==================== alu_cmd_queue
alu_cmd_queue, placement view:
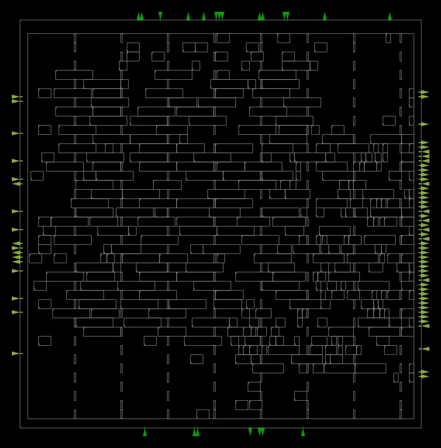
alu_cmd_queue, M2 wires:
Bar = 20 um.
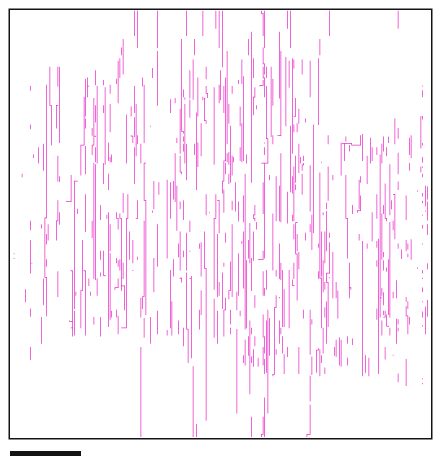
$ cat config.mk
export PLATFORM = sky130hd
export DESIGN_NAME = alu_cmd_queue
export DESIGN_NICKNAME = d
export VERILOG_FILES = /design/src/rtl/alu_cmd_queue.sv
export SDC_FILE = /design/constraint.sdc
export NUM_CORES = 1
export LEC_CHECK = 0
export ABC_CLOCK_PERIOD_IN_PS = 3000
export CORE_AREA = 2 2 117 119
export DETAILED_ROUTE_END_ITERATION = 8
export DIE_AREA = 0 0 119 121
export PLACE_DENSITY = 0.55
export SKIP_LAST_GASP = 1
export SLEW_MARGIN = 40
export SYNTH_ARGS = -nofsm -noshare
export SYNTH_HDL_FRONTEND = slang
export SYNTH_SLANG_ARGS = --single-unit
$ cat constraint.sdc
create_clock -name clk -period 3 [get_ports clk]
set_input_delay 0.6 -clock clk [delete_from_list [all_inputs] [get_ports clk]]
set_output_delay 0.6 -clock clk [all_outputs]
set_load 0.02 [all_outputs]
$ cat src/rtl/alu_cmd_queue.sv
// Command FIFO feeding a combinational ALU, with a one-entry result register and divide-by-zero guard.
// Optional issued-command statistics counter enabled by defining ALU_CMD_QUEUE_STATS_EN.
module alu_cmd_queue #(
    parameter int DEPTH = 4
) (
    input  logic        clk,
    input  logic        rst,
    input  logic        cmd_valid,
    output logic        cmd_ready,
    input  logic [7:0]  cmd_A,
    input  logic [7:0]  cmd_B,
    input  logic [3:0]  cmd_Sel,
    output logic [7:0]  A,
    output logic [7:0]  B,
    output logic [3:0]  ALU_Sel,
    input  logic [7:0]  ALU_Out,
    input  logic        CarryOut,
    output logic        res_valid,
    input  logic        res_ready,
    output logic [7:0]  res_Out,
    output logic        res_Carry,
    output logic [3:0]  res_Sel,
    output logic        res_DivZero,
    output logic [15:0] cmd_count
);

    localparam int PTR_W = (DEPTH > 1) ? $clog2(DEPTH) : 1;
    localparam logic [PTR_W-1:0] PTR_ONE  = PTR_W'(1);
    localparam logic [PTR_W-1:0] PTR_LAST = PTR_W'(DEPTH - 1);
    localparam logic [PTR_W:0]   CNT_ONE  = (PTR_W + 1)'(1);
    localparam logic [PTR_W:0]   CNT_FULL = (PTR_W + 1)'(DEPTH);
    localparam logic [3:0]       OP_DIV   = 4'b0011;

    typedef struct packed {
        logic [3:0] sel;
        logic [7:0] b;
        logic [7:0] a;
    } cmd_t;

    typedef enum logic {IDLE, HOLD} state_t;

    cmd_t             mem [DEPTH];
    cmd_t             head;
    logic [PTR_W-1:0] wr_ptr;
    logic [PTR_W-1:0] rd_ptr;
    logic [PTR_W:0]   count;
    logic             empty;
    logic             push;
    logic             issue;
    logic             div_zero;
    state_t           state;
    state_t           state_next;

    assign empty     = (count == '0);
    assign cmd_ready = (count < CNT_FULL);
    assign push      = cmd_valid && cmd_ready;
    assign issue     = !empty && ((state == IDLE) || res_ready);
    assign head      = mem[rd_ptr];

    assign A        = empty ? 8'd0 : head.a;
    assign B        = empty ? 8'd0 : head.b;
    assign ALU_Sel  = empty ? 4'd0 : head.sel;
    assign div_zero = (ALU_Sel == OP_DIV) && (B == 8'd0);

    // NOTE: storage has no reset; count alone decides which entries are visible.
    always_ff @(posedge clk) begin
        if (push) begin
            mem[wr_ptr] <= '{sel: cmd_Sel, b: cmd_B, a: cmd_A};
        end
    end

    // NOTE: sequential state uses non-blocking assignments so every register samples pre-edge values.
    always_ff @(posedge clk or posedge rst) begin
        if (rst) begin
            wr_ptr <= '0;
            rd_ptr <= '0;
            count  <= '0;
        end else begin
            if (push) begin
                wr_ptr <= (wr_ptr == PTR_LAST) ? '0 : wr_ptr + PTR_ONE;
            end
            if (issue) begin
                rd_ptr <= (rd_ptr == PTR_LAST) ? '0 : rd_ptr + PTR_ONE;
            end
            case ({push, issue})
                2'b10:   count <= count + CNT_ONE;
                2'b01:   count <= count - CNT_ONE;
                default: count <= count;
            endcase
        end
    end

    always_ff @(posedge clk or posedge rst) begin
        if (rst) begin
            state <= IDLE;
        end else begin
            state <= state_next;
        end
    end

    // NOTE: next state gets a default first so no path can infer a latch.
    always_comb begin
        state_next = state;
        if (issue) begin
            state_next = HOLD;
        end else if ((state == HOLD) && res_ready) begin
            state_next = IDLE;
        end
    end

    assign res_valid = (state == HOLD);

    always_ff @(posedge clk or posedge rst) begin
        if (rst) begin
            res_Out     <= 8'd0;
            res_Carry   <= 1'b0;
            res_Sel     <= 4'd0;
            res_DivZero <= 1'b0;
        end else if (issue) begin
            res_Sel     <= ALU_Sel;
            res_DivZero <= div_zero;
            res_Out     <= div_zero ? 8'hFF : ALU_Out;
            res_Carry   <= div_zero ? 1'b0 : CarryOut;
        end
    end

`ifdef ALU_CMD_QUEUE_STATS_EN
    always_ff @(posedge clk or posedge rst) begin
        if (rst) begin
            cmd_count <= 16'd0;
        end else if (issue) begin
            cmd_count <= cmd_count + 16'd1;
        end
    end
`else
    assign cmd_count = 16'd0;
`endif

endmodule

==> metrics.log <==
[flow] collecting metrics
INFO  metric outcome = completed
INFO  metric critical_path.max_stage_delay = 0.62 ns
INFO  metric clockBufferCount = 9
INFO  metric cts.repair.resized = 0
INFO  metric ys_top_cells_by_count = 80 x sky130_fd_sc_hd__edfxtp_1, 33 x sky130_fd_sc_hd__nand2_1, 22 x sky130_fd_sc_hd__dfrtp_1, 22 x sky130_fd_sc_hd__nor2b_1, 17 x sky130_fd_sc_hd__mux4_2
INFO  metric adder_share = 0.02249
INFO  metric placed_cells = 494
INFO  metric area_share_of_and_or_nand_nor_cells_after_synthesis = 0.1053
INFO  metric yosys.stat.seqShare = 0.6982
INFO  metric slack_of_the_critical_path = 0.1137 ns
INFO  metric setup_repair_after_global_routing_missed_its_margin = false
INFO  metric cts_hold_buffers = 0
INFO  metric io_pins = 85
INFO  metric antenna_found_initial = 1
INFO  metric n_antenna_cell = 0
INFO  metric drt_pass1_iterations = 4
INFO  metric worstReg2RegEnd = count[2]$_DFFE_PP0P_
INFO  metric hpwlAfterDp = 5288 um
INFO  metric max_clock_freq = 346.5 MHz
INFO  metric worst-r2r-setup-slack = 0.81 ns
INFO  metric post-route-cell-area = 5439 sq um
INFO  metric first_global_vias = 2,366
INFO  metric most_used_cells_in_the_layout_excluding_fill_and_tap_cells = 80 x sky130_fd_sc_hd__edfxtp_1, 67 x sky130_fd_sc_hd__clkdlybuf4s50_1, 33 x sky130_fd_sc_hd__nand2_1, 22 x sky130_fd_sc_hd__nor2b_1, 22 x sky130_fd_sc_hd__dfrtp_1
INFO  metric min_path_type = reg -> reg
## Picture notes: 'placement view' of alu_cmd_queue
total core area: 13,090 sq um
share of the core filled with cells: 0.4157
fill count: 1,207
# rows: 42
final non-filler cell total: 510

## Picture notes: 'M2 wires' of alu_cmd_queue
nets with wire on the layer	312
main direction	vertical
longest straight run	45.9 um
wire length on this layer	3,870 um
final wirelength: 8121 um
count of vias placed by the detailed router: 2,244
GR Layer Usage met2: 0.2015


==================== exc_vector_fetch
===== src/rtl/exc_vector_fetch.sv =====
// Exception vector fetch: selects vector address 253/254/255, captures handler byte, pulses a PC load.
// Latency: accept -> pc_load after MEM_LATENCY+1 edges; busy clears one edge later.
// No backpressure: requests arriving outside IDLE are dropped. Macro EXC_VECTOR_EPC_EN builds the EPC capture path.
module exc_vector_fetch #(
  // Edges from select code registered to memory data valid; legal range 1..15.
  parameter int unsigned MEM_LATENCY = 1
) (
  input  logic        clk,
  input  logic        reset_n,
  input  logic        exc_req,
  input  logic [1:0]  exc_cause,
  input  logic [31:0] pc_in,
  input  logic [31:0] mem_data_in,
  output logic [3:0]  mem_addr_sel,
  output logic        busy,
  output logic [31:0] pc_out,
  output logic        pc_load,
  output logic [31:0] epc_out,
  output logic        epc_load,
  output logic        exc_err
);

  typedef enum logic [1:0] {
    S_IDLE = 2'd0,
    S_WAIT = 2'd1,
    S_DONE = 2'd2
  } state_t;

  localparam logic [3:0] LAT = 4'(MEM_LATENCY);

  state_t      state, state_nxt;
  logic [3:0]  cnt, cnt_nxt;
  logic [3:0]  sel_nxt;
  logic [31:0] pc_nxt;
  logic        pc_load_nxt;
  logic        exc_err_nxt;
  logic        accept;

  // Register state, countdown, select code and PC outputs.
  always_ff @(posedge clk or negedge reset_n) begin
    if (!reset_n) begin
      state        <= S_IDLE;
      cnt          <= 4'd0;
      mem_addr_sel <= 4'd0;
      pc_out       <= 32'd0;
      pc_load      <= 1'b0;
      exc_err      <= 1'b0;
    end else begin
      state        <= state_nxt;
      cnt          <= cnt_nxt;
      mem_addr_sel <= sel_nxt;
      pc_out       <= pc_nxt;
      pc_load      <= pc_load_nxt;
      exc_err      <= exc_err_nxt;
    end
  end

  // Next-state and next-output decode; select code is held through WAIT.
  always_comb begin
    state_nxt   = state;
    cnt_nxt     = cnt;
    sel_nxt     = mem_addr_sel;
    pc_nxt      = pc_out;
    pc_load_nxt = 1'b0;
    exc_err_nxt = 1'b0;
    accept      = 1'b0;
    case (state)
      S_IDLE: begin
        if (exc_req) begin
          if (exc_cause != 2'd3) begin
            accept    = 1'b1;
            sel_nxt   = 4'd2 + {2'b00, exc_cause};
            cnt_nxt   = LAT;
            state_nxt = S_WAIT;
          end else begin
            exc_err_nxt = 1'b1;
          end
        end
      end
      S_WAIT: begin
        if (cnt != 4'd0) begin
          cnt_nxt = cnt - 4'd1;
        end else begin
          pc_nxt      = {24'b0, mem_data_in[7:0]};
          pc_load_nxt = 1'b1;
          sel_nxt     = 4'd0;
          state_nxt   = S_DONE;
        end
      end
      S_DONE: begin
        state_nxt = S_IDLE;
      end
      default: begin
        state_nxt = S_IDLE;
      end
    endcase
  end

  assign busy = (state != S_IDLE);

`ifdef EXC_VECTOR_EPC_EN
  logic unused_bits;
  assign unused_bits = ^mem_data_in[31:8];

  // Capture the faulting PC on accept and strobe the EPC register for one cycle.
  always_ff @(posedge clk or negedge reset_n) begin
    if (!reset_n) begin
      epc_out  <= 32'd0;
      epc_load <= 1'b0;
    end else begin
      epc_load <= accept;
      if (accept) begin
        epc_out <= pc_in;
      end
    end
  end
`else
  logic unused_bits;
  assign unused_bits = ^{pc_in, mem_data_in[31:8], accept};

  assign epc_out  = 32'd0;
  assign epc_load = 1'b0;
`endif

endmodule


===== config.mk =====
export PLATFORM = sky130hd
export DESIGN_NAME = exc_vector_fetch
export DESIGN_NICKNAME = d
export VERILOG_FILES = /design/src/rtl/exc_vector_fetch.sv
export SDC_FILE = /design/constraint.sdc
export NUM_CORES = 1
export LEC_CHECK = 0
export ABC_AREA = 1
export CAP_MARGIN = 20
export CORE_ASPECT_RATIO = 1.75
export CORE_MARGIN = 4
export CORE_UTILIZATION = 25
export DETAILED_ROUTE_END_ITERATION = 8
export PLACE_DENSITY = 0.76
export SETUP_SLACK_MARGIN = 0.5
export SLEW_MARGIN = 25
export SYNTH_ARGS = -nofsm -noshare
export SYNTH_HDL_FRONTEND = slang
export SYNTH_SLANG_ARGS = --single-unit

===== constraint.sdc =====
create_clock -name clk -period 1.22 [get_ports clk]
set_clock_uncertainty 0.1 [all_clocks]
set_input_delay 0.244 -clock clk [delete_from_list [all_inputs] [get_ports clk]]
set_output_delay 0.244 -clock clk [all_outputs]
set_load 0.02 [all_outputs]

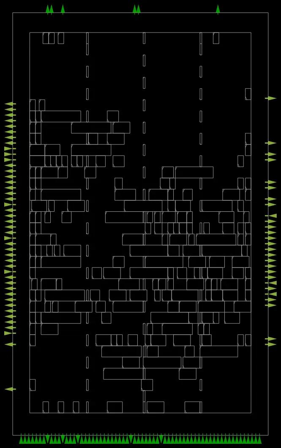
exc_vector_fetch: placement view
share of the core filled with cells: 0.3565
final non-filler cell total: 259
register share of the cell area: 0.2757
# rows: 34

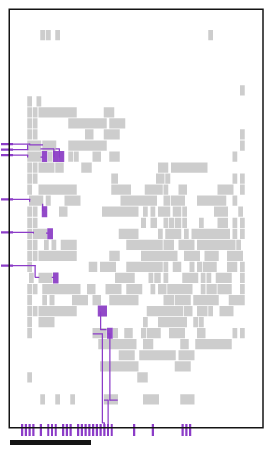
exc_vector_fetch: port wiring
Bar = 20 um.
colour	port	bits	direction	end cells	buffers	wire
purple	`mem_data_in`	32	input	8	8	106 um
# port buffers: 26
num ports: 141

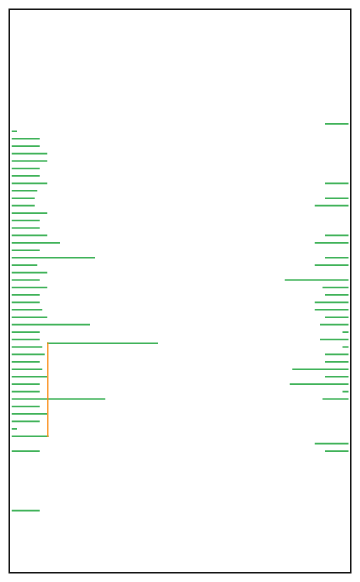
exc_vector_fetch: wiring by layer
Only two layers are drawn.
colour	layer	wire length
green	M3	406 um
orange	M4	17.0 um
final wirelength: 2514 um
count of vias placed by the detailed router: 954
total global routing track utilization: 0.07423
routed length per instance: 9.707 um

==> metrics.log <==
[flow] collecting metrics
INFO  metric outcome = finished, violations left
INFO  metric violations = negative setup slack
INFO  metric n_fill_cell = 518
INFO  metric final_setup_violation_count = 17
INFO  metric grt_pass1_wl = 3732 um
INFO  metric pg_seq = 1.17 mW
INFO  metric placement.cell_area = 1496 sq um
INFO  metric postRouteAntennaNets = 0
INFO  metric final_max_slew_viol_count = 0
INFO  metric max_flop_register = pc_out
INFO  metric worstPathRequired = 1.32 ns
INFO  metric clk-power = 0.442 mW
INFO  metric fin_nets = 277
INFO  metric setup_repair_after_global_routing_missed_its_margin = true
INFO  metric synth.top_cells.by_area = sky130_fd_sc_hd__dfrtp_1 37%, sky130_fd_sc_hd__buf_4 34%, sky130_fd_sc_hd__nand2_1 13%
INFO  metric gp_congestion = 0.7090
INFO  metric compound_area_frac = 0
INFO  metric synth-edff-count = 0
INFO  metric die_w = 62.14 um
INFO  metric cts.path.max_buffers = 2
INFO  metric grt_use_met3 = 0.02399
INFO  metric report.final.hold_viol_count = 0
INFO  metric path_max_fanout = 5
INFO  metric cts.sink_count = 19
INFO  metric category_of_the_most_critical_setup_path = reg -> reg
INFO  metric grt.busiest_layer = met2
INFO  metric clockBufferCount = 3
INFO  metric cts.clk_slew.worst_paths = 0.07 ns
INFO  metric final_period_minus_worst_setup_slack = 1.330 ns
INFO  metric drt-initial-drc-count = 15
INFO  metric multi_input_comb_cells = 123
INFO  metric cap_violations = 0
INFO  metric power.leakage = 0.9592 nW
INFO  metric yosysUniqueCellTypes = 17
INFO  metric met1_demand_to_capacity_share_in_global_routing = 0.06613
INFO  metric power_per_cell_area = 2449 nW/um^2
INFO  metric comb_area_frac = 0.3498
INFO  metric largest_register_ff_count = 8
INFO  metric power_frac_seq = 0.269
INFO  metric crit_family = buffers and inverters
INFO  metric max_clock_freq = 752.1 MHz
INFO  metric timing.hold.ws = 0.2269 ns
INFO  metric num-nonclk-buffers = 48
INFO  metric synthMuxAreaShare = 0
INFO  metric drt_pass1_iterations = 2
INFO  metric post_route_cells_drive_above_1_share = 0.3951
INFO  metric post-route-cell-area = 1774 sq um
INFO  metric slack_of_the_critical_path = -0.1096 ns
INFO  metric seqCellArea = 489.2 sq um
INFO  metric antenna_found_initial = 0
INFO  metric area_delta_synth_final = 38.34%
INFO  metric lay_top_count = sky130_fd_sc_hd__conb_1
INFO  metric power_frac_clock = 0.102
INFO  metric timing.final.crit_share = 1.090
INFO  metric yosys.stat.chipArea = 1282 sq um
INFO  metric numCtsBuffers = 3
INFO  metric synthDominantCellAreaShare = 0.3707
INFO  metric synth-xor-area-share = 0.006829

==================== alu_seq_flat
alu_seq_flat, wiring by layer:
Only two layers are drawn.
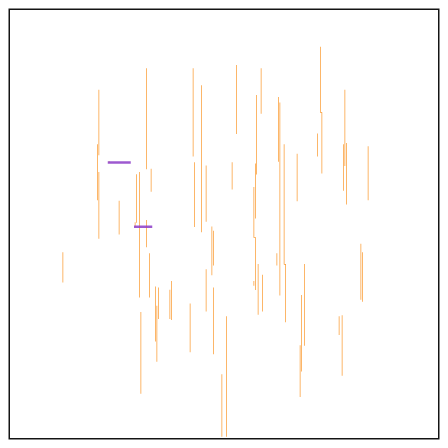
alu_seq_flat, M2 wires:
Bar = 100 um.
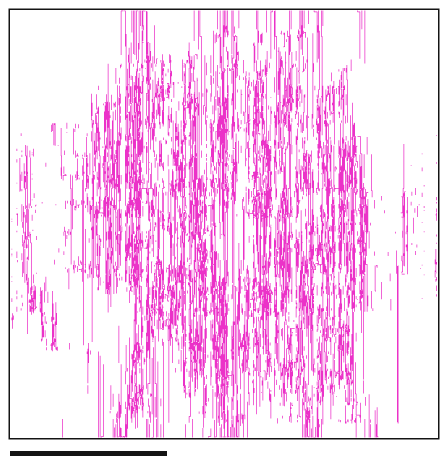
### src/rtl/alu_seq_pkg.sv
// Shared definitions for the ALU instruction sequencer: opcode/select encoding,
// condition codes, instruction field positions and the sequencer FSM states.
package alu_seq_pkg;

  localparam int unsigned NREGS = 8;
  localparam int unsigned AW    = 3;
  localparam int unsigned DW    = 32;
  localparam int unsigned IW    = 16;

  // Opcodes double as the external ALU select codes.
  localparam logic [2:0] OP_ADD = 3'b000;
  localparam logic [2:0] OP_SUB = 3'b001;
  localparam logic [2:0] OP_AND = 3'b010;
  localparam logic [2:0] OP_OR  = 3'b011;
  localparam logic [2:0] OP_NOT = 3'b100;

  localparam logic [1:0] COND_AL = 2'b00;
  localparam logic [1:0] COND_Z  = 2'b01;
  localparam logic [1:0] COND_C  = 2'b10;
  localparam logic [1:0] COND_V  = 2'b11;

  // Flag register layout is {Z,C,V}.
  localparam int unsigned FLAG_Z = 2;
  localparam int unsigned FLAG_C = 1;
  localparam int unsigned FLAG_V = 0;

  localparam int unsigned OP_MSB   = 15;
  localparam int unsigned OP_LSB   = 13;
  localparam int unsigned RD_MSB   = 12;
  localparam int unsigned RD_LSB   = 10;
  localparam int unsigned RA_MSB   = 9;
  localparam int unsigned RA_LSB   = 7;
  localparam int unsigned RB_MSB   = 6;
  localparam int unsigned RB_LSB   = 4;
  localparam int unsigned COND_MSB = 3;
  localparam int unsigned COND_LSB = 2;
  localparam int unsigned SF_BIT   = 1;

  typedef enum logic [1:0] {
    S_IDLE = 2'd0,
    S_EXEC = 2'd1,
    S_RESP = 2'd2
  } state_e;

  function automatic logic op_legal(input logic [2:0] op);
    return (op <= OP_NOT);
  endfunction

  function automatic logic cond_met(input logic [1:0] cond, input logic [2:0] flags);
    logic met;
    unique case (cond)
      COND_AL: met = 1'b1;
      COND_Z:  met = flags[FLAG_Z];
      COND_C:  met = flags[FLAG_C];
      COND_V:  met = flags[FLAG_V];
      default: met = 1'b0;
    endcase
    return met;
  endfunction

endpackage

### src/rtl/alu_seq_if.sv
// Instruction-in / response-out handshake bundle of the ALU sequencer.
interface alu_seq_if;
  import alu_seq_pkg::*;

  logic          in_valid;
  logic          in_ready;
  logic [IW-1:0] in_instr;
  logic          out_valid;
  logic          out_ready;
  logic [DW-1:0] out_res;
  logic [2:0]    out_flags;
  logic          out_skip;
  logic          out_err;

  modport master (
    output in_valid, in_instr, out_ready,
    input  in_ready, out_valid, out_res, out_flags, out_skip, out_err
  );

  modport slave (
    input  in_valid, in_instr, out_ready,
    output in_ready, out_valid, out_res, out_flags, out_skip, out_err
  );

endinterface

### src/rtl/alu_seq_regfile.sv
// 8x32 register file: async reset, two combinational read ports and a
// synchronous write path shared by instruction commit and direct load.
module alu_seq_regfile
  import alu_seq_pkg::*;
(
  input  logic          clk,
  input  logic          rst,
  input  logic          cm_en,
  input  logic [AW-1:0] cm_addr,
  input  logic [DW-1:0] cm_data,
  input  logic          ld_en,
  input  logic [AW-1:0] ld_addr,
  input  logic [DW-1:0] ld_data,
  input  logic [AW-1:0] ra_addr,
  input  logic [AW-1:0] rb_addr,
  output logic [DW-1:0] ra_data,
  output logic [DW-1:0] rb_data
);

  logic [DW-1:0] regs_q [NREGS];
  logic [DW-1:0] regs_d [NREGS];

  // Write select per register so a load to a different register still lands
  // in a commit cycle; on an address clash the commit wins.
  always_comb begin
    regs_d = regs_q;
    for (int unsigned i = 0; i < NREGS; i++) begin
      if (cm_en && (cm_addr == AW'(i))) begin
        regs_d[i] = cm_data;
      end else if (ld_en && (ld_addr == AW'(i))) begin
        regs_d[i] = ld_data;
      end
    end
  end

  always_ff @(posedge clk or posedge rst) begin
    if (rst) begin
      regs_q <= '{default: '0};
    end else begin
      regs_q <= regs_d;
    end
  end

  assign ra_data = regs_q[ra_addr];
  assign rb_data = regs_q[rb_addr];

endmodule

### src/rtl/alu_seq.sv
// Sequencer for an external combinational ALU: accepts an instruction, issues
// operands for one cycle, commits result/flags under condition, then responds.
module alu_seq
  import alu_seq_pkg::*;
(
  input  logic          clk,
  input  logic          rst,
  alu_seq_if.slave      bus,
  input  logic          ld_en,
  input  logic [AW-1:0] ld_addr,
  input  logic [DW-1:0] ld_data,
  output logic [DW-1:0] alu_opA,
  output logic [DW-1:0] alu_opB,
  output logic [2:0]    alu_sel,
  input  logic [DW-1:0] alu_res,
  input  logic          alu_z,
  input  logic          alu_c,
  input  logic          alu_v
);

  state_e        state_q, state_d;
  logic [2:0]    op_q, op_d;
  logic [AW-1:0] rd_q, rd_d;
  logic [1:0]    cond_q, cond_d;
  logic          sf_q, sf_d;
  logic [DW-1:0] opa_q, opa_d;
  logic [DW-1:0] opb_q, opb_d;
  logic [2:0]    sel_q, sel_d;
  logic [2:0]    flags_q, flags_d;
  logic          in_ready_q, in_ready_d;
  logic          out_valid_q, out_valid_d;
  logic [DW-1:0] out_res_q, out_res_d;
  logic [2:0]    out_flags_q, out_flags_d;
  logic          out_skip_q, out_skip_d;
  logic          out_err_q, out_err_d;

  logic          commit;
  logic          legal;
  logic [AW-1:0] ra_addr, rb_addr;
  logic [DW-1:0] ra_data, rb_data;
  logic          unused_rsvd;

  assign ra_addr     = bus.in_instr[RA_MSB:RA_LSB];
  assign rb_addr     = bus.in_instr[RB_MSB:RB_LSB];
  assign unused_rsvd = bus.in_instr[0];

  alu_seq_regfile u_regfile (
    .clk     (clk),
    .rst     (rst),
    .cm_en   (commit),
    .cm_addr (rd_q),
    .cm_data (alu_res),
    .ld_en   (ld_en),
    .ld_addr (ld_addr),
    .ld_data (ld_data),
    .ra_addr (ra_addr),
    .rb_addr (rb_addr),
    .ra_data (ra_data),
    .rb_data (rb_data)
  );

  always_comb begin
    state_d     = state_q;
    op_d        = op_q;
    rd_d        = rd_q;
    cond_d      = cond_q;
    sf_d        = sf_q;
    opa_d       = opa_q;
    opb_d       = opb_q;
    sel_d       = sel_q;
    flags_d     = flags_q;
    in_ready_d  = in_ready_q;
    out_valid_d = out_valid_q;
    out_res_d   = out_res_q;
    out_flags_d = out_flags_q;
    out_skip_d  = out_skip_q;
    out_err_d   = out_err_q;
    legal       = op_legal(op_q);
    commit      = 1'b0;

    unique case (state_q)
      S_IDLE: begin
        if (bus.in_valid && in_ready_q) begin
          op_d       = bus.in_instr[OP_MSB:OP_LSB];
          rd_d       = bus.in_instr[RD_MSB:RD_LSB];
          cond_d     = bus.in_instr[COND_MSB:COND_LSB];
          sf_d       = bus.in_instr[SF_BIT];
          sel_d      = bus.in_instr[OP_MSB:OP_LSB];
          // Forward a load landing on this same edge so the operand sees it.
          opa_d      = (ld_en && (ld_addr == ra_addr)) ? ld_data : ra_data;
          opb_d      = (ld_en && (ld_addr == rb_addr)) ? ld_data : rb_data;
          in_ready_d = 1'b0;
          state_d    = S_EXEC;
        end
      end
      S_EXEC: begin
        commit = legal && cond_met(cond_q, flags_q);
        if (commit && sf_q) begin
          flags_d = {alu_z, alu_c, alu_v};
        end
        out_res_d   = commit ? alu_res : '0;
        out_flags_d = flags_d;
        out_skip_d  = !commit;
        out_err_d   = !legal;
        out_valid_d = 1'b1;
        state_d     = S_RESP;
      end
      S_RESP: begin
        if (bus.out_ready) begin
          out_valid_d = 1'b0;
          in_ready_d  = 1'b1;
          state_d     = S_IDLE;
        end
      end
      default: begin
        out_valid_d = 1'b0;
        in_ready_d  = 1'b1;
        state_d     = S_IDLE;
      end
    endcase
  end

  always_ff @(posedge clk or posedge rst) begin
    if (rst) begin
      state_q     <= S_IDLE;
      op_q        <= '0;
      rd_q        <= '0;
      cond_q      <= '0;
      sf_q        <= 1'b0;
      opa_q       <= '0;
      opb_q       <= '0;
      sel_q       <= '0;
      flags_q     <= '0;
      in_ready_q  <= 1'b1;
      out_valid_q <= 1'b0;
      out_res_q   <= '0;
      out_flags_q <= '0;
      out_skip_q  <= 1'b0;
      out_err_q   <= 1'b0;
    end else begin
      state_q     <= state_d;
      op_q        <= op_d;
      rd_q        <= rd_d;
      cond_q      <= cond_d;
      sf_q        <= sf_d;
      opa_q       <= opa_d;
      opb_q       <= opb_d;
      sel_q       <= sel_d;
      flags_q     <= flags_d;
      in_ready_q  <= in_ready_d;
      out_valid_q <= out_valid_d;
      out_res_q   <= out_res_d;
      out_flags_q <= out_flags_d;
      out_skip_q  <= out_skip_d;
      out_err_q   <= out_err_d;
    end
  end

  assign alu_opA       = opa_q;
  assign alu_opB       = opb_q;
  assign alu_sel       = sel_q;
  assign bus.in_ready  = in_ready_q;
  assign bus.out_valid = out_valid_q;
  assign bus.out_res   = out_res_q;
  assign bus.out_flags = out_flags_q;
  assign bus.out_skip  = out_skip_q;
  assign bus.out_err   = out_err_q;

endmodule

### src/flat_wrapper.sv
// flat-port wrapper written by rule: the top's interface ports become plain ports
module alu_seq_flat import alu_seq_pkg::*;
  (clk, rst, ld_en, ld_addr, ld_data, alu_opA, alu_opB, alu_sel, alu_res, alu_z, alu_c, alu_v, bus_in_valid, bus_in_instr, bus_out_ready, bus_in_ready, bus_out_valid, bus_out_res, bus_out_flags, bus_out_skip, bus_out_err);
  alu_seq_if bus_i ();
  input  logic clk;
  input  logic rst;
  input  logic ld_en;
  input  logic [AW-1:0] ld_addr;
  input  logic [DW-1:0] ld_data;
  output logic [DW-1:0] alu_opA;
  output logic [DW-1:0] alu_opB;
  output logic [2:0] alu_sel;
  input  logic [DW-1:0] alu_res;
  input  logic alu_z;
  input  logic alu_c;
  input  logic alu_v;
  input wire logic [$bits(bus_i.in_valid)-1:0] bus_in_valid;
  input wire logic [$bits(bus_i.in_instr)-1:0] bus_in_instr;
  input wire logic [$bits(bus_i.out_ready)-1:0] bus_out_ready;
  output wire logic [$bits(bus_i.in_ready)-1:0] bus_in_ready;
  output wire logic [$bits(bus_i.out_valid)-1:0] bus_out_valid;
  output wire logic [$bits(bus_i.out_res)-1:0] bus_out_res;
  output wire logic [$bits(bus_i.out_flags)-1:0] bus_out_flags;
  output wire logic [$bits(bus_i.out_skip)-1:0] bus_out_skip;
  output wire logic [$bits(bus_i.out_err)-1:0] bus_out_err;
  assign bus_i.in_valid = bus_in_valid;
  assign bus_i.in_instr = bus_in_instr;
  assign bus_i.out_ready = bus_out_ready;
  assign bus_in_ready = bus_i.in_ready;
  assign bus_out_valid = bus_i.out_valid;
  assign bus_out_res = bus_i.out_res;
  assign bus_out_flags = bus_i.out_flags;
  assign bus_out_skip = bus_i.out_skip;
  assign bus_out_err = bus_i.out_err;
  alu_seq u_core (.clk(clk), .rst(rst), .bus(bus_i), .ld_en(ld_en), .ld_addr(ld_addr), .ld_data(ld_data), .alu_opA(alu_opA), .alu_opB(alu_opB), .alu_sel(alu_sel), .alu_res(alu_res), .alu_z(alu_z), .alu_c(alu_c), .alu_v(alu_v));
endmodule
### config.mk
export PLATFORM = sky130hd
export DESIGN_NAME = alu_seq_flat
export DESIGN_NICKNAME = d
export VERILOG_FILES = /design/src/rtl/alu_seq_pkg.sv /design/src/rtl/alu_seq_if.sv /design/src/rtl/alu_seq_regfile.sv /design/src/rtl/alu_seq.sv /design/src/flat_wrapper.sv
export SDC_FILE = /design/constraint.sdc
export NUM_CORES = 1
export LEC_CHECK = 0
export CORE_MARGIN = 4
export CORE_UTILIZATION = 30
export DETAILED_ROUTE_END_ITERATION = 7
export SYNTH_ARGS = -nofsm -noshare
export SYNTH_HDL_FRONTEND = slang
export SYNTH_SLANG_ARGS = --single-unit
### constraint.sdc
create_clock -name clk -period 30.3 [get_ports clk]
set_input_delay 9.09 -clock clk [delete_from_list [all_inputs] [get_ports clk]]
set_output_delay 9.09 -clock clk [all_outputs]
set_load 0.05 [all_outputs]
==> metrics.log <==
[flow] collecting metrics
INFO  metric placement.cell_area = 23,740 sq um
INFO  metric outcome = completed
INFO  metric uppermost_layer_routed = met5
INFO  metric cts.sink_count = 370
INFO  metric power_frac_clock = 0.280
INFO  metric grt_pass1_wl = 103,400 um
INFO  metric comb_area_frac = 0.4377
INFO  metric final-nonclk-buf-share = 0.08774
INFO  metric synth.top_cells.by_area = sky130_fd_sc_hd__dfrtp_1 44%, sky130_fd_sc_hd__mux2_2 25%, sky130_fd_sc_hd__mux4_2 14%
INFO  metric most_used_flip_flop_cell_after_synthesis = sky130_fd_sc_hd__dfrtp_1
INFO  metric clk-power = 0.542 mW
INFO  metric ctsHtreeMaxLevel = 2
INFO  metric cts.clk_slew.worst_paths = 0.06 ns
INFO  metric antenna_found_initial = 4
INFO  metric asyncSetResetFlopFracSynth = 1.000
INFO  metric switching_power = 0.6619 mW
INFO  metric post_route_cells_drive_above_1_share = 0.4412
INFO  metric final_setup_violation_count = 0
INFO  metric nWellTaps = 931
INFO  metric critical_path.endpoint = u_core.alu_opB[31]$_DFFE_PP0P_
INFO  metric numCtsBuffers = 46
INFO  metric clock_latency = 0.58 ns
INFO  metric worstSetupStartpointType = input pin
INFO  metric via_density_per_instance = 5.388
INFO  metric clk_share = 0.05796
About 'wiring by layer' of alu_seq_flat:
colour	layer	wire length
orange	M4	2,180 um
purple	M5	23.0 um
total global routing track utilization: 0.1861
routed length per instance: 26.51 um

About 'M2 wires' of alu_seq_flat:
longest straight run	151 um
wire length on this layer	34.6 mm
GR Layer Usage met2: 0.3232
final wirelength: 69,900 um
count of vias placed by the detailed router: 14,210


==================== signal_timestamper
===== src/rtl/signal_timestamper_pkg.sv =====
// Shared definitions for the signal timestamper: register map, AXI responses
// and the timestamp record carried through the compensation pipeline and FIFO.
package signal_timestamper_pkg;

  localparam logic [15:0] ControlAddr_Con         = 16'h0000;
  localparam logic [15:0] StatusAddr_Con          = 16'h0004;
  localparam logic [15:0] IrqMaskAddr_Con         = 16'h0008;
  localparam logic [15:0] FillLevelAddr_Con       = 16'h000C;
  localparam logic [15:0] CableDelayAddr_Con      = 16'h0010;
  localparam logic [15:0] EventCountAddr_Con      = 16'h0014;
  localparam logic [15:0] TimestampNsAddr_Con     = 16'h0020;
  localparam logic [15:0] TimestampSecondAddr_Con = 16'h0024;

  localparam logic [31:0] NanosPerSecond_Con = 32'd1_000_000_000;

  localparam logic [1:0] RespOkay_Con   = 2'b00;
  localparam logic [1:0] RespSlvErr_Con = 2'b10;

  typedef struct packed {
    logic [31:0] second;
    logic [31:0] nanosecond;
  } Timestamp_Type;

  function automatic logic isMappedAddr(input logic [15:0] addr);
    case (addr)
      ControlAddr_Con, StatusAddr_Con, IrqMaskAddr_Con, FillLevelAddr_Con,
      CableDelayAddr_Con, EventCountAddr_Con, TimestampNsAddr_Con,
      TimestampSecondAddr_Con: return 1'b1;
      default:                 return 1'b0;
    endcase
  endfunction

endpackage


===== src/rtl/signal_timestamper_fifo.sv =====
// Synchronous timestamp FIFO; a push on a full FIFO succeeds only when a pop
// frees a slot in the same cycle.
module signal_timestamper_fifo
  import signal_timestamper_pkg::*;
#(
  parameter  int FifoDepth_Gen  = 4,
  localparam int AddrWidth_Con  = $clog2(FifoDepth_Gen),
  localparam int LevelWidth_Con = AddrWidth_Con + 1
)(
  input  logic                      SysClk_ClkIn,
  input  logic                      SysRstN_RstIn,
  input  logic                      Push_ValIn,
  input  Timestamp_Type             Push_DatIn,
  input  logic                      Pop_ValIn,
  output Timestamp_Type             Head_DatOut,
  output logic                      Full_DatOut,
  output logic                      Empty_DatOut,
  output logic [LevelWidth_Con-1:0] FillLevel_DatOut
);

  Timestamp_Type             mem [FifoDepth_Gen];
  logic [AddrWidth_Con-1:0]  wrPtr;
  logic [AddrWidth_Con-1:0]  rdPtr;
  logic [LevelWidth_Con-1:0] count;
  logic                      doPush;
  logic                      doPop;

  assign Empty_DatOut     = (count == '0);
  assign Full_DatOut      = (count == LevelWidth_Con'(FifoDepth_Gen));
  assign doPop            = Pop_ValIn & ~Empty_DatOut;
  assign doPush           = Push_ValIn & (~Full_DatOut | doPop);
  assign Head_DatOut      = mem[rdPtr];
  assign FillLevel_DatOut = count;

  // NOTE: storage is deliberately not reset; the pointers and count alone say which slots are valid.
  always_ff @(posedge SysClk_ClkIn) begin
    if (doPush) mem[wrPtr] <= Push_DatIn;
  end

  // NOTE: sequential state uses non-blocking assignments so every flop samples pre-edge values.
  always_ff @(posedge SysClk_ClkIn or negedge SysRstN_RstIn) begin
    if (!SysRstN_RstIn) begin
      wrPtr <= '0;
      rdPtr <= '0;
      count <= '0;
    end else begin
      if (doPush) wrPtr <= wrPtr + AddrWidth_Con'(1);
      if (doPop)  rdPtr <= rdPtr + AddrWidth_Con'(1);
      case ({doPush, doPop})
        2'b10:   count <= count + LevelWidth_Con'(1);
        2'b01:   count <= count - LevelWidth_Con'(1);
        default: count <= count;
      endcase
    end
  end

endmodule


===== src/rtl/signal_timestamper.sv =====
// Timestamps active edges of an asynchronous event input against ClockTime,
// removes the input path delay and queues the results for AXI4-Lite readout.
module signal_timestamper
  import signal_timestamper_pkg::*;
#(
  parameter int    ClockPeriod_Gen   = 20,
  parameter int    InputDelay_Gen    = 0,
  parameter string InputPolarity_Gen = "true",
  parameter int    FifoDepth_Gen     = 4
)(
  input  logic        SysClk_ClkIn,
  input  logic        SysRstN_RstIn,
  input  logic [31:0] ClockTime_Second_DatIn,
  input  logic [31:0] ClockTime_Nanosecond_DatIn,
  input  logic        ClockTime_TimeJump_DatIn,
  input  logic        ClockTime_ValIn,
  input  logic        SignalTimestamper_EvtIn,
  output logic        Irq_EvtOut,
  input  logic        AxiWriteAddrValid_ValIn,
  output logic        AxiWriteAddrReady_RdyOut,
  input  logic [15:0] AxiWriteAddrAddress_AdrIn,
  input  logic [2:0]  AxiWriteAddrProt_DatIn,
  input  logic        AxiWriteDataValid_ValIn,
  output logic        AxiWriteDataReady_RdyOut,
  input  logic [31:0] AxiWriteDataData_DatIn,
  input  logic [3:0]  AxiWriteDataStrobe_DatIn,
  output logic        AxiWriteRespValid_ValOut,
  input  logic        AxiWriteRespReady_RdyIn,
  output logic [1:0]  AxiWriteRespResponse_DatOut,
  input  logic        AxiReadAddrValid_ValIn,
  output logic        AxiReadAddrReady_RdyOut,
  input  logic [15:0] AxiReadAddrAddress_AdrIn,
  input  logic [2:0]  AxiReadAddrProt_DatIn,
  output logic        AxiReadDataValid_ValOut,
  input  logic        AxiReadDataReady_RdyIn,
  output logic [1:0]  AxiReadDataResponse_DatOut,
  output logic [31:0] AxiReadDataData_DatOut
);

  localparam bit          RisingActive_Con = (InputPolarity_Gen == "true");
  // Synchroniser plus edge-detect flops add three clock periods of latency.
  localparam logic [31:0] FixedDelay_Con   = 32'(InputDelay_Gen + 3 * ClockPeriod_Gen);
  localparam int          LevelWidth_Con   = $clog2(FifoDepth_Gen) + 1;

  logic        enable, overflow, jump;
  logic [2:0]  irqMask;
  logic [23:0] cableDelay;
  logic [31:0] eventCount;

  logic [2:0]  evtShift;
  logic        detect, captureOk, jumpEvent;

  logic          s1Valid, s2Valid, s3Valid, s2NoBorrow;
  Timestamp_Type s1Time, s3Time;
  logic [31:0]   s1Sub, s2Second, s2SecondDec, s2NsDirect, s2NsWrapped;

  Timestamp_Type             fifoHead;
  logic                      fifoFull, fifoEmpty, fifoPop, pushDropped;
  logic [LevelWidth_Con-1:0] fifoLevel;

  logic        wrReady, wrHandshake, arHandshake;
  logic [31:0] readMux;
  logic        unusedInputs;

  assign unusedInputs = ^{AxiWriteAddrProt_DatIn, AxiReadAddrProt_DatIn,
                          AxiWriteDataData_DatIn[31:24], AxiWriteDataStrobe_DatIn[3]};

  // evtShift[1:0] is the synchroniser, evtShift[2] the edge-detect history.
  always_ff @(posedge SysClk_ClkIn or negedge SysRstN_RstIn) begin
    if (!SysRstN_RstIn) evtShift <= '0;
    else                evtShift <= {evtShift[1:0], SignalTimestamper_EvtIn};
  end

  assign detect    = RisingActive_Con ? (evtShift[1] & ~evtShift[2]) : (~evtShift[1] & evtShift[2]);
  assign captureOk = detect & enable & ClockTime_ValIn & ~ClockTime_TimeJump_DatIn;
  assign jumpEvent = detect & enable & ClockTime_ValIn & ClockTime_TimeJump_DatIn;

  // Capture, then precompute both borrow outcomes, then select.
  always_ff @(posedge SysClk_ClkIn or negedge SysRstN_RstIn) begin
    if (!SysRstN_RstIn) begin
      s1Valid <= 1'b0; s1Time <= '0; s1Sub <= '0;
      s2Valid <= 1'b0; s2NoBorrow <= 1'b0; s2Second <= '0; s2SecondDec <= '0;
      s2NsDirect <= '0; s2NsWrapped <= '0;
      s3Valid <= 1'b0; s3Time <= '0;
    end else begin
      s1Valid <= captureOk;
      if (captureOk) begin
        s1Time <= '{second: ClockTime_Second_DatIn, nanosecond: ClockTime_Nanosecond_DatIn};
        s1Sub  <= FixedDelay_Con + {8'h00, cableDelay};
      end
      s2Valid     <= s1Valid;
      s2NoBorrow  <= (s1Time.nanosecond >= s1Sub);
      s2Second    <= s1Time.second;
      s2SecondDec <= s1Time.second - 32'd1;
      s2NsDirect  <= s1Time.nanosecond - s1Sub;
      s2NsWrapped <= s1Time.nanosecond + NanosPerSecond_Con - s1Sub;
      s3Valid     <= s2Valid;
      s3Time      <= s2NoBorrow ? '{second: s2Second, nanosecond: s2NsDirect}
                                : '{second: s2SecondDec, nanosecond: s2NsWrapped};
    end
  end

  assign fifoPop     = arHandshake & (AxiReadAddrAddress_AdrIn == TimestampSecondAddr_Con) & ~fifoEmpty;
  assign pushDropped = s3Valid & fifoFull & ~fifoPop;

  signal_timestamper_fifo #(.FifoDepth_Gen(FifoDepth_Gen)) fifoInst (
    .SysClk_ClkIn     (SysClk_ClkIn),
    .SysRstN_RstIn    (SysRstN_RstIn),
    .Push_ValIn       (s3Valid),
    .Push_DatIn       (s3Time),
    .Pop_ValIn        (fifoPop),
    .Head_DatOut      (fifoHead),
    .Full_DatOut      (fifoFull),
    .Empty_DatOut     (fifoEmpty),
    .FillLevel_DatOut (fifoLevel)
  );

  assign AxiWriteAddrReady_RdyOut = wrReady;
  assign AxiWriteDataReady_RdyOut = wrReady;
  assign wrHandshake = wrReady & AxiWriteAddrValid_ValIn & AxiWriteDataValid_ValIn;
  assign arHandshake = AxiReadAddrReady_RdyOut & AxiReadAddrValid_ValIn;

  always_ff @(posedge SysClk_ClkIn or negedge SysRstN_RstIn) begin
    if (!SysRstN_RstIn) begin
      wrReady <= 1'b0;
      AxiWriteRespValid_ValOut    <= 1'b0;
      AxiWriteRespResponse_DatOut <= RespOkay_Con;
      enable <= 1'b0; overflow <= 1'b0; jump <= 1'b0;
      irqMask <= '0; cableDelay <= '0; eventCount <= '0;
      Irq_EvtOut <= 1'b0;
    end else begin
      wrReady <= ~wrReady & AxiWriteAddrValid_ValIn & AxiWriteDataValid_ValIn & ~AxiWriteRespValid_ValOut;
      if (wrHandshake) begin
        AxiWriteRespValid_ValOut    <= 1'b1;
        AxiWriteRespResponse_DatOut <= isMappedAddr(AxiWriteAddrAddress_AdrIn) ? RespOkay_Con : RespSlvErr_Con;
      end else if (AxiWriteRespReady_RdyIn) begin
        AxiWriteRespValid_ValOut <= 1'b0;
      end

      if (wrHandshake && AxiWriteDataStrobe_DatIn[0]) begin
        if (AxiWriteAddrAddress_AdrIn == ControlAddr_Con) enable  <= AxiWriteDataData_DatIn[0];
        if (AxiWriteAddrAddress_AdrIn == IrqMaskAddr_Con) irqMask <= AxiWriteDataData_DatIn[2:0];
      end
      if (wrHandshake && AxiWriteAddrAddress_AdrIn == CableDelayAddr_Con) begin
        for (int b = 0; b < 3; b++)
          if (AxiWriteDataStrobe_DatIn[b]) cableDelay[8*b +: 8] <= AxiWriteDataData_DatIn[8*b +: 8];
      end

      // Sticky flags: a new set event wins over a simultaneous write-one-to-clear.
      if (wrHandshake && AxiWriteAddrAddress_AdrIn == StatusAddr_Con && AxiWriteDataStrobe_DatIn[0]) begin
        overflow <= (overflow & ~AxiWriteDataData_DatIn[1]) | pushDropped;
        jump     <= (jump & ~AxiWriteDataData_DatIn[2]) | jumpEvent;
      end else begin
        overflow <= overflow | pushDropped;
        jump     <= jump | jumpEvent;
      end

      if (s3Valid) eventCount <= eventCount + 32'd1;
      Irq_EvtOut <= |({jump, overflow, ~fifoEmpty} & irqMask);
    end
  end

  // NOTE: default first so every path assigns readMux and no latch is inferred.
  always_comb begin
    readMux = '0;
    case (AxiReadAddrAddress_AdrIn)
      ControlAddr_Con:         readMux = {31'd0, enable};
      StatusAddr_Con:          readMux = {29'd0, jump, overflow, ~fifoEmpty};
      IrqMaskAddr_Con:         readMux = {29'd0, irqMask};
      FillLevelAddr_Con:       readMux = 32'(fifoLevel);
      CableDelayAddr_Con:      readMux = {8'd0, cableDelay};
      EventCountAddr_Con:      readMux = eventCount;
      TimestampNsAddr_Con:     readMux = fifoEmpty ? 32'd0 : fifoHead.nanosecond;
      TimestampSecondAddr_Con: readMux = fifoEmpty ? 32'd0 : fifoHead.second;
      default:                 readMux = '0;
    endcase
  end

  always_ff @(posedge SysClk_ClkIn or negedge SysRstN_RstIn) begin
    if (!SysRstN_RstIn) begin
      AxiReadAddrReady_RdyOut    <= 1'b0;
      AxiReadDataValid_ValOut    <= 1'b0;
      AxiReadDataResponse_DatOut <= RespOkay_Con;
      AxiReadDataData_DatOut     <= '0;
    end else begin
      AxiReadAddrReady_RdyOut <= ~AxiReadAddrReady_RdyOut & AxiReadAddrValid_ValIn & ~AxiReadDataValid_ValOut;
      if (arHandshake) begin
        AxiReadDataValid_ValOut    <= 1'b1;
        AxiReadDataData_DatOut     <= readMux;
        AxiReadDataResponse_DatOut <= isMappedAddr(AxiReadAddrAddress_AdrIn) ? RespOkay_Con : RespSlvErr_Con;
      end else if (AxiReadDataReady_RdyIn) begin
        AxiReadDataValid_ValOut <= 1'b0;
      end
    end
  end

endmodule

===== config.mk =====
export PLATFORM = sky130hd
export DESIGN_NAME = signal_timestamper
export DESIGN_NICKNAME = d
export VERILOG_FILES = /design/src/rtl/signal_timestamper_pkg.sv /design/src/rtl/signal_timestamper_fifo.sv /design/src/rtl/signal_timestamper.sv
export SDC_FILE = /design/constraint.sdc
export NUM_CORES = 1
export LEC_CHECK = 0
export CAP_MARGIN = 20
export CORE_MARGIN = 3
export CORE_UTILIZATION = 35
export DETAILED_ROUTE_END_ITERATION = 6
export PLACE_DENSITY = 0.59
export SLEW_MARGIN = 10
export SYNTH_ARGS = -nofsm -noshare
export SYNTH_HDL_FRONTEND = slang
export SYNTH_SLANG_ARGS = --single-unit

===== constraint.sdc =====
create_clock -name SysClk_ClkIn -period 4 [get_ports SysClk_ClkIn]
set_input_delay 0.6 -clock SysClk_ClkIn [delete_from_list [all_inputs] [get_ports SysClk_ClkIn]]
set_output_delay 0.6 -clock SysClk_ClkIn [all_outputs]
set_load 0.02 [all_outputs]

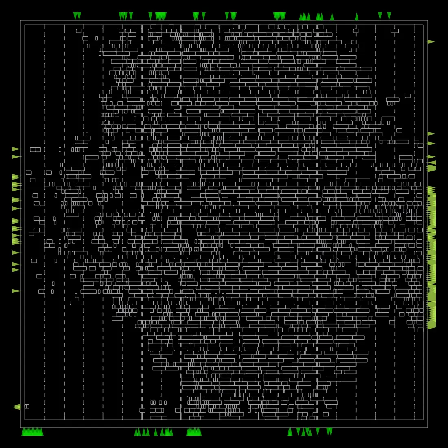
signal_timestamper: placement view
FFs & Latches: 650
register share of the cell area: 0.5228

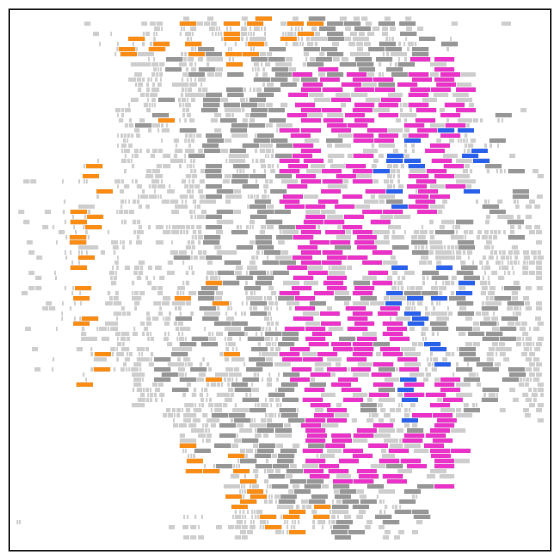
signal_timestamper: where the registers sit
colour	name in the netlist	sequential cells
blue	`eventCount`	32
magenta	`fifoInst.mem`	256
orange	`s1Time`	64
not coloured	298
Seq group: 6.90 mW
footprint of the flip-flops and latches: 17,550 sq um
share of the core filled with cells: 0.4243

==> metrics.log <==
[flow] collecting metrics
INFO  metric outcome = completed
INFO  metric syn-cell-area = 28,000 sq um
INFO  metric cp_common_cell = sky130_fd_sc_hd__inv_1
INFO  metric worstReg2RegEnd = s2NsWrapped[17]$_DFF_PN0_
INFO  metric final_period_minus_worst_setup_slack = 3.473 ns
INFO  metric met3_wirelength = 3224 um
INFO  metric synthMuxAreaShare = 0.09037
INFO  metric maximum_number_of_pins_on_one_net_before_global_route_repair = 107
INFO  metric clk_share = 0.07241
INFO  metric fin_setup_tns = 0 ns
INFO  metric clock-skew-final = 0.02150 ns
INFO  metric placement.cell_area = 31,140 sq um
INFO  metric n_fill_cell = 7,165
INFO  metric tritoncts_clock_tree = done
INFO  metric final_setup_violation_count = 0
INFO  metric met1_demand_to_capacity_share_in_global_routing = 0.2396
INFO  metric dieHeight = 288.8 um
INFO  metric gp_congestion = 0.8530
INFO  metric cts.sink_count = 650
INFO  metric p_int = 11.18 mW
INFO  metric synthDominantCellAreaShare = 0.3522
INFO  metric most_used_cells_in_the_layout_excluding_fill_and_tap_cells = 391 x sky130_fd_sc_hd__dfrtp_1, 285 x sky130_fd_sc_hd__nand2_1, 256 x sky130_fd_sc_hd__edfxtp_1, 171 x sky130_fd_sc_hd__clkdlybuf4s50_1, 106 x sky130_fd_sc_hd__inv_1
INFO  metric worst_slew_pin_slew = 1.037 ns
INFO  metric vias = 17,070
INFO  metric category_of_the_most_critical_setup_path = reg -> reg
INFO  metric rr_worst_depth = 11
INFO  metric yosysWarnings = 0
INFO  metric detail_route.wirelength.met1 = 32,240 um
INFO  metric critical_path.endpoint = s2NsWrapped[17]$_DFF_PN0_
INFO  metric netlist.top_cell.by_area = sky130_fd_sc_hd__dfrtp_1
INFO  metric power_frac_seq = 0.494
INFO  metric placementRows = 103
INFO  metric worstSetupStartpointType = flip-flop
INFO  metric hpwlAfterDp = 47,700 um
INFO  metric cap_violations = 0
INFO  metric power.total = 13.96 mW
INFO  metric placed_cells = 3,273
INFO  metric log.warning_count = 75
INFO  metric worst-r2r-setup-slack = 0.53 ns
INFO  metric lay_top_count = sky130_fd_sc_hd__dfrtp_1
INFO  metric worst_setup_path_startpoint = s1Sub[2]$_DFFE_PN0P_
INFO  metric switching_share = 0.1991
INFO  metric io_pins = 190
INFO  metric final-comb-area = 9729 sq um
INFO  metric top_power_group = registers
INFO  metric first_global_vias = 17,710
INFO  metric grt_usage = 0.1654
INFO  metric post-route-cell-area = 33,570 sq um
INFO  metric report.final.hold_viol_count = 0
INFO  metric detail_route.drc_violations = 0
INFO  metric critical_path.max_stage_delay = 0.54 ns
INFO  metric area_share_of_and_or_nand_nor_cells_after_synthesis = 0.09444
INFO  metric syn_area_per_cell = 13.34 sq um
INFO  metric clk-power = 6.77 mW
INFO  metric timing.critical_path.slowest_stage_cell = sky130_fd_sc_hd__a2111oi_2
INFO  metric num-nonclk-buffers = 207

==================== fsm_input_sequencer
<file path="config.mk">
export PLATFORM = sky130hd
export DESIGN_NAME = fsm_input_sequencer
export DESIGN_NICKNAME = d
export VERILOG_FILES = /design/src/rtl/fsm_input_sequencer.sv
export SDC_FILE = /design/constraint.sdc
export NUM_CORES = 1
export LEC_CHECK = 0
export ABC_CLOCK_PERIOD_IN_PS = 3900
export CAP_MARGIN = 20
export CORE_ASPECT_RATIO = 2
export CORE_MARGIN = 2
export CORE_UTILIZATION = 40
export DETAILED_ROUTE_END_ITERATION = 8
export PLACE_DENSITY = 0.58
export SLEW_MARGIN = 20
export SYNTH_ARGS = -nofsm -noshare
export SYNTH_HDL_FRONTEND = slang
export SYNTH_SLANG_ARGS = --single-unit
</file>
<file path="constraint.sdc">
create_clock -name clk -period 3.9 [get_ports clk]
set_clock_uncertainty 0.05 [all_clocks]
set_input_delay 0.78 -clock clk [delete_from_list [all_inputs] [get_ports clk]]
set_output_delay 0.78 -clock clk [all_outputs]
set_load 0.01 [all_outputs]
</file>
<file path="src/rtl/fsm_input_sequencer.sv">
// Command sequencer for 3-bit FSM user-input ports.
// Accepts (code, hold) commands into a small FIFO and replays each code on a
// registered user_input bus for max(hold,1) cycles, separated by GAP_LEN
// cycles of IDLE_CODE. seq_done pulses once when the queue drains to idle.
module fsm_input_sequencer #(
    parameter int          DEPTH     = 4,
    parameter int          HOLD_W    = 4,
    parameter int          GAP_LEN   = 1,
    parameter logic [2:0]  IDLE_CODE = 3'b111
) (
    input  logic                       clk,
    input  logic                       rst,
    input  logic [2:0]                 in_code,
    input  logic [HOLD_W-1:0]          in_hold,
    input  logic                       in_valid,
    output logic                       in_ready,
    output logic [2:0]                 user_input,
    output logic                       drive_active,
    output logic                       seq_done,
    output logic [$clog2(DEPTH):0]     fifo_count
);

    localparam int AW = $clog2(DEPTH);
    localparam int CW = AW + 1;
    localparam int EW = 3 + HOLD_W;
    // gap counter only needs to hold GAP_LEN-1
    localparam int GW = (GAP_LEN > 1) ? $clog2(GAP_LEN) : 1;
    localparam logic [GW-1:0] GAP_INIT = GW'(GAP_LEN - 1);

    typedef enum logic [1:0] {
        ST_IDLE,
        ST_DRIVE,
        ST_GAP
    } state_e;

    // FIFO storage: depth is small, so the head entry is read combinationally
    // to allow the pop and the output load to happen on the same edge.
    logic [EW-1:0]     mem_q [DEPTH];
    logic [AW-1:0]     wr_ptr_q, wr_ptr_d;
    logic [AW-1:0]     rd_ptr_q, rd_ptr_d;
    logic [CW-1:0]     count_q, count_d;

    state_e            state_q, state_d;
    logic [2:0]        user_q, user_d;
    logic              drive_q, drive_d;
    logic              done_q, done_d;
    logic [HOLD_W-1:0] hold_q, hold_d;
    logic [GW-1:0]     gap_q, gap_d;

    logic              push;
    logic              pop;
    logic [EW-1:0]     head;
    logic [2:0]        head_code;
    logic [HOLD_W-1:0] head_hold;
    logic [HOLD_W-1:0] head_hold_m1;

    assign in_ready     = (count_q < CW'(DEPTH));
    // a push coinciding with reset is ignored
    assign push         = in_valid && in_ready && !rst;
    assign head         = mem_q[rd_ptr_q];
    assign head_code    = head[EW-1:HOLD_W];
    assign head_hold    = head[HOLD_W-1:0];
    // hold of zero behaves like a hold of one
    assign head_hold_m1 = (head_hold == '0) ? '0 : head_hold - HOLD_W'(1);

    assign user_input   = user_q;
    assign drive_active = drive_q;
    assign seq_done     = done_q;
    assign fifo_count   = count_q;

    // FIFO entry write; contents need no reset since count gates every read
    always_ff @(posedge clk) begin
        if (push) begin
            mem_q[wr_ptr_q] <= {in_code, in_hold};
        end
    end

    // FIFO pointer and occupancy bookkeeping
    always_comb begin
        wr_ptr_d = wr_ptr_q;
        rd_ptr_d = rd_ptr_q;
        count_d  = count_q;
        if (push) begin
            wr_ptr_d = wr_ptr_q + AW'(1);
        end
        if (pop) begin
            rd_ptr_d = rd_ptr_q + AW'(1);
        end
        if (push && !pop) begin
            count_d = count_q + CW'(1);
        end else if (pop && !push) begin
            count_d = count_q - CW'(1);
        end
    end

    // sequencer next-state and registered output values
    always_comb begin
        state_d = state_q;
        user_d  = user_q;
        drive_d = drive_q;
        done_d  = 1'b0;
        hold_d  = hold_q;
        gap_d   = gap_q;
        pop     = 1'b0;
        case (state_q)
            ST_IDLE: begin
                user_d  = IDLE_CODE;
                drive_d = 1'b0;
                if (count_q != '0) begin
                    pop     = 1'b1;
                    user_d  = head_code;
                    hold_d  = head_hold_m1;
                    drive_d = 1'b1;
                    state_d = ST_DRIVE;
                end
            end
            ST_DRIVE: begin
                if (hold_q == '0) begin
                    user_d  = IDLE_CODE;
                    gap_d   = GAP_INIT;
                    drive_d = 1'b0;
                    state_d = ST_GAP;
                end else begin
                    hold_d = hold_q - HOLD_W'(1);
                end
            end
            ST_GAP: begin
                if (gap_q != '0) begin
                    gap_d = gap_q - GW'(1);
                end else if (count_q != '0) begin
                    // next queued command follows the gap with no bubble
                    pop     = 1'b1;
                    user_d  = head_code;
                    hold_d  = head_hold_m1;
                    drive_d = 1'b1;
                    state_d = ST_DRIVE;
                end else begin
                    done_d  = 1'b1;
                    state_d = ST_IDLE;
                end
            end
            default: begin
                user_d  = IDLE_CODE;
                drive_d = 1'b0;
                state_d = ST_IDLE;
            end
        endcase
    end

    // state, output and pointer registers with synchronous reset
    always_ff @(posedge clk) begin
        if (rst) begin
            state_q  <= ST_IDLE;
            user_q   <= IDLE_CODE;
            drive_q  <= 1'b0;
            done_q   <= 1'b0;
            hold_q   <= '0;
            gap_q    <= '0;
            wr_ptr_q <= '0;
            rd_ptr_q <= '0;
            count_q  <= '0;
        end else begin
            state_q  <= state_d;
            user_q   <= user_d;
            drive_q  <= drive_d;
            done_q   <= done_d;
            hold_q   <= hold_d;
            gap_q    <= gap_d;
            wr_ptr_q <= wr_ptr_d;
            rd_ptr_q <= rd_ptr_d;
            count_q  <= count_d;
        end
    end

endmodule
</file>
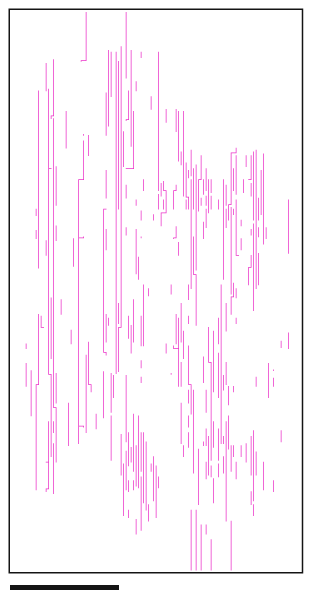
fsm_input_sequencer: M2 wires
Bar = 20 um.
longest straight run	59.2 um
main direction	vertical
GR Layer Usage met2: 0.2355
final wirelength: 3153 um
count of vias placed by the detailed router: 1,124

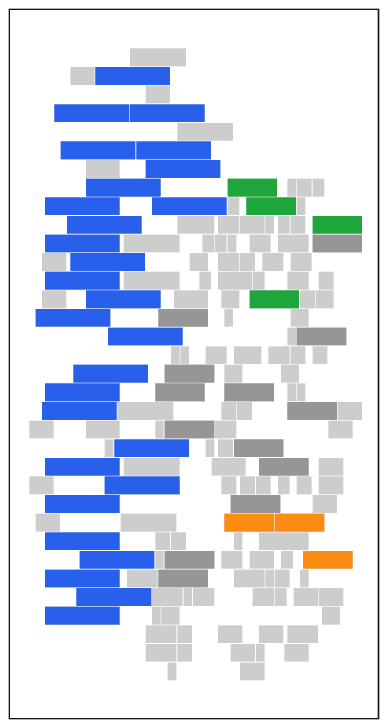
fsm_input_sequencer: where the registers sit
colour	name in the netlist	sequential cells
green	`hold_q`	4
blue	`mem_q`	28
orange	`fifo_count`	3
not coloured	13
Seq group: 0.703 mW
footprint of the flip-flops and latches: 1241 sq um
register share of the cell area: 0.5406
share of the core filled with cells: 0.4764

==> metrics.log <==
[flow] collecting metrics
INFO  metric min_path_type = reg -> reg
INFO  metric max_clock_freq = 360.6 MHz
INFO  metric clock_latency = 0.30 ns
INFO  metric io_pins = 19
INFO  metric worst_slew_pin_slew = 0.5092 ns
INFO  metric synth.top_cells.by_area = sky130_fd_sc_hd__edfxtp_1 42%, sky130_fd_sc_hd__dfxtp_1 20%, sky130_fd_sc_hd__mux4_2 8.0%
INFO  metric max_flop_register = mem_q
INFO  metric outcome = completed
INFO  metric placement.cell_area = 2212 sq um
INFO  metric yosys.stat.chipArea = 1979 sq um
INFO  metric yosysUniqueCellTypes = 41
INFO  metric clockBufferCount = 6
INFO  metric syn_nets = 156
INFO  metric num-nonclk-inverters = 8
INFO  metric yosys.stat.seqShare = 0.6271
INFO  metric power_per_cell_area = 637.7 nW/um^2
INFO  metric first_global_vias = 1,174
INFO  metric nWellTaps = 57
INFO  metric met3_wirelength = 113 um
INFO  metric io_buffers = 18
INFO  metric lay_top_count = sky130_fd_sc_hd__edfxtp_1
INFO  metric worstReg2RegEnd = fifo_count[2]$_SDFFE_PP0P_
INFO  metric most_used_flip_flop_cell_after_synthesis = sky130_fd_sc_hd__edfxtp_1
INFO  metric timing.hold.worst_path_depth = 2
INFO  metric cts.clk_slew.worst_paths = 0.08 ns
INFO  metric comb_power = 0.483 mW
INFO  metric cp_data_arrival_time = 2.96 ns

==================== alu_mul_seq_flat
**config.mk**
```make
export PLATFORM = sky130hd
export DESIGN_NAME = alu_mul_seq_flat
export DESIGN_NICKNAME = d
export VERILOG_FILES = /design/src/rtl/alu_pkg.sv /design/src/rtl/alu_mul_seq_if.sv /design/src/rtl/alu_mul_seq.sv /design/src/flat_wrapper.sv
export SDC_FILE = /design/constraint.sdc
export NUM_CORES = 1
export LEC_CHECK = 0
export CORE_MARGIN = 1.5
export CORE_UTILIZATION = 45
export CTS_BUF_LIST = sky130_fd_sc_hd__clkbuf_4 sky130_fd_sc_hd__clkbuf_8
export CTS_CLUSTER_SIZE = 8
export DETAILED_ROUTE_END_ITERATION = 7
export PLACE_DENSITY = 0.75
export REMOVE_ABC_BUFFERS = 1
export SLEW_MARGIN = 20
export SYNTH_ARGS = -nofsm -noshare
export SYNTH_HDL_FRONTEND = slang
export SYNTH_SLANG_ARGS = --single-unit
```
**constraint.sdc**
```tcl
create_clock -name clk -period 2.7 [get_ports clk]
set_clock_uncertainty 0.2 [all_clocks]
set_input_delay 0.54 -clock clk [delete_from_list [all_inputs] [get_ports clk]]
set_output_delay 0.54 -clock clk [all_outputs]
set_load 0.1 [all_outputs]
```
**src/rtl/alu_pkg.sv**
```systemverilog
// Shared ALU definitions: op-select codes and the multiplier controller state encoding.
// Used by alu_mul_seq (build option MUL_EARLY_TERM_EN) and the execute-stage ALU.
package alu_pkg;

    localparam logic [2:0] ALU_OP_AND = 3'b000;
    localparam logic [2:0] ALU_OP_OR  = 3'b001;
    localparam logic [2:0] ALU_OP_ADD = 3'b010;
    localparam logic [2:0] ALU_OP_SRL = 3'b100;
    localparam logic [2:0] ALU_OP_SLL = 3'b101;
    localparam logic [2:0] ALU_OP_SUB = 3'b110;
    localparam logic [2:0] ALU_OP_XOR = 3'b111;

    typedef enum logic [2:0] {
        IDLE = 3'd0,
        ADD  = 3'd1,
        SHR  = 3'd2,
        SHL  = 3'd3,
        DONE = 3'd4
    } mul_state_e;

endpackage

```
**src/rtl/alu_mul_seq_if.sv**
```systemverilog
// Request/result handshake plus ALU operand bus for the sequential multiplier.
// slave = multiplier controller side; master = execute stage (requester and ALU).
interface alu_mul_seq_if #(
    parameter int unsigned Bus_Width = 16
);
    logic                 start;
    logic [Bus_Width-1:0] op_a;
    logic [Bus_Width-1:0] op_b;
    logic                 busy;
    logic                 done;
    logic [Bus_Width-1:0] product;
    logic                 ovf;
    logic [Bus_Width-1:0] alu_a;
    logic [Bus_Width-1:0] alu_b;
    logic [2:0]           alu_sel;
    logic [Bus_Width-1:0] alu_result;
    logic                 alu_zero;

    modport slave (
        input  start, op_a, op_b, alu_result, alu_zero,
        output busy, done, product, ovf, alu_a, alu_b, alu_sel
    );

    modport master (
        output start, op_a, op_b, alu_result, alu_zero,
        input  busy, done, product, ovf, alu_a, alu_b, alu_sel
    );
endinterface

```
**src/rtl/alu_mul_seq.sv**
```systemverilog
// Shift-and-add unsigned multiplier that borrows the shared execute-stage ALU
// (ADD, SRL, SLL and the Zero flag). Product is the low Bus_Width bits plus a sticky
// overflow flag. Build option MUL_EARLY_TERM_EN: when defined, the sequence ends as soon
// as the remaining multiplier is zero; otherwise it always runs Bus_Width SHR steps.
module alu_mul_seq
    import alu_pkg::*;
#(
    parameter int unsigned Bus_Width = 16
) (
    input logic          clk,
    input logic          rst,
    alu_mul_seq_if.slave bus
);

`ifndef MUL_EARLY_TERM_EN
    localparam int unsigned CntW = $clog2(Bus_Width + 1);
    logic [CntW-1:0] r_cnt;
`endif

    mul_state_e           r_state;
    mul_state_e           w_state_d;
    logic [Bus_Width-1:0] r_acc;
    logic [Bus_Width-1:0] r_mcand;
    logic [Bus_Width-1:0] r_mplier;
    logic [Bus_Width-1:0] r_product;
    logic                 r_ovf;
    logic [Bus_Width-1:0] w_alu_a;
    logic [Bus_Width-1:0] w_alu_b;
    logic [2:0]           w_alu_sel;
    logic                 w_last_shr;

    // Decide whether the current SHR is the final step of the sequence.
    always_comb begin
`ifdef MUL_EARLY_TERM_EN
        w_last_shr = bus.alu_zero;
`else
        w_last_shr = (r_cnt == CntW'(Bus_Width - 1));
`endif
    end

    // Next-state and ALU operand/op-select decode.
    always_comb begin
        w_state_d = r_state;
        w_alu_a   = '0;
        w_alu_b   = '0;
        w_alu_sel = ALU_OP_AND;
        case (r_state)
            IDLE: begin
                if (bus.start) begin
                    w_state_d = bus.op_b[0] ? ADD : SHR;
`ifdef MUL_EARLY_TERM_EN
                    if (bus.op_b == '0) w_state_d = DONE;
`endif
                end
            end
            ADD: begin
                w_alu_a   = r_acc;
                w_alu_b   = r_mcand;
                w_alu_sel = ALU_OP_ADD;
                w_state_d = SHR;
            end
            SHR: begin
                w_alu_a   = r_mplier;
                w_alu_b   = Bus_Width'(1);
                w_alu_sel = ALU_OP_SRL;
                w_state_d = w_last_shr ? DONE : SHL;
            end
            SHL: begin
                w_alu_a   = r_mcand;
                w_alu_b   = Bus_Width'(1);
                w_alu_sel = ALU_OP_SLL;
                // r_mplier already holds the shifted value, so bit 0 is the next bit
                w_state_d = r_mplier[0] ? ADD : SHR;
            end
            DONE:    w_state_d = IDLE;
            default: w_state_d = IDLE;
        endcase
    end

    // State register.
    always_ff @(posedge clk) begin
        if (rst) r_state <= IDLE;
        else     r_state <= w_state_d;
    end

    // Datapath registers, written back from the ALU result of the current state.
    always_ff @(posedge clk) begin
        if (rst) begin
            r_acc     <= '0;
            r_mcand   <= '0;
            r_mplier  <= '0;
            r_product <= '0;
            r_ovf     <= 1'b0;
`ifndef MUL_EARLY_TERM_EN
            r_cnt     <= '0;
`endif
        end else begin
            case (r_state)
                IDLE: begin
                    if (bus.start) begin
                        r_mcand  <= bus.op_a;
                        r_mplier <= bus.op_b;
                        r_acc    <= '0;
                        r_ovf    <= 1'b0;
`ifndef MUL_EARLY_TERM_EN
                        r_cnt    <= '0;
`endif
                    end
                end
                ADD: begin
                    r_acc <= bus.alu_result;
                    // Wrapped sum is smaller than an addend exactly on carry-out
                    r_ovf <= r_ovf | (bus.alu_result < r_acc);
                end
                SHR: begin
                    r_mplier <= bus.alu_result;
`ifndef MUL_EARLY_TERM_EN
                    r_cnt    <= r_cnt + CntW'(1);
`endif
                end
                SHL: begin
                    r_mcand <= bus.alu_result;
                    // A lost MSB only matters if a multiplier bit is still left to use it
                    r_ovf   <= r_ovf | (r_mcand[Bus_Width-1] & (r_mplier != '0));
                end
                DONE:    r_product <= r_acc;
                default: ;
            endcase
        end
    end

    // Outputs; product follows acc during DONE and holds the registered copy afterwards.
    always_comb begin
        bus.busy    = (r_state == ADD) || (r_state == SHR) || (r_state == SHL);
        bus.done    = (r_state == DONE);
        bus.product = (r_state == DONE) ? r_acc : r_product;
        bus.ovf     = r_ovf;
        bus.alu_a   = w_alu_a;
        bus.alu_b   = w_alu_b;
        bus.alu_sel = w_alu_sel;
    end

endmodule

```
**src/flat_wrapper.sv**
```systemverilog
// flat-port wrapper written by rule: the top's interface ports become plain ports
module alu_mul_seq_flat import alu_pkg::*;
#(
    parameter int unsigned Bus_Width = 16
)
  (clk, rst, bus_start, bus_op_a, bus_op_b, bus_alu_result, bus_alu_zero, bus_busy, bus_done, bus_product, bus_ovf, bus_alu_a, bus_alu_b, bus_alu_sel);
  alu_mul_seq_if #(.Bus_Width(Bus_Width)) bus_i ();
  input logic clk;
  input logic rst;
  input wire logic [$bits(bus_i.start)-1:0] bus_start;
  input wire logic [$bits(bus_i.op_a)-1:0] bus_op_a;
  input wire logic [$bits(bus_i.op_b)-1:0] bus_op_b;
  input wire logic [$bits(bus_i.alu_result)-1:0] bus_alu_result;
  input wire logic [$bits(bus_i.alu_zero)-1:0] bus_alu_zero;
  output wire logic [$bits(bus_i.busy)-1:0] bus_busy;
  output wire logic [$bits(bus_i.done)-1:0] bus_done;
  output wire logic [$bits(bus_i.product)-1:0] bus_product;
  output wire logic [$bits(bus_i.ovf)-1:0] bus_ovf;
  output wire logic [$bits(bus_i.alu_a)-1:0] bus_alu_a;
  output wire logic [$bits(bus_i.alu_b)-1:0] bus_alu_b;
  output wire logic [$bits(bus_i.alu_sel)-1:0] bus_alu_sel;
  assign bus_i.start = bus_start;
  assign bus_i.op_a = bus_op_a;
  assign bus_i.op_b = bus_op_b;
  assign bus_i.alu_result = bus_alu_result;
  assign bus_i.alu_zero = bus_alu_zero;
  assign bus_busy = bus_i.busy;
  assign bus_done = bus_i.done;
  assign bus_product = bus_i.product;
  assign bus_ovf = bus_i.ovf;
  assign bus_alu_a = bus_i.alu_a;
  assign bus_alu_b = bus_i.alu_b;
  assign bus_alu_sel = bus_i.alu_sel;
  alu_mul_seq #(.Bus_Width(Bus_Width)) u_core (.clk(clk), .rst(rst), .bus(bus_i));
endmodule
```
==> metrics.log <==
[flow] collecting metrics
INFO  metric ff_count = 73
INFO  metric grt_pass1_wl = 18,440 um
INFO  metric finish.cell_count_without_fillers = 665
INFO  metric log.warning_count = 26
INFO  metric num-nonclk-buffers = 135
INFO  metric via_density_per_instance = 5.654
INFO  metric clk_share = 0.03353
INFO  metric area_delta_synth_final = 50.25%
INFO  metric synth.top_cells.by_area = sky130_fd_sc_hd__dfxtp_1 37%, sky130_fd_sc_hd__mux2i_1 8.1%, sky130_fd_sc_hd__mux2_2 7.7%
INFO  metric report.final.hold_viol_count = 0
INFO  metric vdd_ir_drop_max = 0.0002724 V
INFO  metric nWellTaps = 108
INFO  metric largest_cell_class = combinational gates
INFO  metric crit_family = simple AND/OR/NAND/NOR gates
INFO  metric grt_use_met3 = 0.04697
INFO  metric min_path_type = reg -> reg
INFO  metric synth-seq-cells = 73
INFO  metric yosys.stat.chipArea = 3974 sq um
INFO  metric worst-r2r-setup-slack = 0.30 ns
INFO  metric worst_setup_path_startpoint = u_core.r_state[0]$_SDFFE_PP0P_
INFO  metric postRouteAntennaNets = 0
INFO  metric clockBufferCount = 11
INFO  metric tritoncts_clock_tree = done
INFO  metric category_of_the_most_critical_setup_path = reg -> out
INFO  metric synthDominantCellAreaShare = 0.3678
INFO  metric worstReg2RegEnd = u_core.r_mplier[9]$_SDFFE_PP0P_
INFO  metric switching_power = 1.005 mW
INFO  metric end_kind = primary output
INFO  metric post-route-cell-area = 5971 sq um
INFO  metric met3_wirelength = 918 um
INFO  metric power_frac_seq = 0.404
INFO  metric post_route_cells_drive_above_1_share = 0.2496
INFO  metric most_used_flip_flop_cell_after_synthesis = sky130_fd_sc_hd__dfxtp_1
INFO  metric fin_setup_tns = 0 ns
INFO  metric ys_top_cells_by_count = 79 x sky130_fd_sc_hd__nor2_1, 73 x sky130_fd_sc_hd__dfxtp_1, 35 x sky130_fd_sc_hd__a211oi_1
INFO  metric detail_route.drc_violations = 0
INFO  metric placementRows = 34
INFO  metric crit_buf_inv = 2
INFO  metric uppermost_layer_routed = met4
INFO  metric routed-wl-met2 = 5362 um
INFO  metric cts_hold_buffers = 0
INFO  metric cts.clk_slew.worst_paths = 0.08 ns
INFO  metric final_setup_violation_count = 0
INFO  metric placed_cells = 647
INFO  metric maximum_number_of_pins_on_one_net_before_global_route_repair = 33
INFO  metric n_fill_cell = 648
INFO  metric multi_input_comb_cells = 313
INFO  metric worst_slew_pin_slew = 0.6883 ns
INFO  metric timing.critical_path.slowest_stage_cell = sky130_fd_sc_hd__mux2_2
INFO  metric cts.repair.resized = 5
INFO  metric yosysCellCount = 441
INFO  metric drt_pass1_iterations = 5
INFO  metric yosysWarnings = 0
INFO  metric netlist.top_cell.by_area = sky130_fd_sc_hd__dfxtp_1
INFO  metric first_global_vias = 3,685
INFO  metric timing.hold.worst_path_depth = 1
INFO  metric placement.cell_area = 5727 sq um
INFO  metric clk-power = 0.868 mW
INFO  metric cts.sink_count = 73
INFO  metric asyncSetResetFlopFracSynth = 0
INFO  metric layout.core_utilization = 0.6914
INFO  metric hold_path_startpoint = u_core.r_cnt[3]$_SDFFE_PP0P_
INFO  metric power.share.combinational = 0.307
INFO  metric outcome = completed
INFO  metric rr_worst_depth = 5
INFO  metric timing.hold.ws = 0.2712 ns
INFO  metric area_share_of_and_or_nand_nor_cells_after_synthesis = 0.1785
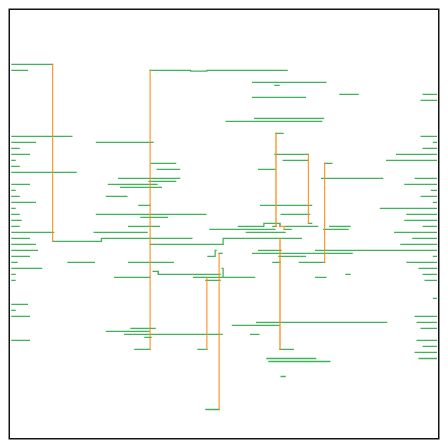
alu_mul_seq_flat: wiring by layer
Only two layers are drawn.
colour	layer	wire length
orange	M4	241 um
green	M3	919 um
final wirelength: 11,400 um
total global routing track utilization: 0.2444
count of vias placed by the detailed router: 3,760
routed length per instance: 17.14 um

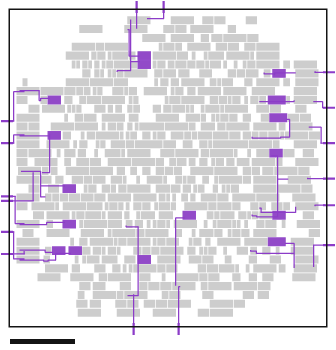
alu_mul_seq_flat: port wiring
Bar = 20 um.
colour	port	bits	direction	end cells	buffers	wire
purple	`bus_product`	16	output	16	16	435 um
# port buffers: 104
num ports: 106


==================== clk_ratio_monitor
clk_ratio_monitor, where the registers sit:
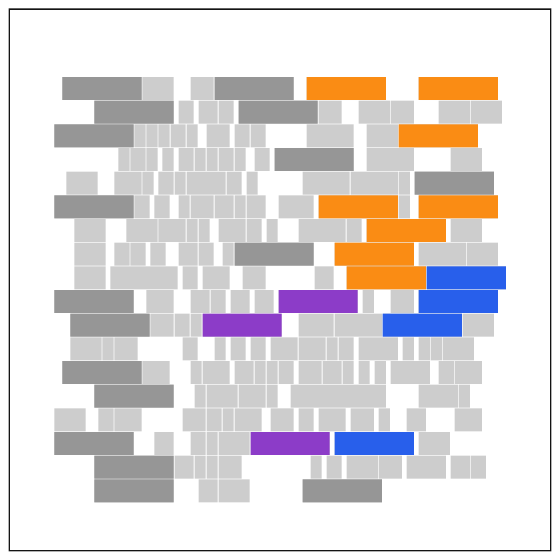
File: config.mk
export PLATFORM = sky130hd
export DESIGN_NAME = clk_ratio_monitor
export DESIGN_NICKNAME = d
export VERILOG_FILES = /design/src/rtl/clk_ratio_monitor.sv
export SDC_FILE = /design/constraint.sdc
export NUM_CORES = 1
export LEC_CHECK = 0
export CORE_MARGIN = 5
export CORE_UTILIZATION = 62
export CTS_BUF_LIST = sky130_fd_sc_hd__clkbuf_4
export DETAILED_ROUTE_END_ITERATION = 10
export GPL_TIMING_DRIVEN = 0
export PLACE_DENSITY = 0.87
export SYNTH_ARGS = -nofsm -noshare
export SYNTH_HDL_FRONTEND = slang
export SYNTH_SLANG_ARGS = --single-unit
File: constraint.sdc
create_clock -name clk -period 3.5 [get_ports clk]
set_input_delay 0.35 -clock clk [delete_from_list [all_inputs] [get_ports clk]]
set_output_delay 0.35 -clock clk [all_outputs]
set_load 0.02 [all_outputs]
File: src/rtl/clk_ratio_monitor.sv
// clk_ratio_monitor: checks a divided clock tap against the ratio chosen by sel; CLK_MON_TIMEOUT_EN adds stopped-clock timeout.
// Latency: rise seen SYNC_STAGES+1 cycles after a clk_in edge; period/period_valid/locked register on the rise cycle.
// Backpressure: none, passive observer; period_valid is a single-cycle pulse with no handshake.
module clk_ratio_monitor #(
    parameter int CNT_W       = 8,
    parameter int LOCK_N      = 4,
    parameter int SYNC_STAGES = 2
) (
    input  logic             clk,
    input  logic             reset,
    input  logic             clk_in,
    input  logic             enable,
    input  logic [2:0]       sel,
    input  logic             clear,
    output logic [CNT_W-1:0] period,
    output logic             period_valid,
    output logic             locked,
    output logic             error
);

    typedef enum logic [2:0] {
        ST_IDLE,
        ST_ACQUIRE,
        ST_MEASURE,
        ST_LOCKED,
        ST_ERROR
    } state_t;

    localparam logic [3:0] LOCK_V = 4'(LOCK_N);

    state_t                 state_q, state_d;
    logic [SYNC_STAGES-1:0] sync_q, sync_d;
    logic                   prev_q, prev_d;
    logic [2:0]             sel_q, sel_d;
    logic [CNT_W-1:0]       cnt_q, cnt_d;
    logic [3:0]             mcnt_q, mcnt_d;
    logic [CNT_W-1:0]       period_q, period_d;
    logic                   pv_q, pv_d;
    logic                   locked_q, locked_d;
    logic                   error_q, error_d;

    logic                   synced;
    logic                   rise;
    logic                   sel_chg;
    logic                   in_run;
    logic                   match;
    logic                   tmo_hit;
    logic [2:0]             eff_sel;
    logic [CNT_W-1:0]       exp_ratio;

    assign synced    = sync_q[SYNC_STAGES-1];
    assign rise      = synced & ~prev_q;
    assign sel_chg   = (sel != sel_q);
    // Selects 5..7 have no tap of their own; they alias the slowest ratio.
    assign eff_sel   = (sel > 3'd4) ? 3'd4 : sel;
    assign exp_ratio = CNT_W'(2) << eff_sel;
    assign match     = (cnt_q == exp_ratio);
    assign in_run    = (state_q == ST_MEASURE) || (state_q == ST_LOCKED) || (state_q == ST_ERROR);

`ifdef CLK_MON_TIMEOUT_EN
    // Fires once: cnt passes the threshold exactly once before saturating.
    assign tmo_hit   = (cnt_q == (exp_ratio << 1)) && !rise;
`else
    assign tmo_hit   = 1'b0;
`endif

    // Front end: synchronizer shift, edge history, sel history, period counter
    always_comb begin
        sync_d = {sync_q[SYNC_STAGES-2:0], clk_in};
        prev_d = synced;
        sel_d  = sel;
        if (state_q == ST_IDLE) begin
            cnt_d = '0;
        end else if (rise) begin
            cnt_d = CNT_W'(1);
        end else if (cnt_q == {CNT_W{1'b1}}) begin
            cnt_d = cnt_q;
        end else begin
            cnt_d = cnt_q + CNT_W'(1);
        end
    end

    // Next-state and output decisions; enable, then clear/sel restart, then per-state evaluation
    always_comb begin
        state_d  = state_q;
        mcnt_d   = mcnt_q;
        period_d = period_q;
        pv_d     = 1'b0;
        locked_d = locked_q;
        // error is sticky and lags ERROR entry by one cycle; only clear drops it
        error_d  = clear ? 1'b0 : (error_q | (state_q == ST_ERROR));

        if (!enable) begin
            state_d  = ST_IDLE;
            mcnt_d   = '0;
            locked_d = 1'b0;
        end else if (clear || sel_chg) begin
            state_d  = ST_ACQUIRE;
            mcnt_d   = '0;
            locked_d = 1'b0;
        end else begin
            if (rise && in_run) begin
                period_d = cnt_q;
                pv_d     = 1'b1;
            end
            case (state_q)
                ST_IDLE: begin
                    state_d = ST_ACQUIRE;
                end
                ST_ACQUIRE: begin
                    // first edge only arms the counter; the partial period before it is discarded
                    if (rise) begin
                        state_d = ST_MEASURE;
                        mcnt_d  = '0;
                    end
                end
                ST_MEASURE: begin
                    if (rise) begin
                        if (match) begin
                            mcnt_d = mcnt_q + 4'd1;
                            if (mcnt_q + 4'd1 == LOCK_V) begin
                                state_d  = ST_LOCKED;
                                locked_d = 1'b1;
                            end
                        end else begin
                            mcnt_d = '0;
                        end
                    end else if (tmo_hit) begin
                        mcnt_d = '0;
                    end
                end
                ST_LOCKED: begin
                    if ((rise && !match) || tmo_hit) begin
                        state_d  = ST_ERROR;
                        locked_d = 1'b0;
                    end
                end
                default: begin
                    state_d = state_q;
                end
            endcase
        end
    end

    // State and output registers
    always_ff @(posedge clk or negedge reset) begin
        if (!reset) begin
            state_q  <= ST_IDLE;
            sync_q   <= '0;
            prev_q   <= 1'b0;
            sel_q    <= '0;
            cnt_q    <= '0;
            mcnt_q   <= '0;
            period_q <= '0;
            pv_q     <= 1'b0;
            locked_q <= 1'b0;
            error_q  <= 1'b0;
        end else begin
            state_q  <= state_d;
            sync_q   <= sync_d;
            prev_q   <= prev_d;
            sel_q    <= sel_d;
            cnt_q    <= cnt_d;
            mcnt_q   <= mcnt_d;
            period_q <= period_d;
            pv_q     <= pv_d;
            locked_q <= locked_d;
            error_q  <= error_d;
        end
    end

    assign period       = period_q;
    assign period_valid = pv_q;
    assign locked       = locked_q;
    assign error        = error_q;

endmodule

==> metrics.log <==
[flow] collecting metrics
INFO  metric setup_repair_after_global_routing_missed_its_margin = false
INFO  metric lay_top_count = sky130_fd_sc_hd__dfrtp_1
INFO  metric grt.busiest_layer = met2
INFO  metric n_fill_cell = 182
INFO  metric cts.sink_count = 32
INFO  metric crit_family = simple AND/OR/NAND/NOR gates
INFO  metric io_buffers = 18
INFO  metric met3_wirelength = 186 um
INFO  metric clk_root_buffer_cell = sky130_fd_sc_hd__clkbuf_4
INFO  metric power.leakage = 0.8796 nW
INFO  metric initial_utilization = 0.6603
INFO  metric crit_buf_inv = 2
INFO  metric outcome = completed
INFO  metric power_frac_seq = 0.532
INFO  metric area_delta_synth_final = 17.42%
INFO  metric first_global_vias = 1,307
INFO  metric grt_use_met3 = 0.05785
INFO  metric finish.cell_count_without_fillers = 223
INFO  metric syn-cell-area = 1680 sq um
INFO  metric n_antenna_cell = 0
INFO  metric io_pins = 19
INFO  metric netlist.top_cell.by_area = sky130_fd_sc_hd__dfrtp_1
INFO  metric compound_area_frac = 0.1281
INFO  metric die_w = 62.06 um
## Picture notes: 'where the registers sit' of clk_ratio_monitor
colour	name in the netlist	sequential cells
blue	`mcnt_q`	4
purple	`state_q`	3
orange	`period`	8
not coloured	17
footprint of the flip-flops and latches: 800.8 sq um
Seq group: 0.385 mW


==================== rv_data_bus_ctrl_flat
rv_data_bus_ctrl_flat, wiring by layer:
Only two layers are drawn.
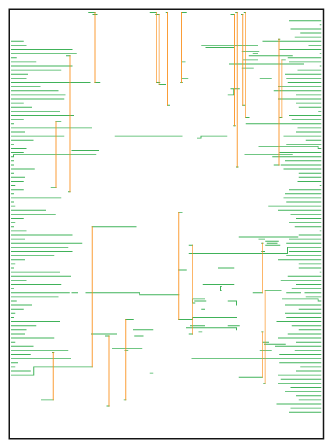
rv_data_bus_ctrl_flat, placement view:
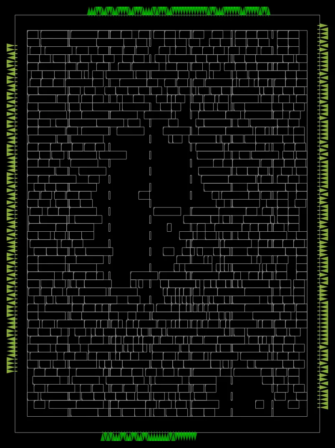
$ cat src/rtl/rv_data_bus_ctrl.sv
// Data-bus controller: one transaction at a time, address decode to RAM / hex / GPIO,
// bounded wait for the selected slave's rvalid, registered response to the core.
package rv_pkg;
  localparam int unsigned      XLEN        = 32;
  localparam logic [XLEN-1:0]  ADDRESS_HEX = 32'h8000_0000;
endpackage

module rv_data_bus_ctrl
  import rv_pkg::*;
#(
  parameter logic [XLEN-1:0] RAM_BASE  = 32'h0000_0000,
  parameter logic [XLEN-1:0] RAM_SIZE  = 32'h0001_0000,
  parameter logic [XLEN-1:0] HEX_ADDR  = ADDRESS_HEX,
  parameter logic [XLEN-1:0] GPIO_BASE = 32'h8000_0100,
  parameter int unsigned     GPIO_SIZE = 16,
  parameter int unsigned     TIMEOUT   = 15
) (
  input logic               clk_i,
  input logic               arstn_i,
  rv_data_bus_ctrl_if.slave bus
);

  localparam int unsigned NSLV = 3;
  localparam int unsigned BEW  = XLEN / 8;
  localparam int unsigned TW   = 8;

  localparam logic [TW-1:0]   TIMER_LAST = TW'(TIMEOUT - 1);
  localparam logic [XLEN-1:0] GPIO_SZ    = XLEN'(GPIO_SIZE);

  localparam logic [1:0] S_IDLE  = 2'd0;
  localparam logic [1:0] S_ISSUE = 2'd1;
  localparam logic [1:0] S_WAIT  = 2'd2;
  localparam logic [1:0] S_RESP  = 2'd3;

  logic [1:0]      state_q, state_d;
  logic [NSLV-1:0] sel_q, sel_d;
  logic            we_q, we_d;
  logic [TW-1:0]   timer_q, timer_d;

  logic [NSLV-1:0] slv_req_q, slv_req_d;
  logic [NSLV-1:0] slv_we_q, slv_we_d;
  logic [BEW-1:0]  slv_be_q, slv_be_d;
  logic [XLEN-1:0] slv_addr_q, slv_addr_d;
  logic [XLEN-1:0] slv_wdata_q, slv_wdata_d;
  logic            rvalid_q, rvalid_d;
  logic            err_q, err_d;
  logic [XLEN-1:0] rdata_q, rdata_d;

  logic            accept;
  logic [NSLV-1:0] hit;
  logic [NSLV-1:0] hit_sel;
  logic            sel_rvalid;
  logic [XLEN-1:0] sel_rdata;

  assign accept         = bus.data_req_i && (state_q == S_IDLE);
  assign bus.data_gnt_o = accept;

  // Range checks use offsets so a window ending at the top of the address space cannot wrap.
  always_comb begin
    hit[0]  = (bus.data_addr_i >= RAM_BASE) && ((bus.data_addr_i - RAM_BASE) < RAM_SIZE);
    hit[1]  = (bus.data_addr_i == HEX_ADDR);
    hit[2]  = (bus.data_addr_i >= GPIO_BASE) && ((bus.data_addr_i - GPIO_BASE) < GPIO_SZ);
    hit_sel = '0;
    if (hit[0])      hit_sel = 3'b001;
    else if (hit[1]) hit_sel = 3'b010;
    else if (hit[2]) hit_sel = 3'b100;
  end

  // Only the selected slave's response is visible; others may hold rvalid high.
  always_comb begin
    sel_rdata  = '0;
    sel_rvalid = |(bus.slv_rvalid_i & sel_q);
    for (int unsigned k = 0; k < NSLV; k++) begin
      if (sel_q[k]) sel_rdata = sel_rdata | bus.slv_rdata_i[k*XLEN +: XLEN];
    end
  end

  always_comb begin
    state_d     = state_q;
    sel_d       = sel_q;
    we_d        = we_q;
    timer_d     = timer_q;
    slv_req_d   = '0;
    slv_we_d    = '0;
    slv_be_d    = slv_be_q;
    slv_addr_d  = slv_addr_q;
    slv_wdata_d = slv_wdata_q;
    rvalid_d    = 1'b0;
    err_d       = err_q;
    rdata_d     = rdata_q;
    case (state_q)
      S_IDLE: begin
        if (accept) begin
          slv_addr_d  = bus.data_addr_i;
          slv_be_d    = bus.data_be_i;
          slv_wdata_d = bus.data_wdata_i;
          we_d        = bus.data_we_i;
          if (|hit_sel) begin
            sel_d     = hit_sel;
            slv_req_d = hit_sel;
            slv_we_d  = hit_sel & {NSLV{bus.data_we_i}};
            state_d   = S_ISSUE;
          end else begin
            sel_d    = '0;
            rvalid_d = 1'b1;
            err_d    = 1'b1;
            rdata_d  = '0;
            state_d  = S_RESP;
          end
        end
      end
      S_ISSUE: begin
        timer_d = '0;
        state_d = S_WAIT;
      end
      S_WAIT: begin
        if (sel_rvalid) begin
          rdata_d  = we_q ? '0 : sel_rdata;
          err_d    = 1'b0;
          rvalid_d = 1'b1;
          state_d  = S_RESP;
        end else if (timer_q == TIMER_LAST) begin
          rdata_d  = '0;
          err_d    = 1'b1;
          rvalid_d = 1'b1;
          state_d  = S_RESP;
        end else begin
          timer_d = timer_q + TW'(1);
        end
      end
      S_RESP: begin
        state_d = S_IDLE;
      end
      default: begin
        state_d = S_IDLE;
      end
    endcase
  end

  always_ff @(posedge clk_i or negedge arstn_i) begin
    if (!arstn_i) begin
      state_q     <= S_IDLE;
      sel_q       <= '0;
      we_q        <= 1'b0;
      timer_q     <= '0;
      slv_req_q   <= '0;
      slv_we_q    <= '0;
      slv_be_q    <= '0;
      slv_addr_q  <= '0;
      slv_wdata_q <= '0;
      rvalid_q    <= 1'b0;
      err_q       <= 1'b0;
      rdata_q     <= '0;
    end else begin
      state_q     <= state_d;
      sel_q       <= sel_d;
      we_q        <= we_d;
      timer_q     <= timer_d;
      slv_req_q   <= slv_req_d;
      slv_we_q    <= slv_we_d;
      slv_be_q    <= slv_be_d;
      slv_addr_q  <= slv_addr_d;
      slv_wdata_q <= slv_wdata_d;
      rvalid_q    <= rvalid_d;
      err_q       <= err_d;
      rdata_q     <= rdata_d;
    end
  end

  assign bus.slv_req_o     = slv_req_q;
  assign bus.slv_we_o      = slv_we_q;
  assign bus.slv_be_o      = slv_be_q;
  assign bus.slv_addr_o    = slv_addr_q;
  assign bus.slv_wdata_o   = slv_wdata_q;
  assign bus.data_rvalid_o = rvalid_q;
  assign bus.data_err_o    = err_q;
  assign bus.data_rdata_o  = rdata_q;

endmodule

$ cat src/rtl/rv_data_bus_ctrl_if.sv
// Bundles the core-side LSU data port and the three-slave memory-mapped side of the data-bus controller.
interface rv_data_bus_ctrl_if #(
  parameter int unsigned XLEN = 32,
  parameter int unsigned NSLV = 3
);
  logic                   data_req_i;
  logic                   data_gnt_o;
  logic                   data_we_i;
  logic [XLEN/8-1:0]      data_be_i;
  logic [XLEN-1:0]        data_addr_i;
  logic [XLEN-1:0]        data_wdata_i;
  logic                   data_rvalid_o;
  logic                   data_err_o;
  logic [XLEN-1:0]        data_rdata_o;
  logic [NSLV-1:0]        slv_req_o;
  logic [NSLV-1:0]        slv_we_o;
  logic [XLEN/8-1:0]      slv_be_o;
  logic [XLEN-1:0]        slv_addr_o;
  logic [XLEN-1:0]        slv_wdata_o;
  logic [NSLV-1:0]        slv_rvalid_i;
  logic [NSLV*XLEN-1:0]   slv_rdata_i;

  // Controller side.
  modport slave (
    input  data_req_i, data_we_i, data_be_i, data_addr_i, data_wdata_i,
    output data_gnt_o, data_rvalid_o, data_err_o, data_rdata_o,
    output slv_req_o, slv_we_o, slv_be_o, slv_addr_o, slv_wdata_o,
    input  slv_rvalid_i, slv_rdata_i
  );

  // Core plus slaves environment side.
  modport master (
    output data_req_i, data_we_i, data_be_i, data_addr_i, data_wdata_i,
    input  data_gnt_o, data_rvalid_o, data_err_o, data_rdata_o,
    input  slv_req_o, slv_we_o, slv_be_o, slv_addr_o, slv_wdata_o,
    output slv_rvalid_i, slv_rdata_i
  );
endinterface

$ cat src/flat_wrapper.sv
// flat-port wrapper written by rule: the top's interface ports become plain ports
module rv_data_bus_ctrl_flat import rv_pkg::*;
#(
  parameter logic [XLEN-1:0] RAM_BASE  = 32'h0000_0000,
  parameter logic [XLEN-1:0] RAM_SIZE  = 32'h0001_0000,
  parameter logic [XLEN-1:0] HEX_ADDR  = ADDRESS_HEX,
  parameter logic [XLEN-1:0] GPIO_BASE = 32'h8000_0100,
  parameter int unsigned     GPIO_SIZE = 16,
  parameter int unsigned     TIMEOUT   = 15
)
  (clk_i, arstn_i, bus_data_req_i, bus_data_we_i, bus_data_be_i, bus_data_addr_i, bus_data_wdata_i, bus_data_gnt_o, bus_data_rvalid_o, bus_data_err_o, bus_data_rdata_o, bus_slv_req_o, bus_slv_we_o, bus_slv_be_o, bus_slv_addr_o, bus_slv_wdata_o, bus_slv_rvalid_i, bus_slv_rdata_i);
  rv_data_bus_ctrl_if bus_i ();
  input logic clk_i;
  input logic arstn_i;
  input wire logic [$bits(bus_i.data_req_i)-1:0] bus_data_req_i;
  input wire logic [$bits(bus_i.data_we_i)-1:0] bus_data_we_i;
  input wire logic [$bits(bus_i.data_be_i)-1:0] bus_data_be_i;
  input wire logic [$bits(bus_i.data_addr_i)-1:0] bus_data_addr_i;
  input wire logic [$bits(bus_i.data_wdata_i)-1:0] bus_data_wdata_i;
  output wire logic [$bits(bus_i.data_gnt_o)-1:0] bus_data_gnt_o;
  output wire logic [$bits(bus_i.data_rvalid_o)-1:0] bus_data_rvalid_o;
  output wire logic [$bits(bus_i.data_err_o)-1:0] bus_data_err_o;
  output wire logic [$bits(bus_i.data_rdata_o)-1:0] bus_data_rdata_o;
  output wire logic [$bits(bus_i.slv_req_o)-1:0] bus_slv_req_o;
  output wire logic [$bits(bus_i.slv_we_o)-1:0] bus_slv_we_o;
  output wire logic [$bits(bus_i.slv_be_o)-1:0] bus_slv_be_o;
  output wire logic [$bits(bus_i.slv_addr_o)-1:0] bus_slv_addr_o;
  output wire logic [$bits(bus_i.slv_wdata_o)-1:0] bus_slv_wdata_o;
  input wire logic [$bits(bus_i.slv_rvalid_i)-1:0] bus_slv_rvalid_i;
  input wire logic [$bits(bus_i.slv_rdata_i)-1:0] bus_slv_rdata_i;
  assign bus_i.data_req_i = bus_data_req_i;
  assign bus_i.data_we_i = bus_data_we_i;
  assign bus_i.data_be_i = bus_data_be_i;
  assign bus_i.data_addr_i = bus_data_addr_i;
  assign bus_i.data_wdata_i = bus_data_wdata_i;
  assign bus_data_gnt_o = bus_i.data_gnt_o;
  assign bus_data_rvalid_o = bus_i.data_rvalid_o;
  assign bus_data_err_o = bus_i.data_err_o;
  assign bus_data_rdata_o = bus_i.data_rdata_o;
  assign bus_slv_req_o = bus_i.slv_req_o;
  assign bus_slv_we_o = bus_i.slv_we_o;
  assign bus_slv_be_o = bus_i.slv_be_o;
  assign bus_slv_addr_o = bus_i.slv_addr_o;
  assign bus_slv_wdata_o = bus_i.slv_wdata_o;
  assign bus_i.slv_rvalid_i = bus_slv_rvalid_i;
  assign bus_i.slv_rdata_i = bus_slv_rdata_i;
  rv_data_bus_ctrl #(.RAM_BASE(RAM_BASE), .RAM_SIZE(RAM_SIZE), .HEX_ADDR(HEX_ADDR), .GPIO_BASE(GPIO_BASE), .GPIO_SIZE(GPIO_SIZE), .TIMEOUT(TIMEOUT)) u_core (.clk_i(clk_i), .arstn_i(arstn_i), .bus(bus_i));
endmodule
$ cat config.mk
export PLATFORM = sky130hd
export DESIGN_NAME = rv_data_bus_ctrl_flat
export DESIGN_NICKNAME = d
export VERILOG_FILES = /design/src/rtl/rv_data_bus_ctrl.sv /design/src/rtl/rv_data_bus_ctrl_if.sv /design/src/flat_wrapper.sv
export SDC_FILE = /design/constraint.sdc
export NUM_CORES = 1
export LEC_CHECK = 0
export ABC_CLOCK_PERIOD_IN_PS = 6900
export CORE_ASPECT_RATIO = 1.4
export CORE_MARGIN = 4
export CORE_UTILIZATION = 43
export DETAILED_ROUTE_END_ITERATION = 10
export GPL_ROUTABILITY_DRIVEN = 1
export PLACE_DENSITY = 0.95
export SLEW_MARGIN = 10
export SYNTH_ARGS = -nofsm -noshare
export SYNTH_HDL_FRONTEND = slang
export SYNTH_SLANG_ARGS = --single-unit
$ cat constraint.sdc
create_clock -name clk_i -period 6.9 [get_ports clk_i]
set_input_delay 1.035 -clock clk_i [delete_from_list [all_inputs] [get_ports clk_i]]
set_output_delay 1.035 -clock clk_i [all_outputs]
set_load 0.02 [all_outputs]
==> metrics.log <==
[flow] collecting metrics
INFO  metric outcome = completed
INFO  metric num-nonclk-inverters = 9
INFO  metric power.total = 3.380 mW
INFO  metric antenna_found_initial = 0
INFO  metric hpwlAfterDp = 14,070 um
INFO  metric cts.sink_count = 122
INFO  metric cts.path.max_buffers = 2
INFO  metric adder_share = 0.009181
INFO  metric power.leakage = 3.575 nW
INFO  metric cts_hold_buffers = 0
INFO  metric timing.hold.worst_path_depth = 2
INFO  metric cts.clk_slew.worst_paths = 0.06 ns
INFO  metric log.warning_count = 28
INFO  metric placed_cells = 846
INFO  metric first_global_vias = 5,638
INFO  metric max_clock_freq = 235.5 MHz
INFO  metric timing.critical_path.slowest_stage_cell = sky130_fd_sc_hd__a41oi_4
INFO  metric cp_data_arrival_time = 4.47 ns
INFO  metric yosysCellCount = 445
INFO  metric yosys.stat.chipArea = 5451 sq um
INFO  metric postRouteAntennaNets = 0
INFO  metric largest_cell_class = registers
INFO  metric pre_cts_slack = 2.281 ns
INFO  metric synth-edff-count = 0
INFO  metric synth.top_cells.by_area = sky130_fd_sc_hd__dfrtp_1 56%, sky130_fd_sc_hd__mux2_2 14%, sky130_fd_sc_hd__a222oi_1 6.1%
INFO  metric power_frac_seq = 0.316
INFO  metric seqAreaFraction = 0.3413
INFO  metric num-nonclk-buffers = 285
About 'wiring by layer' of rv_data_bus_ctrl_flat:
colour	layer	wire length
orange	M4	641 um
green	M3	2,210 um
routed length per instance: 21.20 um
final wirelength: 18,610 um
count of vias placed by the detailed router: 5,104

About 'placement view' of rv_data_bus_ctrl_flat:
share of the core filled with cells: 0.7231
total core area: 12,370 sq um
FFs & Latches: 122
# rows: 48
well-tap cell count: 150


==================== mips_multicycle_ctrl
### src/rtl/mips_ctrl_pkg.sv
// Shared encodings for the multicycle MIPS control FSM and datapath muxes.
// MIPS_CTRL_ADDI_EN adds the addi execute/write-back states.
package mips_ctrl_pkg;

  localparam logic [5:0] OP_RTYPE = 6'h00;
  localparam logic [5:0] OP_J     = 6'h02;
  localparam logic [5:0] OP_BEQ   = 6'h04;
  localparam logic [5:0] OP_ADDI  = 6'h08;
  localparam logic [5:0] OP_LW    = 6'h23;
  localparam logic [5:0] OP_SW    = 6'h2B;

  localparam logic [5:0] FUNCT_ADD = 6'h20;
  localparam logic [5:0] FUNCT_SUB = 6'h22;
  localparam logic [5:0] FUNCT_AND = 6'h24;
  localparam logic [5:0] FUNCT_OR  = 6'h25;
  localparam logic [5:0] FUNCT_SLT = 6'h2A;

  localparam logic [2:0] ALU_ADD = 3'b010;
  localparam logic [2:0] ALU_SUB = 3'b110;
  localparam logic [2:0] ALU_AND = 3'b000;
  localparam logic [2:0] ALU_OR  = 3'b001;
  localparam logic [2:0] ALU_SLT = 3'b111;

  localparam logic [1:0] ALUOP_ADD   = 2'b00;
  localparam logic [1:0] ALUOP_SUB   = 2'b01;
  localparam logic [1:0] ALUOP_FUNCT = 2'b10;

  localparam logic [1:0] SRCB_B   = 2'b00;
  localparam logic [1:0] SRCB_4   = 2'b01;
  localparam logic [1:0] SRCB_IMM = 2'b10;

  localparam logic [1:0] PCSRC_ALU    = 2'b00;
  localparam logic [1:0] PCSRC_ALUOUT = 2'b01;
  localparam logic [1:0] PCSRC_JUMP   = 2'b10;

  typedef enum logic [3:0] {
    S_FETCH   = 4'd0,
    S_DECODE  = 4'd1,
    S_MEMADR  = 4'd2,
    S_MEMRD   = 4'd3,
    S_MEMWB   = 4'd4,
    S_MEMWR   = 4'd5,
    S_RTYPEEX = 4'd6,
    S_RTYPEWB = 4'd7,
    S_BEQEX   = 4'd8,
`ifdef MIPS_CTRL_ADDI_EN
    S_ADDIEX  = 4'd10,
    S_ADDIWB  = 4'd11,
`endif
    S_JEX     = 4'd9
  } state_t;

endpackage

### src/rtl/mips_multicycle_ctrl_alu_dec.sv
// ALU control decode from FSM alu_op and R-type funct.
// Unknown funct falls back to add.
module mips_alu_decoder
  import mips_ctrl_pkg::*;
(
  input  logic [1:0] alu_op,
  input  logic [5:0] funct,
  output logic [2:0] alu_control
);

  logic [2:0] funct_ctl;

  always_comb begin
    funct_ctl = ALU_ADD;
    unique case (1'b1)
      (funct == FUNCT_ADD): funct_ctl = ALU_ADD;
      (funct == FUNCT_SUB): funct_ctl = ALU_SUB;
      (funct == FUNCT_AND): funct_ctl = ALU_AND;
      (funct == FUNCT_OR):  funct_ctl = ALU_OR;
      (funct == FUNCT_SLT): funct_ctl = ALU_SLT;
      default:              funct_ctl = ALU_ADD;
    endcase
  end

  always_comb begin
    alu_control = ALU_ADD;
    unique case (1'b1)
      (alu_op == ALUOP_SUB):   alu_control = ALU_SUB;
      (alu_op == ALUOP_FUNCT): alu_control = funct_ctl;
      default:                 alu_control = ALU_ADD;
    endcase
  end

endmodule

### src/rtl/mips_multicycle_ctrl.sv
// Moore control FSM for the multicycle MIPS datapath.
// Define MIPS_CTRL_ADDI_EN to support addi (op 6'h08).
module mips_multicycle_ctrl
  import mips_ctrl_pkg::*;
(
  input  logic       clk,
  input  logic       reset,
  input  logic [5:0] op,
  input  logic [5:0] funct,
  input  logic       zero,
  input  logic       mem_ready,
  output logic       ir_write,
  output logic       pc_en,
  output logic       mem_write,
  output logic       reg_write,
  output logic       iord,
  output logic       mem_to_reg,
  output logic       reg_dst,
  output logic       alu_src_a,
  output logic [1:0] alu_src_b,
  output logic [1:0] pc_src,
  output logic [2:0] alu_control,
  output logic       illegal_op
);

  state_t     state, next;
  logic [1:0] alu_op;
  logic       pc_write, branch;
  logic       ir_w, mem_w, reg_w, ill;

  always_ff @(posedge clk or posedge reset) begin
    if (reset) state <= S_FETCH;
    else       state <= next;
  end

  always_comb begin
    next       = S_FETCH;
    ir_w       = 1'b0;
    pc_write   = 1'b0;
    branch     = 1'b0;
    mem_w      = 1'b0;
    reg_w      = 1'b0;
    ill        = 1'b0;
    iord       = 1'b0;
    mem_to_reg = 1'b0;
    reg_dst    = 1'b0;
    alu_src_a  = 1'b0;
    alu_src_b  = SRCB_B;
    pc_src     = PCSRC_ALU;
    alu_op     = ALUOP_ADD;
    unique case (state)
      S_FETCH: begin
        alu_src_b = SRCB_4;
        ir_w      = mem_ready;
        pc_write  = mem_ready;
        next      = mem_ready ? S_DECODE : S_FETCH;
      end
      S_DECODE: begin
        alu_src_b = SRCB_IMM;
        unique case (1'b1)
          (op == OP_LW),
          (op == OP_SW):    next = S_MEMADR;
          (op == OP_RTYPE): next = S_RTYPEEX;
          (op == OP_BEQ):   next = S_BEQEX;
          (op == OP_J):     next = S_JEX;
`ifdef MIPS_CTRL_ADDI_EN
          (op == OP_ADDI):  next = S_ADDIEX;
`endif
          default: begin
            next = S_FETCH;
            ill  = 1'b1;
          end
        endcase
      end
      S_MEMADR: begin
        alu_src_a = 1'b1;
        alu_src_b = SRCB_IMM;
        next      = (op == OP_SW) ? S_MEMWR : S_MEMRD;
      end
      S_MEMRD: begin
        iord = 1'b1;
        next = mem_ready ? S_MEMWB : S_MEMRD;
      end
      S_MEMWB: begin
        reg_w      = 1'b1;
        mem_to_reg = 1'b1;
      end
      S_MEMWR: begin
        iord  = 1'b1;
        mem_w = mem_ready;
        next  = mem_ready ? S_FETCH : S_MEMWR;
      end
      S_RTYPEEX: begin
        alu_src_a = 1'b1;
        alu_op    = ALUOP_FUNCT;
        next      = S_RTYPEWB;
      end
      S_RTYPEWB: begin
        reg_w   = 1'b1;
        reg_dst = 1'b1;
      end
      S_BEQEX: begin
        alu_src_a = 1'b1;
        alu_op    = ALUOP_SUB;
        pc_src    = PCSRC_ALUOUT;
        branch    = 1'b1;
      end
      S_JEX: begin
        pc_src   = PCSRC_JUMP;
        pc_write = 1'b1;
      end
`ifdef MIPS_CTRL_ADDI_EN
      S_ADDIEX: begin
        alu_src_a = 1'b1;
        alu_src_b = SRCB_IMM;
        next      = S_ADDIWB;
      end
      S_ADDIWB: reg_w = 1'b1;
`endif
      default: next = S_FETCH;
    endcase
  end

  // Enables are forced low while reset is held, even though FETCH is decoded
  assign ir_write   = ir_w & ~reset;
  assign mem_write  = mem_w & ~reset;
  assign reg_write  = reg_w & ~reset;
  assign illegal_op = ill & ~reset;
  assign pc_en      = (pc_write | (branch & zero)) & ~reset;

  mips_alu_decoder u_alu_dec (
    .alu_op      (alu_op),
    .funct       (funct),
    .alu_control (alu_control)
  );

endmodule

### config.mk
export PLATFORM = sky130hd
export DESIGN_NAME = mips_multicycle_ctrl
export DESIGN_NICKNAME = d
export VERILOG_FILES = /design/src/rtl/mips_ctrl_pkg.sv /design/src/rtl/mips_multicycle_ctrl_alu_dec.sv /design/src/rtl/mips_multicycle_ctrl.sv
export SDC_FILE = /design/constraint.sdc
export NUM_CORES = 1
export LEC_CHECK = 0
export CORE_ASPECT_RATIO = 0.7
export CORE_MARGIN = 2
export CORE_UTILIZATION = 25
export CTS_BUF_LIST = sky130_fd_sc_hd__clkbuf_4
export CTS_CLUSTER_SIZE = 25
export DETAILED_ROUTE_END_ITERATION = 6
export DONT_BUFFER_PORTS = 1
export GPL_TIMING_DRIVEN = 0
export PLACE_DENSITY_LB_ADDON = 0.3
export SYNTH_ARGS = -nofsm -noshare
export SYNTH_HDL_FRONTEND = slang
export SYNTH_SLANG_ARGS = --single-unit
### constraint.sdc
create_clock -name clk -period 1.9 [get_ports clk]
set_input_delay 0.285 -clock clk [delete_from_list [all_inputs] [get_ports clk]]
set_output_delay 0.285 -clock clk [all_outputs]
set_load 0.02 [all_outputs]
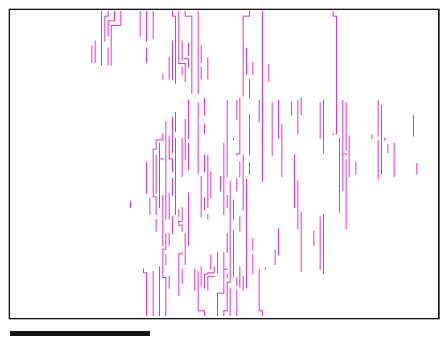
mips_multicycle_ctrl: M2 wires
Bar = 20 um.
longest straight run	24.3 um
main direction	vertical
nets with wire on the layer	95
share of all routed wire	46%
wire length on this layer	733 um
final wirelength: 1591 um
GR Layer Usage met2: 0.2021
count of vias placed by the detailed router: 615

==> metrics.log <==
[flow] collecting metrics
INFO  metric outcome = finished, violations left
INFO  metric violations = negative setup slack
INFO  metric slack_of_the_critical_path = -0.2581 ns
INFO  metric critical_path.endpoint = alu_control[1]
INFO  metric timing.hold.ws = 0.1274 ns
INFO  metric dieHeight = 44.06 um
INFO  metric final_setup_violation_count = 5
INFO  metric grt_use_met3 = 0.02339
INFO  metric worstReg2RegEnd = state[2]$_DFF_PP0_
INFO  metric drt_pass1_iterations = 5
INFO  metric top_power_group = combinational cells
INFO  metric vdd_ir_drop_max = 0.0003050 V
INFO  metric ys_top_cells_by_count = 8 x sky130_fd_sc_hd__nor2_1, 7 x sky130_fd_sc_hd__nand2_1, 6 x sky130_fd_sc_hd__nor3_1
INFO  metric switching_power = 0.4015 mW
INFO  metric lay_top_count = sky130_fd_sc_hd__buf_4
INFO  metric syn_nets = 94
INFO  metric antenna_found_initial = 0

==================== ternary_weight_loader
**config.mk**
```make
export PLATFORM = sky130hd
export DESIGN_NAME = ternary_weight_loader
export DESIGN_NICKNAME = d
export VERILOG_FILES = /design/src/rtl/ternary_weight_loader.sv
export SDC_FILE = /design/constraint.sdc
export NUM_CORES = 1
export LEC_CHECK = 0
export ABC_CLOCK_PERIOD_IN_PS = 3000
export CAP_MARGIN = 20
export CORE_ASPECT_RATIO = 1.1
export CORE_MARGIN = 2
export CORE_UTILIZATION = 46
export DETAILED_ROUTE_END_ITERATION = 16
export HOLD_SLACK_MARGIN = 0.06
export PLACE_DENSITY = 0.82
export RECOVER_POWER = 25
export SLEW_MARGIN = 15
export SYNTH_ARGS = -nofsm -noshare
export SYNTH_HDL_FRONTEND = slang
export SYNTH_SLANG_ARGS = --single-unit
```
**constraint.sdc**
```tcl
create_clock -name clk -period 3 [get_ports clk]
set_input_delay 0.6 -clock clk [delete_from_list [all_inputs] [get_ports clk]]
set_output_delay 0.6 -clock clk [all_outputs]
set_load 0.03 [all_outputs]
```
**src/rtl/ternary_weight_loader.sv**
```systemverilog
// Ternary weight loader: fills an addressed row buffer over valid/ready.
// Illegal ternary codes are zeroed and flagged; done marks a full buffer.
module ternary_weight_loader #(
  parameter int MAX_IN_LEN  = 8,
  parameter int MAX_OUT_LEN = 4,
  parameter int WIDTH       = 2
) (
  input  logic clk,
  input  logic rst_n,
  input  logic ena,
  input  logic load_start,
  input  logic [$clog2(MAX_OUT_LEN+1)-1:0] out_len,
  input  logic in_valid,
  output logic in_ready,
  input  logic [WIDTH*MAX_IN_LEN-1:0] ui_input,
  output logic [WIDTH*MAX_IN_LEN*MAX_OUT_LEN-1:0] uo_weights,
  output logic busy,
  output logic done,
  output logic err
);

  localparam int ROW_W = WIDTH * MAX_IN_LEN;
  localparam int LEN_W = $clog2(MAX_OUT_LEN + 1);
  localparam logic [LEN_W-1:0] ONE = LEN_W'(1);
  localparam logic [LEN_W-1:0] MAX_LEN = LEN_W'(MAX_OUT_LEN);

  typedef enum logic [1:0] {
    IDLE,
    LOAD,
    DONE
  } state_t;

  state_t state;
  logic [LEN_W-1:0] row_cnt;
  logic [LEN_W-1:0] len_q;
  logic [ROW_W-1:0] rows [MAX_OUT_LEN];
  logic [ROW_W-1:0] clean;
  logic illegal;
  logic beat;

  generate
    if (WIDTH == 2) begin : g_tern
      always_comb begin
        clean = ui_input;
        illegal = 1'b0;
        for (int e = 0; e < MAX_IN_LEN; e++) begin
          if (ui_input[e*2 +: 2] == 2'b10) begin
            clean[e*2 +: 2] = 2'b00;
            illegal = 1'b1;
          end
        end
      end
    end else begin : g_raw
      assign clean = ui_input;
      assign illegal = 1'b0;
    end
  endgenerate

  for (genvar r = 0; r < MAX_OUT_LEN; r++) begin : g_flat
    assign uo_weights[r*ROW_W +: ROW_W] = rows[r];
  end

  assign in_ready = ena && (state == LOAD);
  assign beat = in_valid && in_ready;
  assign busy = (state == LOAD);
  assign done = (state == DONE);

  always_ff @(posedge clk) begin
    if (!rst_n) begin
      state <= IDLE;
      row_cnt <= '0;
      len_q <= '0;
      err <= 1'b0;
      for (int r = 0; r < MAX_OUT_LEN; r++)
        rows[r] <= '0;
    end else if (ena) begin
      if (load_start) begin
        // A restart wins over a same-cycle beat and clears the buffer.
        state <= LOAD;
        row_cnt <= '0;
        err <= 1'b0;
        for (int r = 0; r < MAX_OUT_LEN; r++)
          rows[r] <= '0;
        if (out_len == '0 || out_len > MAX_LEN)
          len_q <= MAX_LEN;
        else
          len_q <= out_len;
      end else if (beat) begin
        for (int r = 0; r < MAX_OUT_LEN; r++)
          if (row_cnt == LEN_W'(r))
            rows[r] <= clean;
        err <= err | illegal;
        row_cnt <= row_cnt + ONE;
        if (row_cnt == len_q - ONE)
          state <= DONE;
      end
    end
  end

endmodule

```
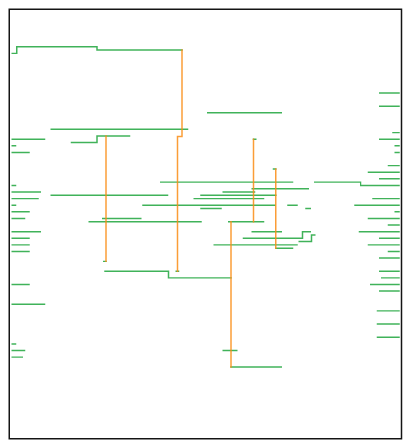
ternary_weight_loader: wiring by layer
Only two layers are drawn.
colour	layer	wire length
green	M3	536 um
orange	M4	136 um
routed length per instance: 16.15 um
total global routing track utilization: 0.2156

==> metrics.log <==
[flow] collecting metrics
INFO  metric critical_path.max_stage_delay = 0.68 ns
INFO  metric io_pins = 92
INFO  metric grt_use_met3 = 0.04948
INFO  metric synth-edff-count = 48
INFO  metric setup_repair_after_global_routing_missed_its_margin = false
INFO  metric final_setup_violation_count = 0
INFO  metric placement.cell_area = 4030 sq um
INFO  metric synth.top_cells.by_area = sky130_fd_sc_hd__edfxtp_1 49%, sky130_fd_sc_hd__dfxtp_1 17%, sky130_fd_sc_hd__nor2_1 4.2%
INFO  metric clk-power = 0.773 mW
INFO  metric syn_area_per_cell = 11.61 sq um
INFO  metric grt_pass1_wl = 10,970 um
INFO  metric final_max_slew_viol_count = 0
INFO  metric ys_top_cells_by_count = 48 x sky130_fd_sc_hd__edfxtp_1, 33 x sky130_fd_sc_hd__nor2_1, 25 x sky130_fd_sc_hd__dfxtp_1
INFO  metric lay_top_count = sky130_fd_sc_hd__clkdlybuf4s50_1
INFO  metric num-nonclk-inverters = 16
INFO  metric r2r-start = state[1]$_SDFFE_PN0P_
INFO  metric syn-instance-count = 255
INFO  metric cts.path.max_buffers = 2
INFO  metric category_of_the_most_critical_setup_path = in -> out
INFO  metric area_delta_synth_final = 42.46%
INFO  metric timing.hold.worst_path_depth = 2
INFO  metric rr_worst_depth = 5
INFO  metric met3_wirelength = 535 um
INFO  metric timing.hold.ws = 0.4818 ns
INFO  metric nWellTaps = 80
INFO  metric post_route_cells_drive_above_1_share = 0.08992
INFO  metric fin_nets = 393
INFO  metric cts.sink_count = 73
INFO  metric worstPathRequired = 2.40 ns
INFO  metric multi_input_comb_cells = 156
INFO  metric timing.final.crit_share = 0.8613
INFO  metric outcome = completed
INFO  metric top_cell = sky130_fd_sc_hd__edfxtp_1
INFO  metric final_period_minus_worst_setup_slack = 2.584 ns
INFO  metric timing.critical_path.slowest_stage_cell = sky130_fd_sc_hd__clkdlybuf4s50_1
INFO  metric synth-xor-area-share = 0.01183

==================== timer_ctrl_flat
<file path="config.mk">
export PLATFORM = sky130hd
export DESIGN_NAME = timer_ctrl_flat
export DESIGN_NICKNAME = d
export VERILOG_FILES = /design/src/rtl/timer_ctrl_if.sv /design/src/rtl/timer_ctrl.sv /design/src/flat_wrapper.sv
export SDC_FILE = /design/constraint.sdc
export NUM_CORES = 1
export LEC_CHECK = 0
export CORE_UTILIZATION = 54
export DETAILED_ROUTE_END_ITERATION = 7
export PLACE_DENSITY = 0.84
export SYNTH_ARGS = -nofsm -noshare
export SYNTH_HDL_FRONTEND = slang
export SYNTH_SLANG_ARGS = --single-unit
</file>
<file path="constraint.sdc">
create_clock -name clk -period 4.05 [get_ports clk]
set_clock_uncertainty 0.1 [all_clocks]
set_input_delay 0.405 -clock clk [delete_from_list [all_inputs] [get_ports clk]]
set_output_delay 0.405 -clock clk [all_outputs]
set_load 0.02 [all_outputs]
</file>
<file path="src/rtl/timer_ctrl_if.sv">
// Command channel between a host/sequencer and the interval-timer controller.
// Valid/ready handshake carrying opcode plus START-time limit and reload mode.
interface timer_ctrl_if #(
  parameter int unsigned WIDTH = 8
) ();
  logic             cmd_valid;
  logic             cmd_ready;
  logic [1:0]       cmd_op;
  logic [WIDTH-1:0] cmd_limit;
  logic             cmd_auto;

  modport master (
    output cmd_valid, cmd_op, cmd_limit, cmd_auto,
    input  cmd_ready
  );

  modport slave (
    input  cmd_valid, cmd_op, cmd_limit, cmd_auto,
    output cmd_ready
  );
endinterface

</file>
<file path="src/rtl/timer_ctrl.sv">
// Programmable interval-timer controller: start/pause/resume/abort sequencing
// around a WIDTH-bit tick counter with one-shot or auto-reload expiry.
module timer_ctrl #(
  parameter int unsigned WIDTH = 8
) (
  input  logic             clk,
  input  logic             rst_n,
  timer_ctrl_if.slave      cmd,
  input  logic             tick_en_i,
  output logic [WIDTH-1:0] count_o,
  output logic [1:0]       state_o,
  output logic             expire_o,
  output logic [WIDTH-1:0] periods_o,
  output logic             cmd_err_o
);

  typedef enum logic [1:0] {
    S_IDLE   = 2'b00,
    S_RUN    = 2'b01,
    S_PAUSED = 2'b10,
    S_DONE   = 2'b11
  } state_e;

  typedef enum logic [1:0] {
    OP_START  = 2'b00,
    OP_PAUSE  = 2'b01,
    OP_RESUME = 2'b10,
    OP_ABORT  = 2'b11
  } op_e;

  state_e           state_q,   state_d;
  logic [WIDTH-1:0] count_q,   count_d;
  logic [WIDTH-1:0] periods_q, periods_d;
  logic [WIDTH-1:0] limit_q,   limit_d;
  logic             auto_q,    auto_d;
  logic             ready_q,   ready_d;
  logic             expire_q,  expire_d;
  logic             err_q,     err_d;
  logic             accept;

  assign accept = cmd.cmd_valid && ready_q;

  // State register and all registered outputs.
  always_ff @(posedge clk or negedge rst_n) begin
    if (!rst_n) begin
      state_q   <= S_IDLE;
      count_q   <= '0;
      periods_q <= '0;
      limit_q   <= '0;
      auto_q    <= 1'b0;
      ready_q   <= 1'b1;
      expire_q  <= 1'b0;
      err_q     <= 1'b0;
    end else begin
      state_q   <= state_d;
      count_q   <= count_d;
      periods_q <= periods_d;
      limit_q   <= limit_d;
      auto_q    <= auto_d;
      ready_q   <= ready_d;
      expire_q  <= expire_d;
      err_q     <= err_d;
    end
  end

  // Next state: an accepted command always pre-empts a same-cycle tick.
  always_comb begin
    state_d   = state_q;
    count_d   = count_q;
    periods_d = periods_q;
    limit_d   = limit_q;
    auto_d    = auto_q;
    ready_d   = 1'b1;
    expire_d  = 1'b0;
    err_d     = 1'b0;

    if (accept) begin
      ready_d = 1'b0;
      unique case (op_e'(cmd.cmd_op))
        OP_START: begin
          limit_d   = cmd.cmd_limit;
          auto_d    = cmd.cmd_auto;
          count_d   = '0;
          periods_d = '0;
          state_d   = S_RUN;
        end
        OP_PAUSE: begin
          if (state_q == S_RUN) state_d = S_PAUSED;
          else                  err_d   = 1'b1;
        end
        OP_RESUME: begin
          if (state_q == S_PAUSED) state_d = S_RUN;
          else                     err_d   = 1'b1;
        end
        OP_ABORT: begin
          count_d   = '0;
          periods_d = '0;
          state_d   = S_IDLE;
        end
        default: ;
      endcase
    end else if (state_q == S_RUN && tick_en_i) begin
      if (count_q == limit_q) begin
        expire_d = 1'b1;
        if (auto_q) begin
          count_d = '0;
          if (periods_q != {WIDTH{1'b1}}) periods_d = periods_q + WIDTH'(1);
        end else begin
          state_d = S_DONE;
        end
      end else begin
        count_d = count_q + WIDTH'(1);
      end
    end
  end

  assign cmd.cmd_ready = ready_q;
  assign count_o       = count_q;
  assign state_o       = state_q;
  assign expire_o      = expire_q;
  assign periods_o     = periods_q;
  assign cmd_err_o     = err_q;

endmodule

</file>
<file path="src/flat_wrapper.sv">
// flat-port wrapper written by rule: the top's interface ports become plain ports
module timer_ctrl_flat 
#(
  parameter int unsigned WIDTH = 8
)
  (clk, rst_n, tick_en_i, count_o, state_o, expire_o, periods_o, cmd_err_o, cmd_cmd_valid, cmd_cmd_op, cmd_cmd_limit, cmd_cmd_auto, cmd_cmd_ready);
  timer_ctrl_if #(.WIDTH(WIDTH)) cmd_i ();
  input  logic clk;
  input  logic rst_n;
  input  logic tick_en_i;
  output logic [WIDTH-1:0] count_o;
  output logic [1:0] state_o;
  output logic expire_o;
  output logic [WIDTH-1:0] periods_o;
  output logic cmd_err_o;
  input wire logic [$bits(cmd_i.cmd_valid)-1:0] cmd_cmd_valid;
  input wire logic [$bits(cmd_i.cmd_op)-1:0] cmd_cmd_op;
  input wire logic [$bits(cmd_i.cmd_limit)-1:0] cmd_cmd_limit;
  input wire logic [$bits(cmd_i.cmd_auto)-1:0] cmd_cmd_auto;
  output wire logic [$bits(cmd_i.cmd_ready)-1:0] cmd_cmd_ready;
  assign cmd_i.cmd_valid = cmd_cmd_valid;
  assign cmd_i.cmd_op = cmd_cmd_op;
  assign cmd_i.cmd_limit = cmd_cmd_limit;
  assign cmd_i.cmd_auto = cmd_cmd_auto;
  assign cmd_cmd_ready = cmd_i.cmd_ready;
  timer_ctrl #(.WIDTH(WIDTH)) u_core (.clk(clk), .rst_n(rst_n), .cmd(cmd_i), .tick_en_i(tick_en_i), .count_o(count_o), .state_o(state_o), .expire_o(expire_o), .periods_o(periods_o), .cmd_err_o(cmd_err_o));
endmodule
</file>
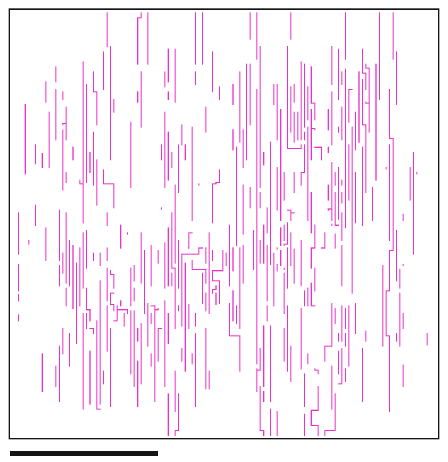
timer_ctrl_flat: M2 wires
Bar = 20 um.
main direction	vertical
longest straight run	37.1 um
wire length on this layer	1,680 um
share of all routed wire	49%
nets with wire on the layer	194
GR Layer Usage met2: 0.3678
count of vias placed by the detailed router: 1,371
final wirelength: 3467 um

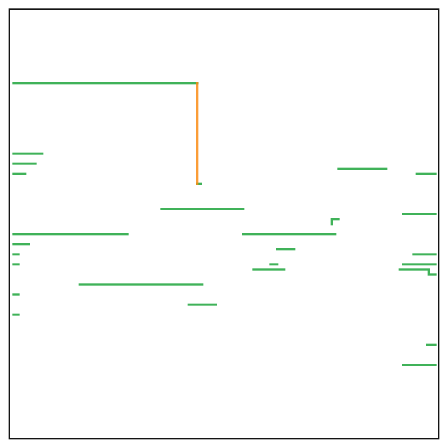
timer_ctrl_flat: wiring by layer
Only two layers are drawn.
colour	layer	wire length
green	M3	138 um
orange	M4	13.6 um
total global routing track utilization: 0.2289
routed length per instance: 15.07 um

==> metrics.log <==
[flow] collecting metrics
INFO  metric syn-instance-count = 157
INFO  metric placement.cell_area = 2063 sq um
INFO  metric num-nonclk-inverters = 10
INFO  metric topCombFamilyByArea = simple AND/OR/NAND/NOR gates
INFO  metric finish.cell_count_without_fillers = 230
INFO  metric grt_use_met3 = 0.05804
INFO  metric cts.repair.resized = 0
INFO  metric timing.critical_path.cells = xor2_1 -> nor4_4 -> nand4_2 -> o311a_2 -> a211o_1
INFO  metric detail_route.wirelength.met1 = 1632 um
INFO  metric worstPathRequired = 4.15 ns
INFO  metric power_frac_clock = 0.199
INFO  metric numCtsBuffers = 5
INFO  metric asyncSetResetFlopFracSynth = 1.000
INFO  metric detail_route.drc_violations = 1
INFO  metric gp_congestion = 0.8024
INFO  metric postCtsSetupBuffers = 0
INFO  metric pre_cts_slack = 1.458 ns
INFO  metric slack_of_the_critical_path = 1.666 ns
INFO  metric clk_root_buffer_cell = sky130_fd_sc_hd__clkbuf_4
INFO  metric post_route_cells_drive_above_1_share = 0.1357
INFO  metric power_frac_seq = 0.454
INFO  metric outcome = finished, violations left
INFO  metric final-nonclk-buf-share = 0.1685
INFO  metric violations = design-rule violations
INFO  metric switching_share = 0.3613
INFO  metric initial_utilization = 0.5899
INFO  metric clockBufferCount = 7
INFO  metric yosysUniqueCellTypes = 44
INFO  metric final_setup_violation_count = 0
INFO  metric adder_share = 0.05204
INFO  metric compound_area_frac = 0.1405
INFO  metric timing.hold.ws = 0.3607 ns
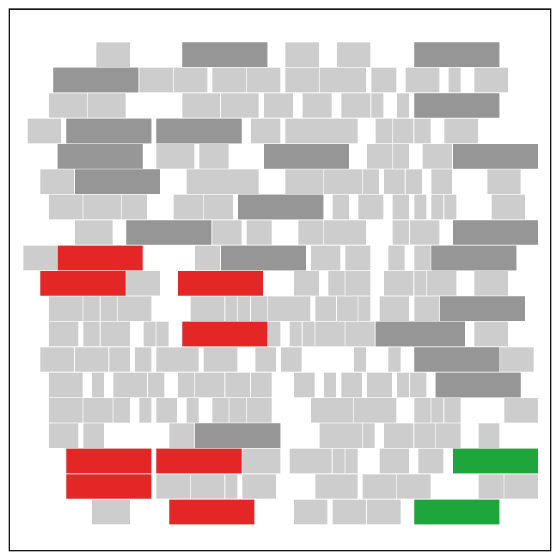
timer_ctrl_flat: where the registers sit
colour	name in the netlist	sequential cells
red	`u_core.periods_o`	8
green	`u_core.state_o`	2
not coloured	20
share of the core filled with cells: 0.7443
register share of the cell area: 0.3542



==> gallery <==
Where the registers sit.
panel A
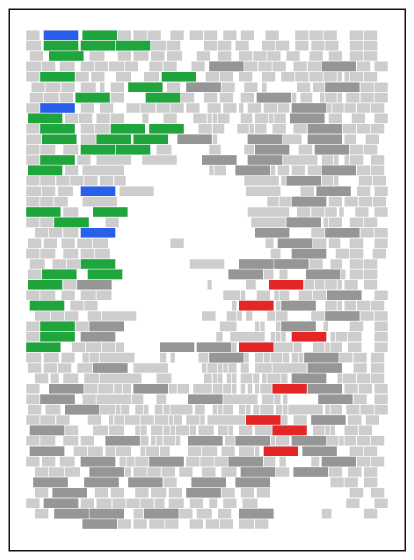
panel B
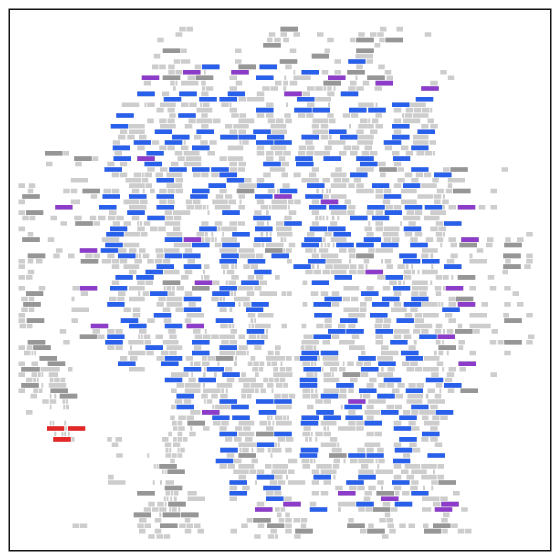
panel C
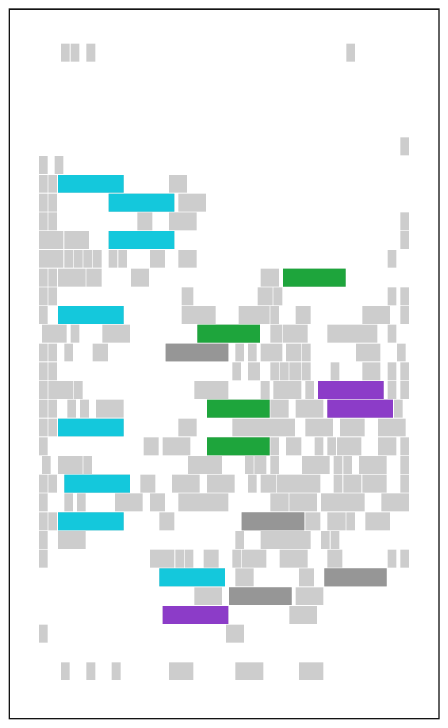
panel D
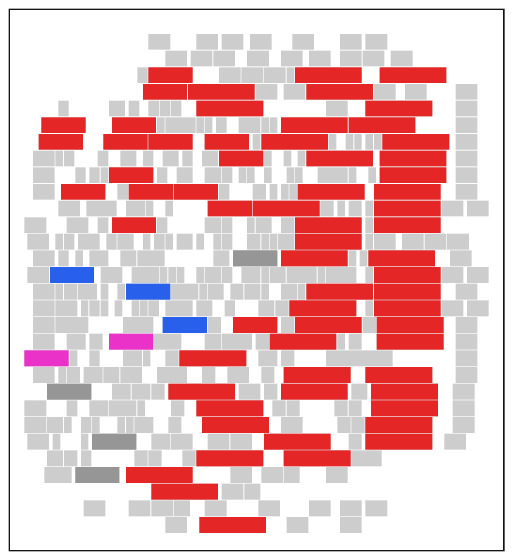
panel E
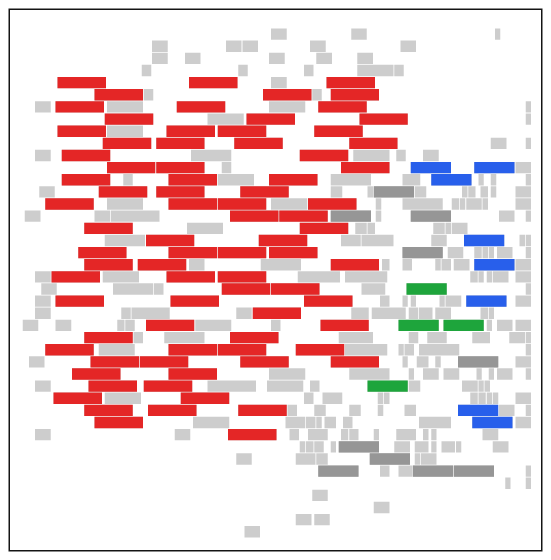
panel F
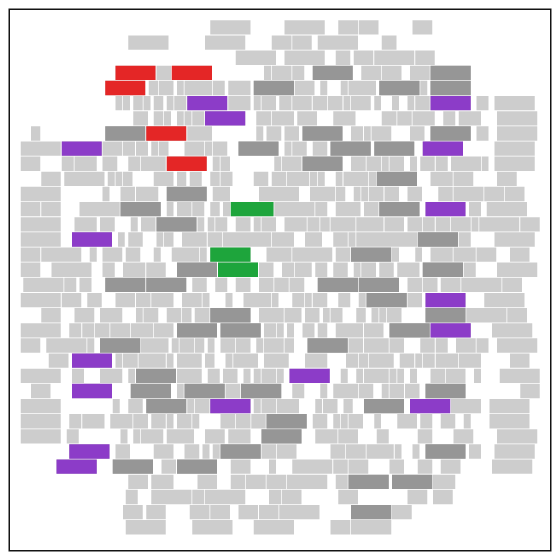
For rv_data_bus_ctrl_flat, see panel A.
For exc_vector_fetch, see panel C.
For alu_seq_flat, see panel B.
For alu_cmd_queue, see panel E.
For alu_mul_seq_flat, see panel F.
For ternary_weight_loader, see panel D.
- most sequential cells: panel B

Key to panel A:
colour	name in the netlist	sequential cells
blue	`u_core.bus.slv_be_o`	4
red	`u_core.timer_q`	8
green	`u_core.bus.slv_wdata_o`	32


## Gallery

Wiring by layer.
Only two layers are drawn.
image #1
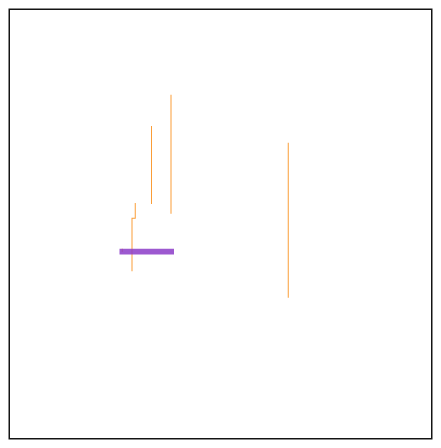
image #2
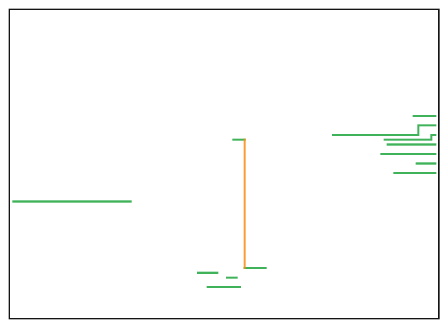
image #3
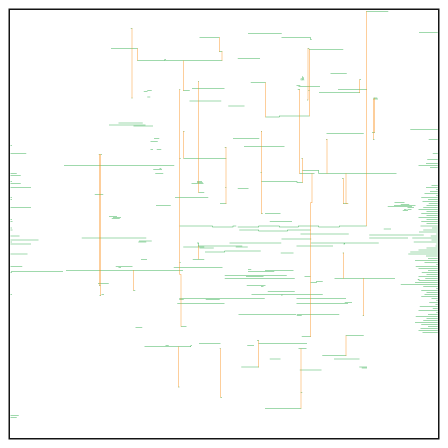
image #4
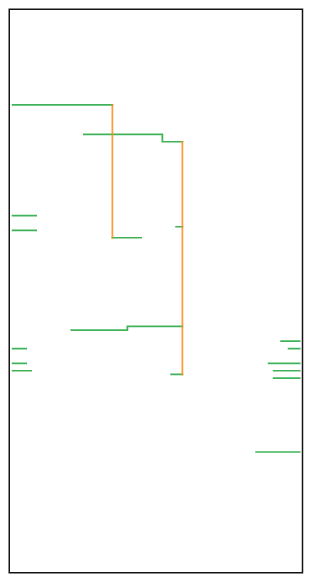
image #5
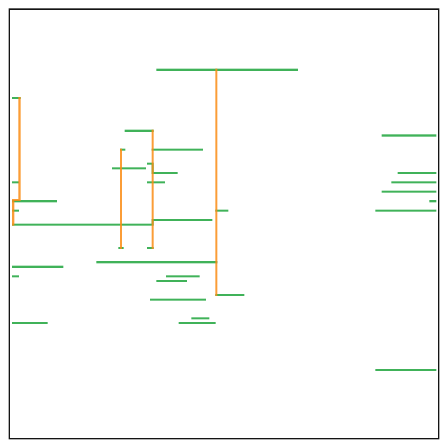
image #5: clk_ratio_monitor
image #1: alu_cmd_queue
image #4: fsm_input_sequencer
image #3: signal_timestamper
image #2: mips_multicycle_ctrl
The one with the most wire is image #3.
The one with the least wire is image #2.

Power figures rest on the tool's default switching activity, not on a simulated workload.
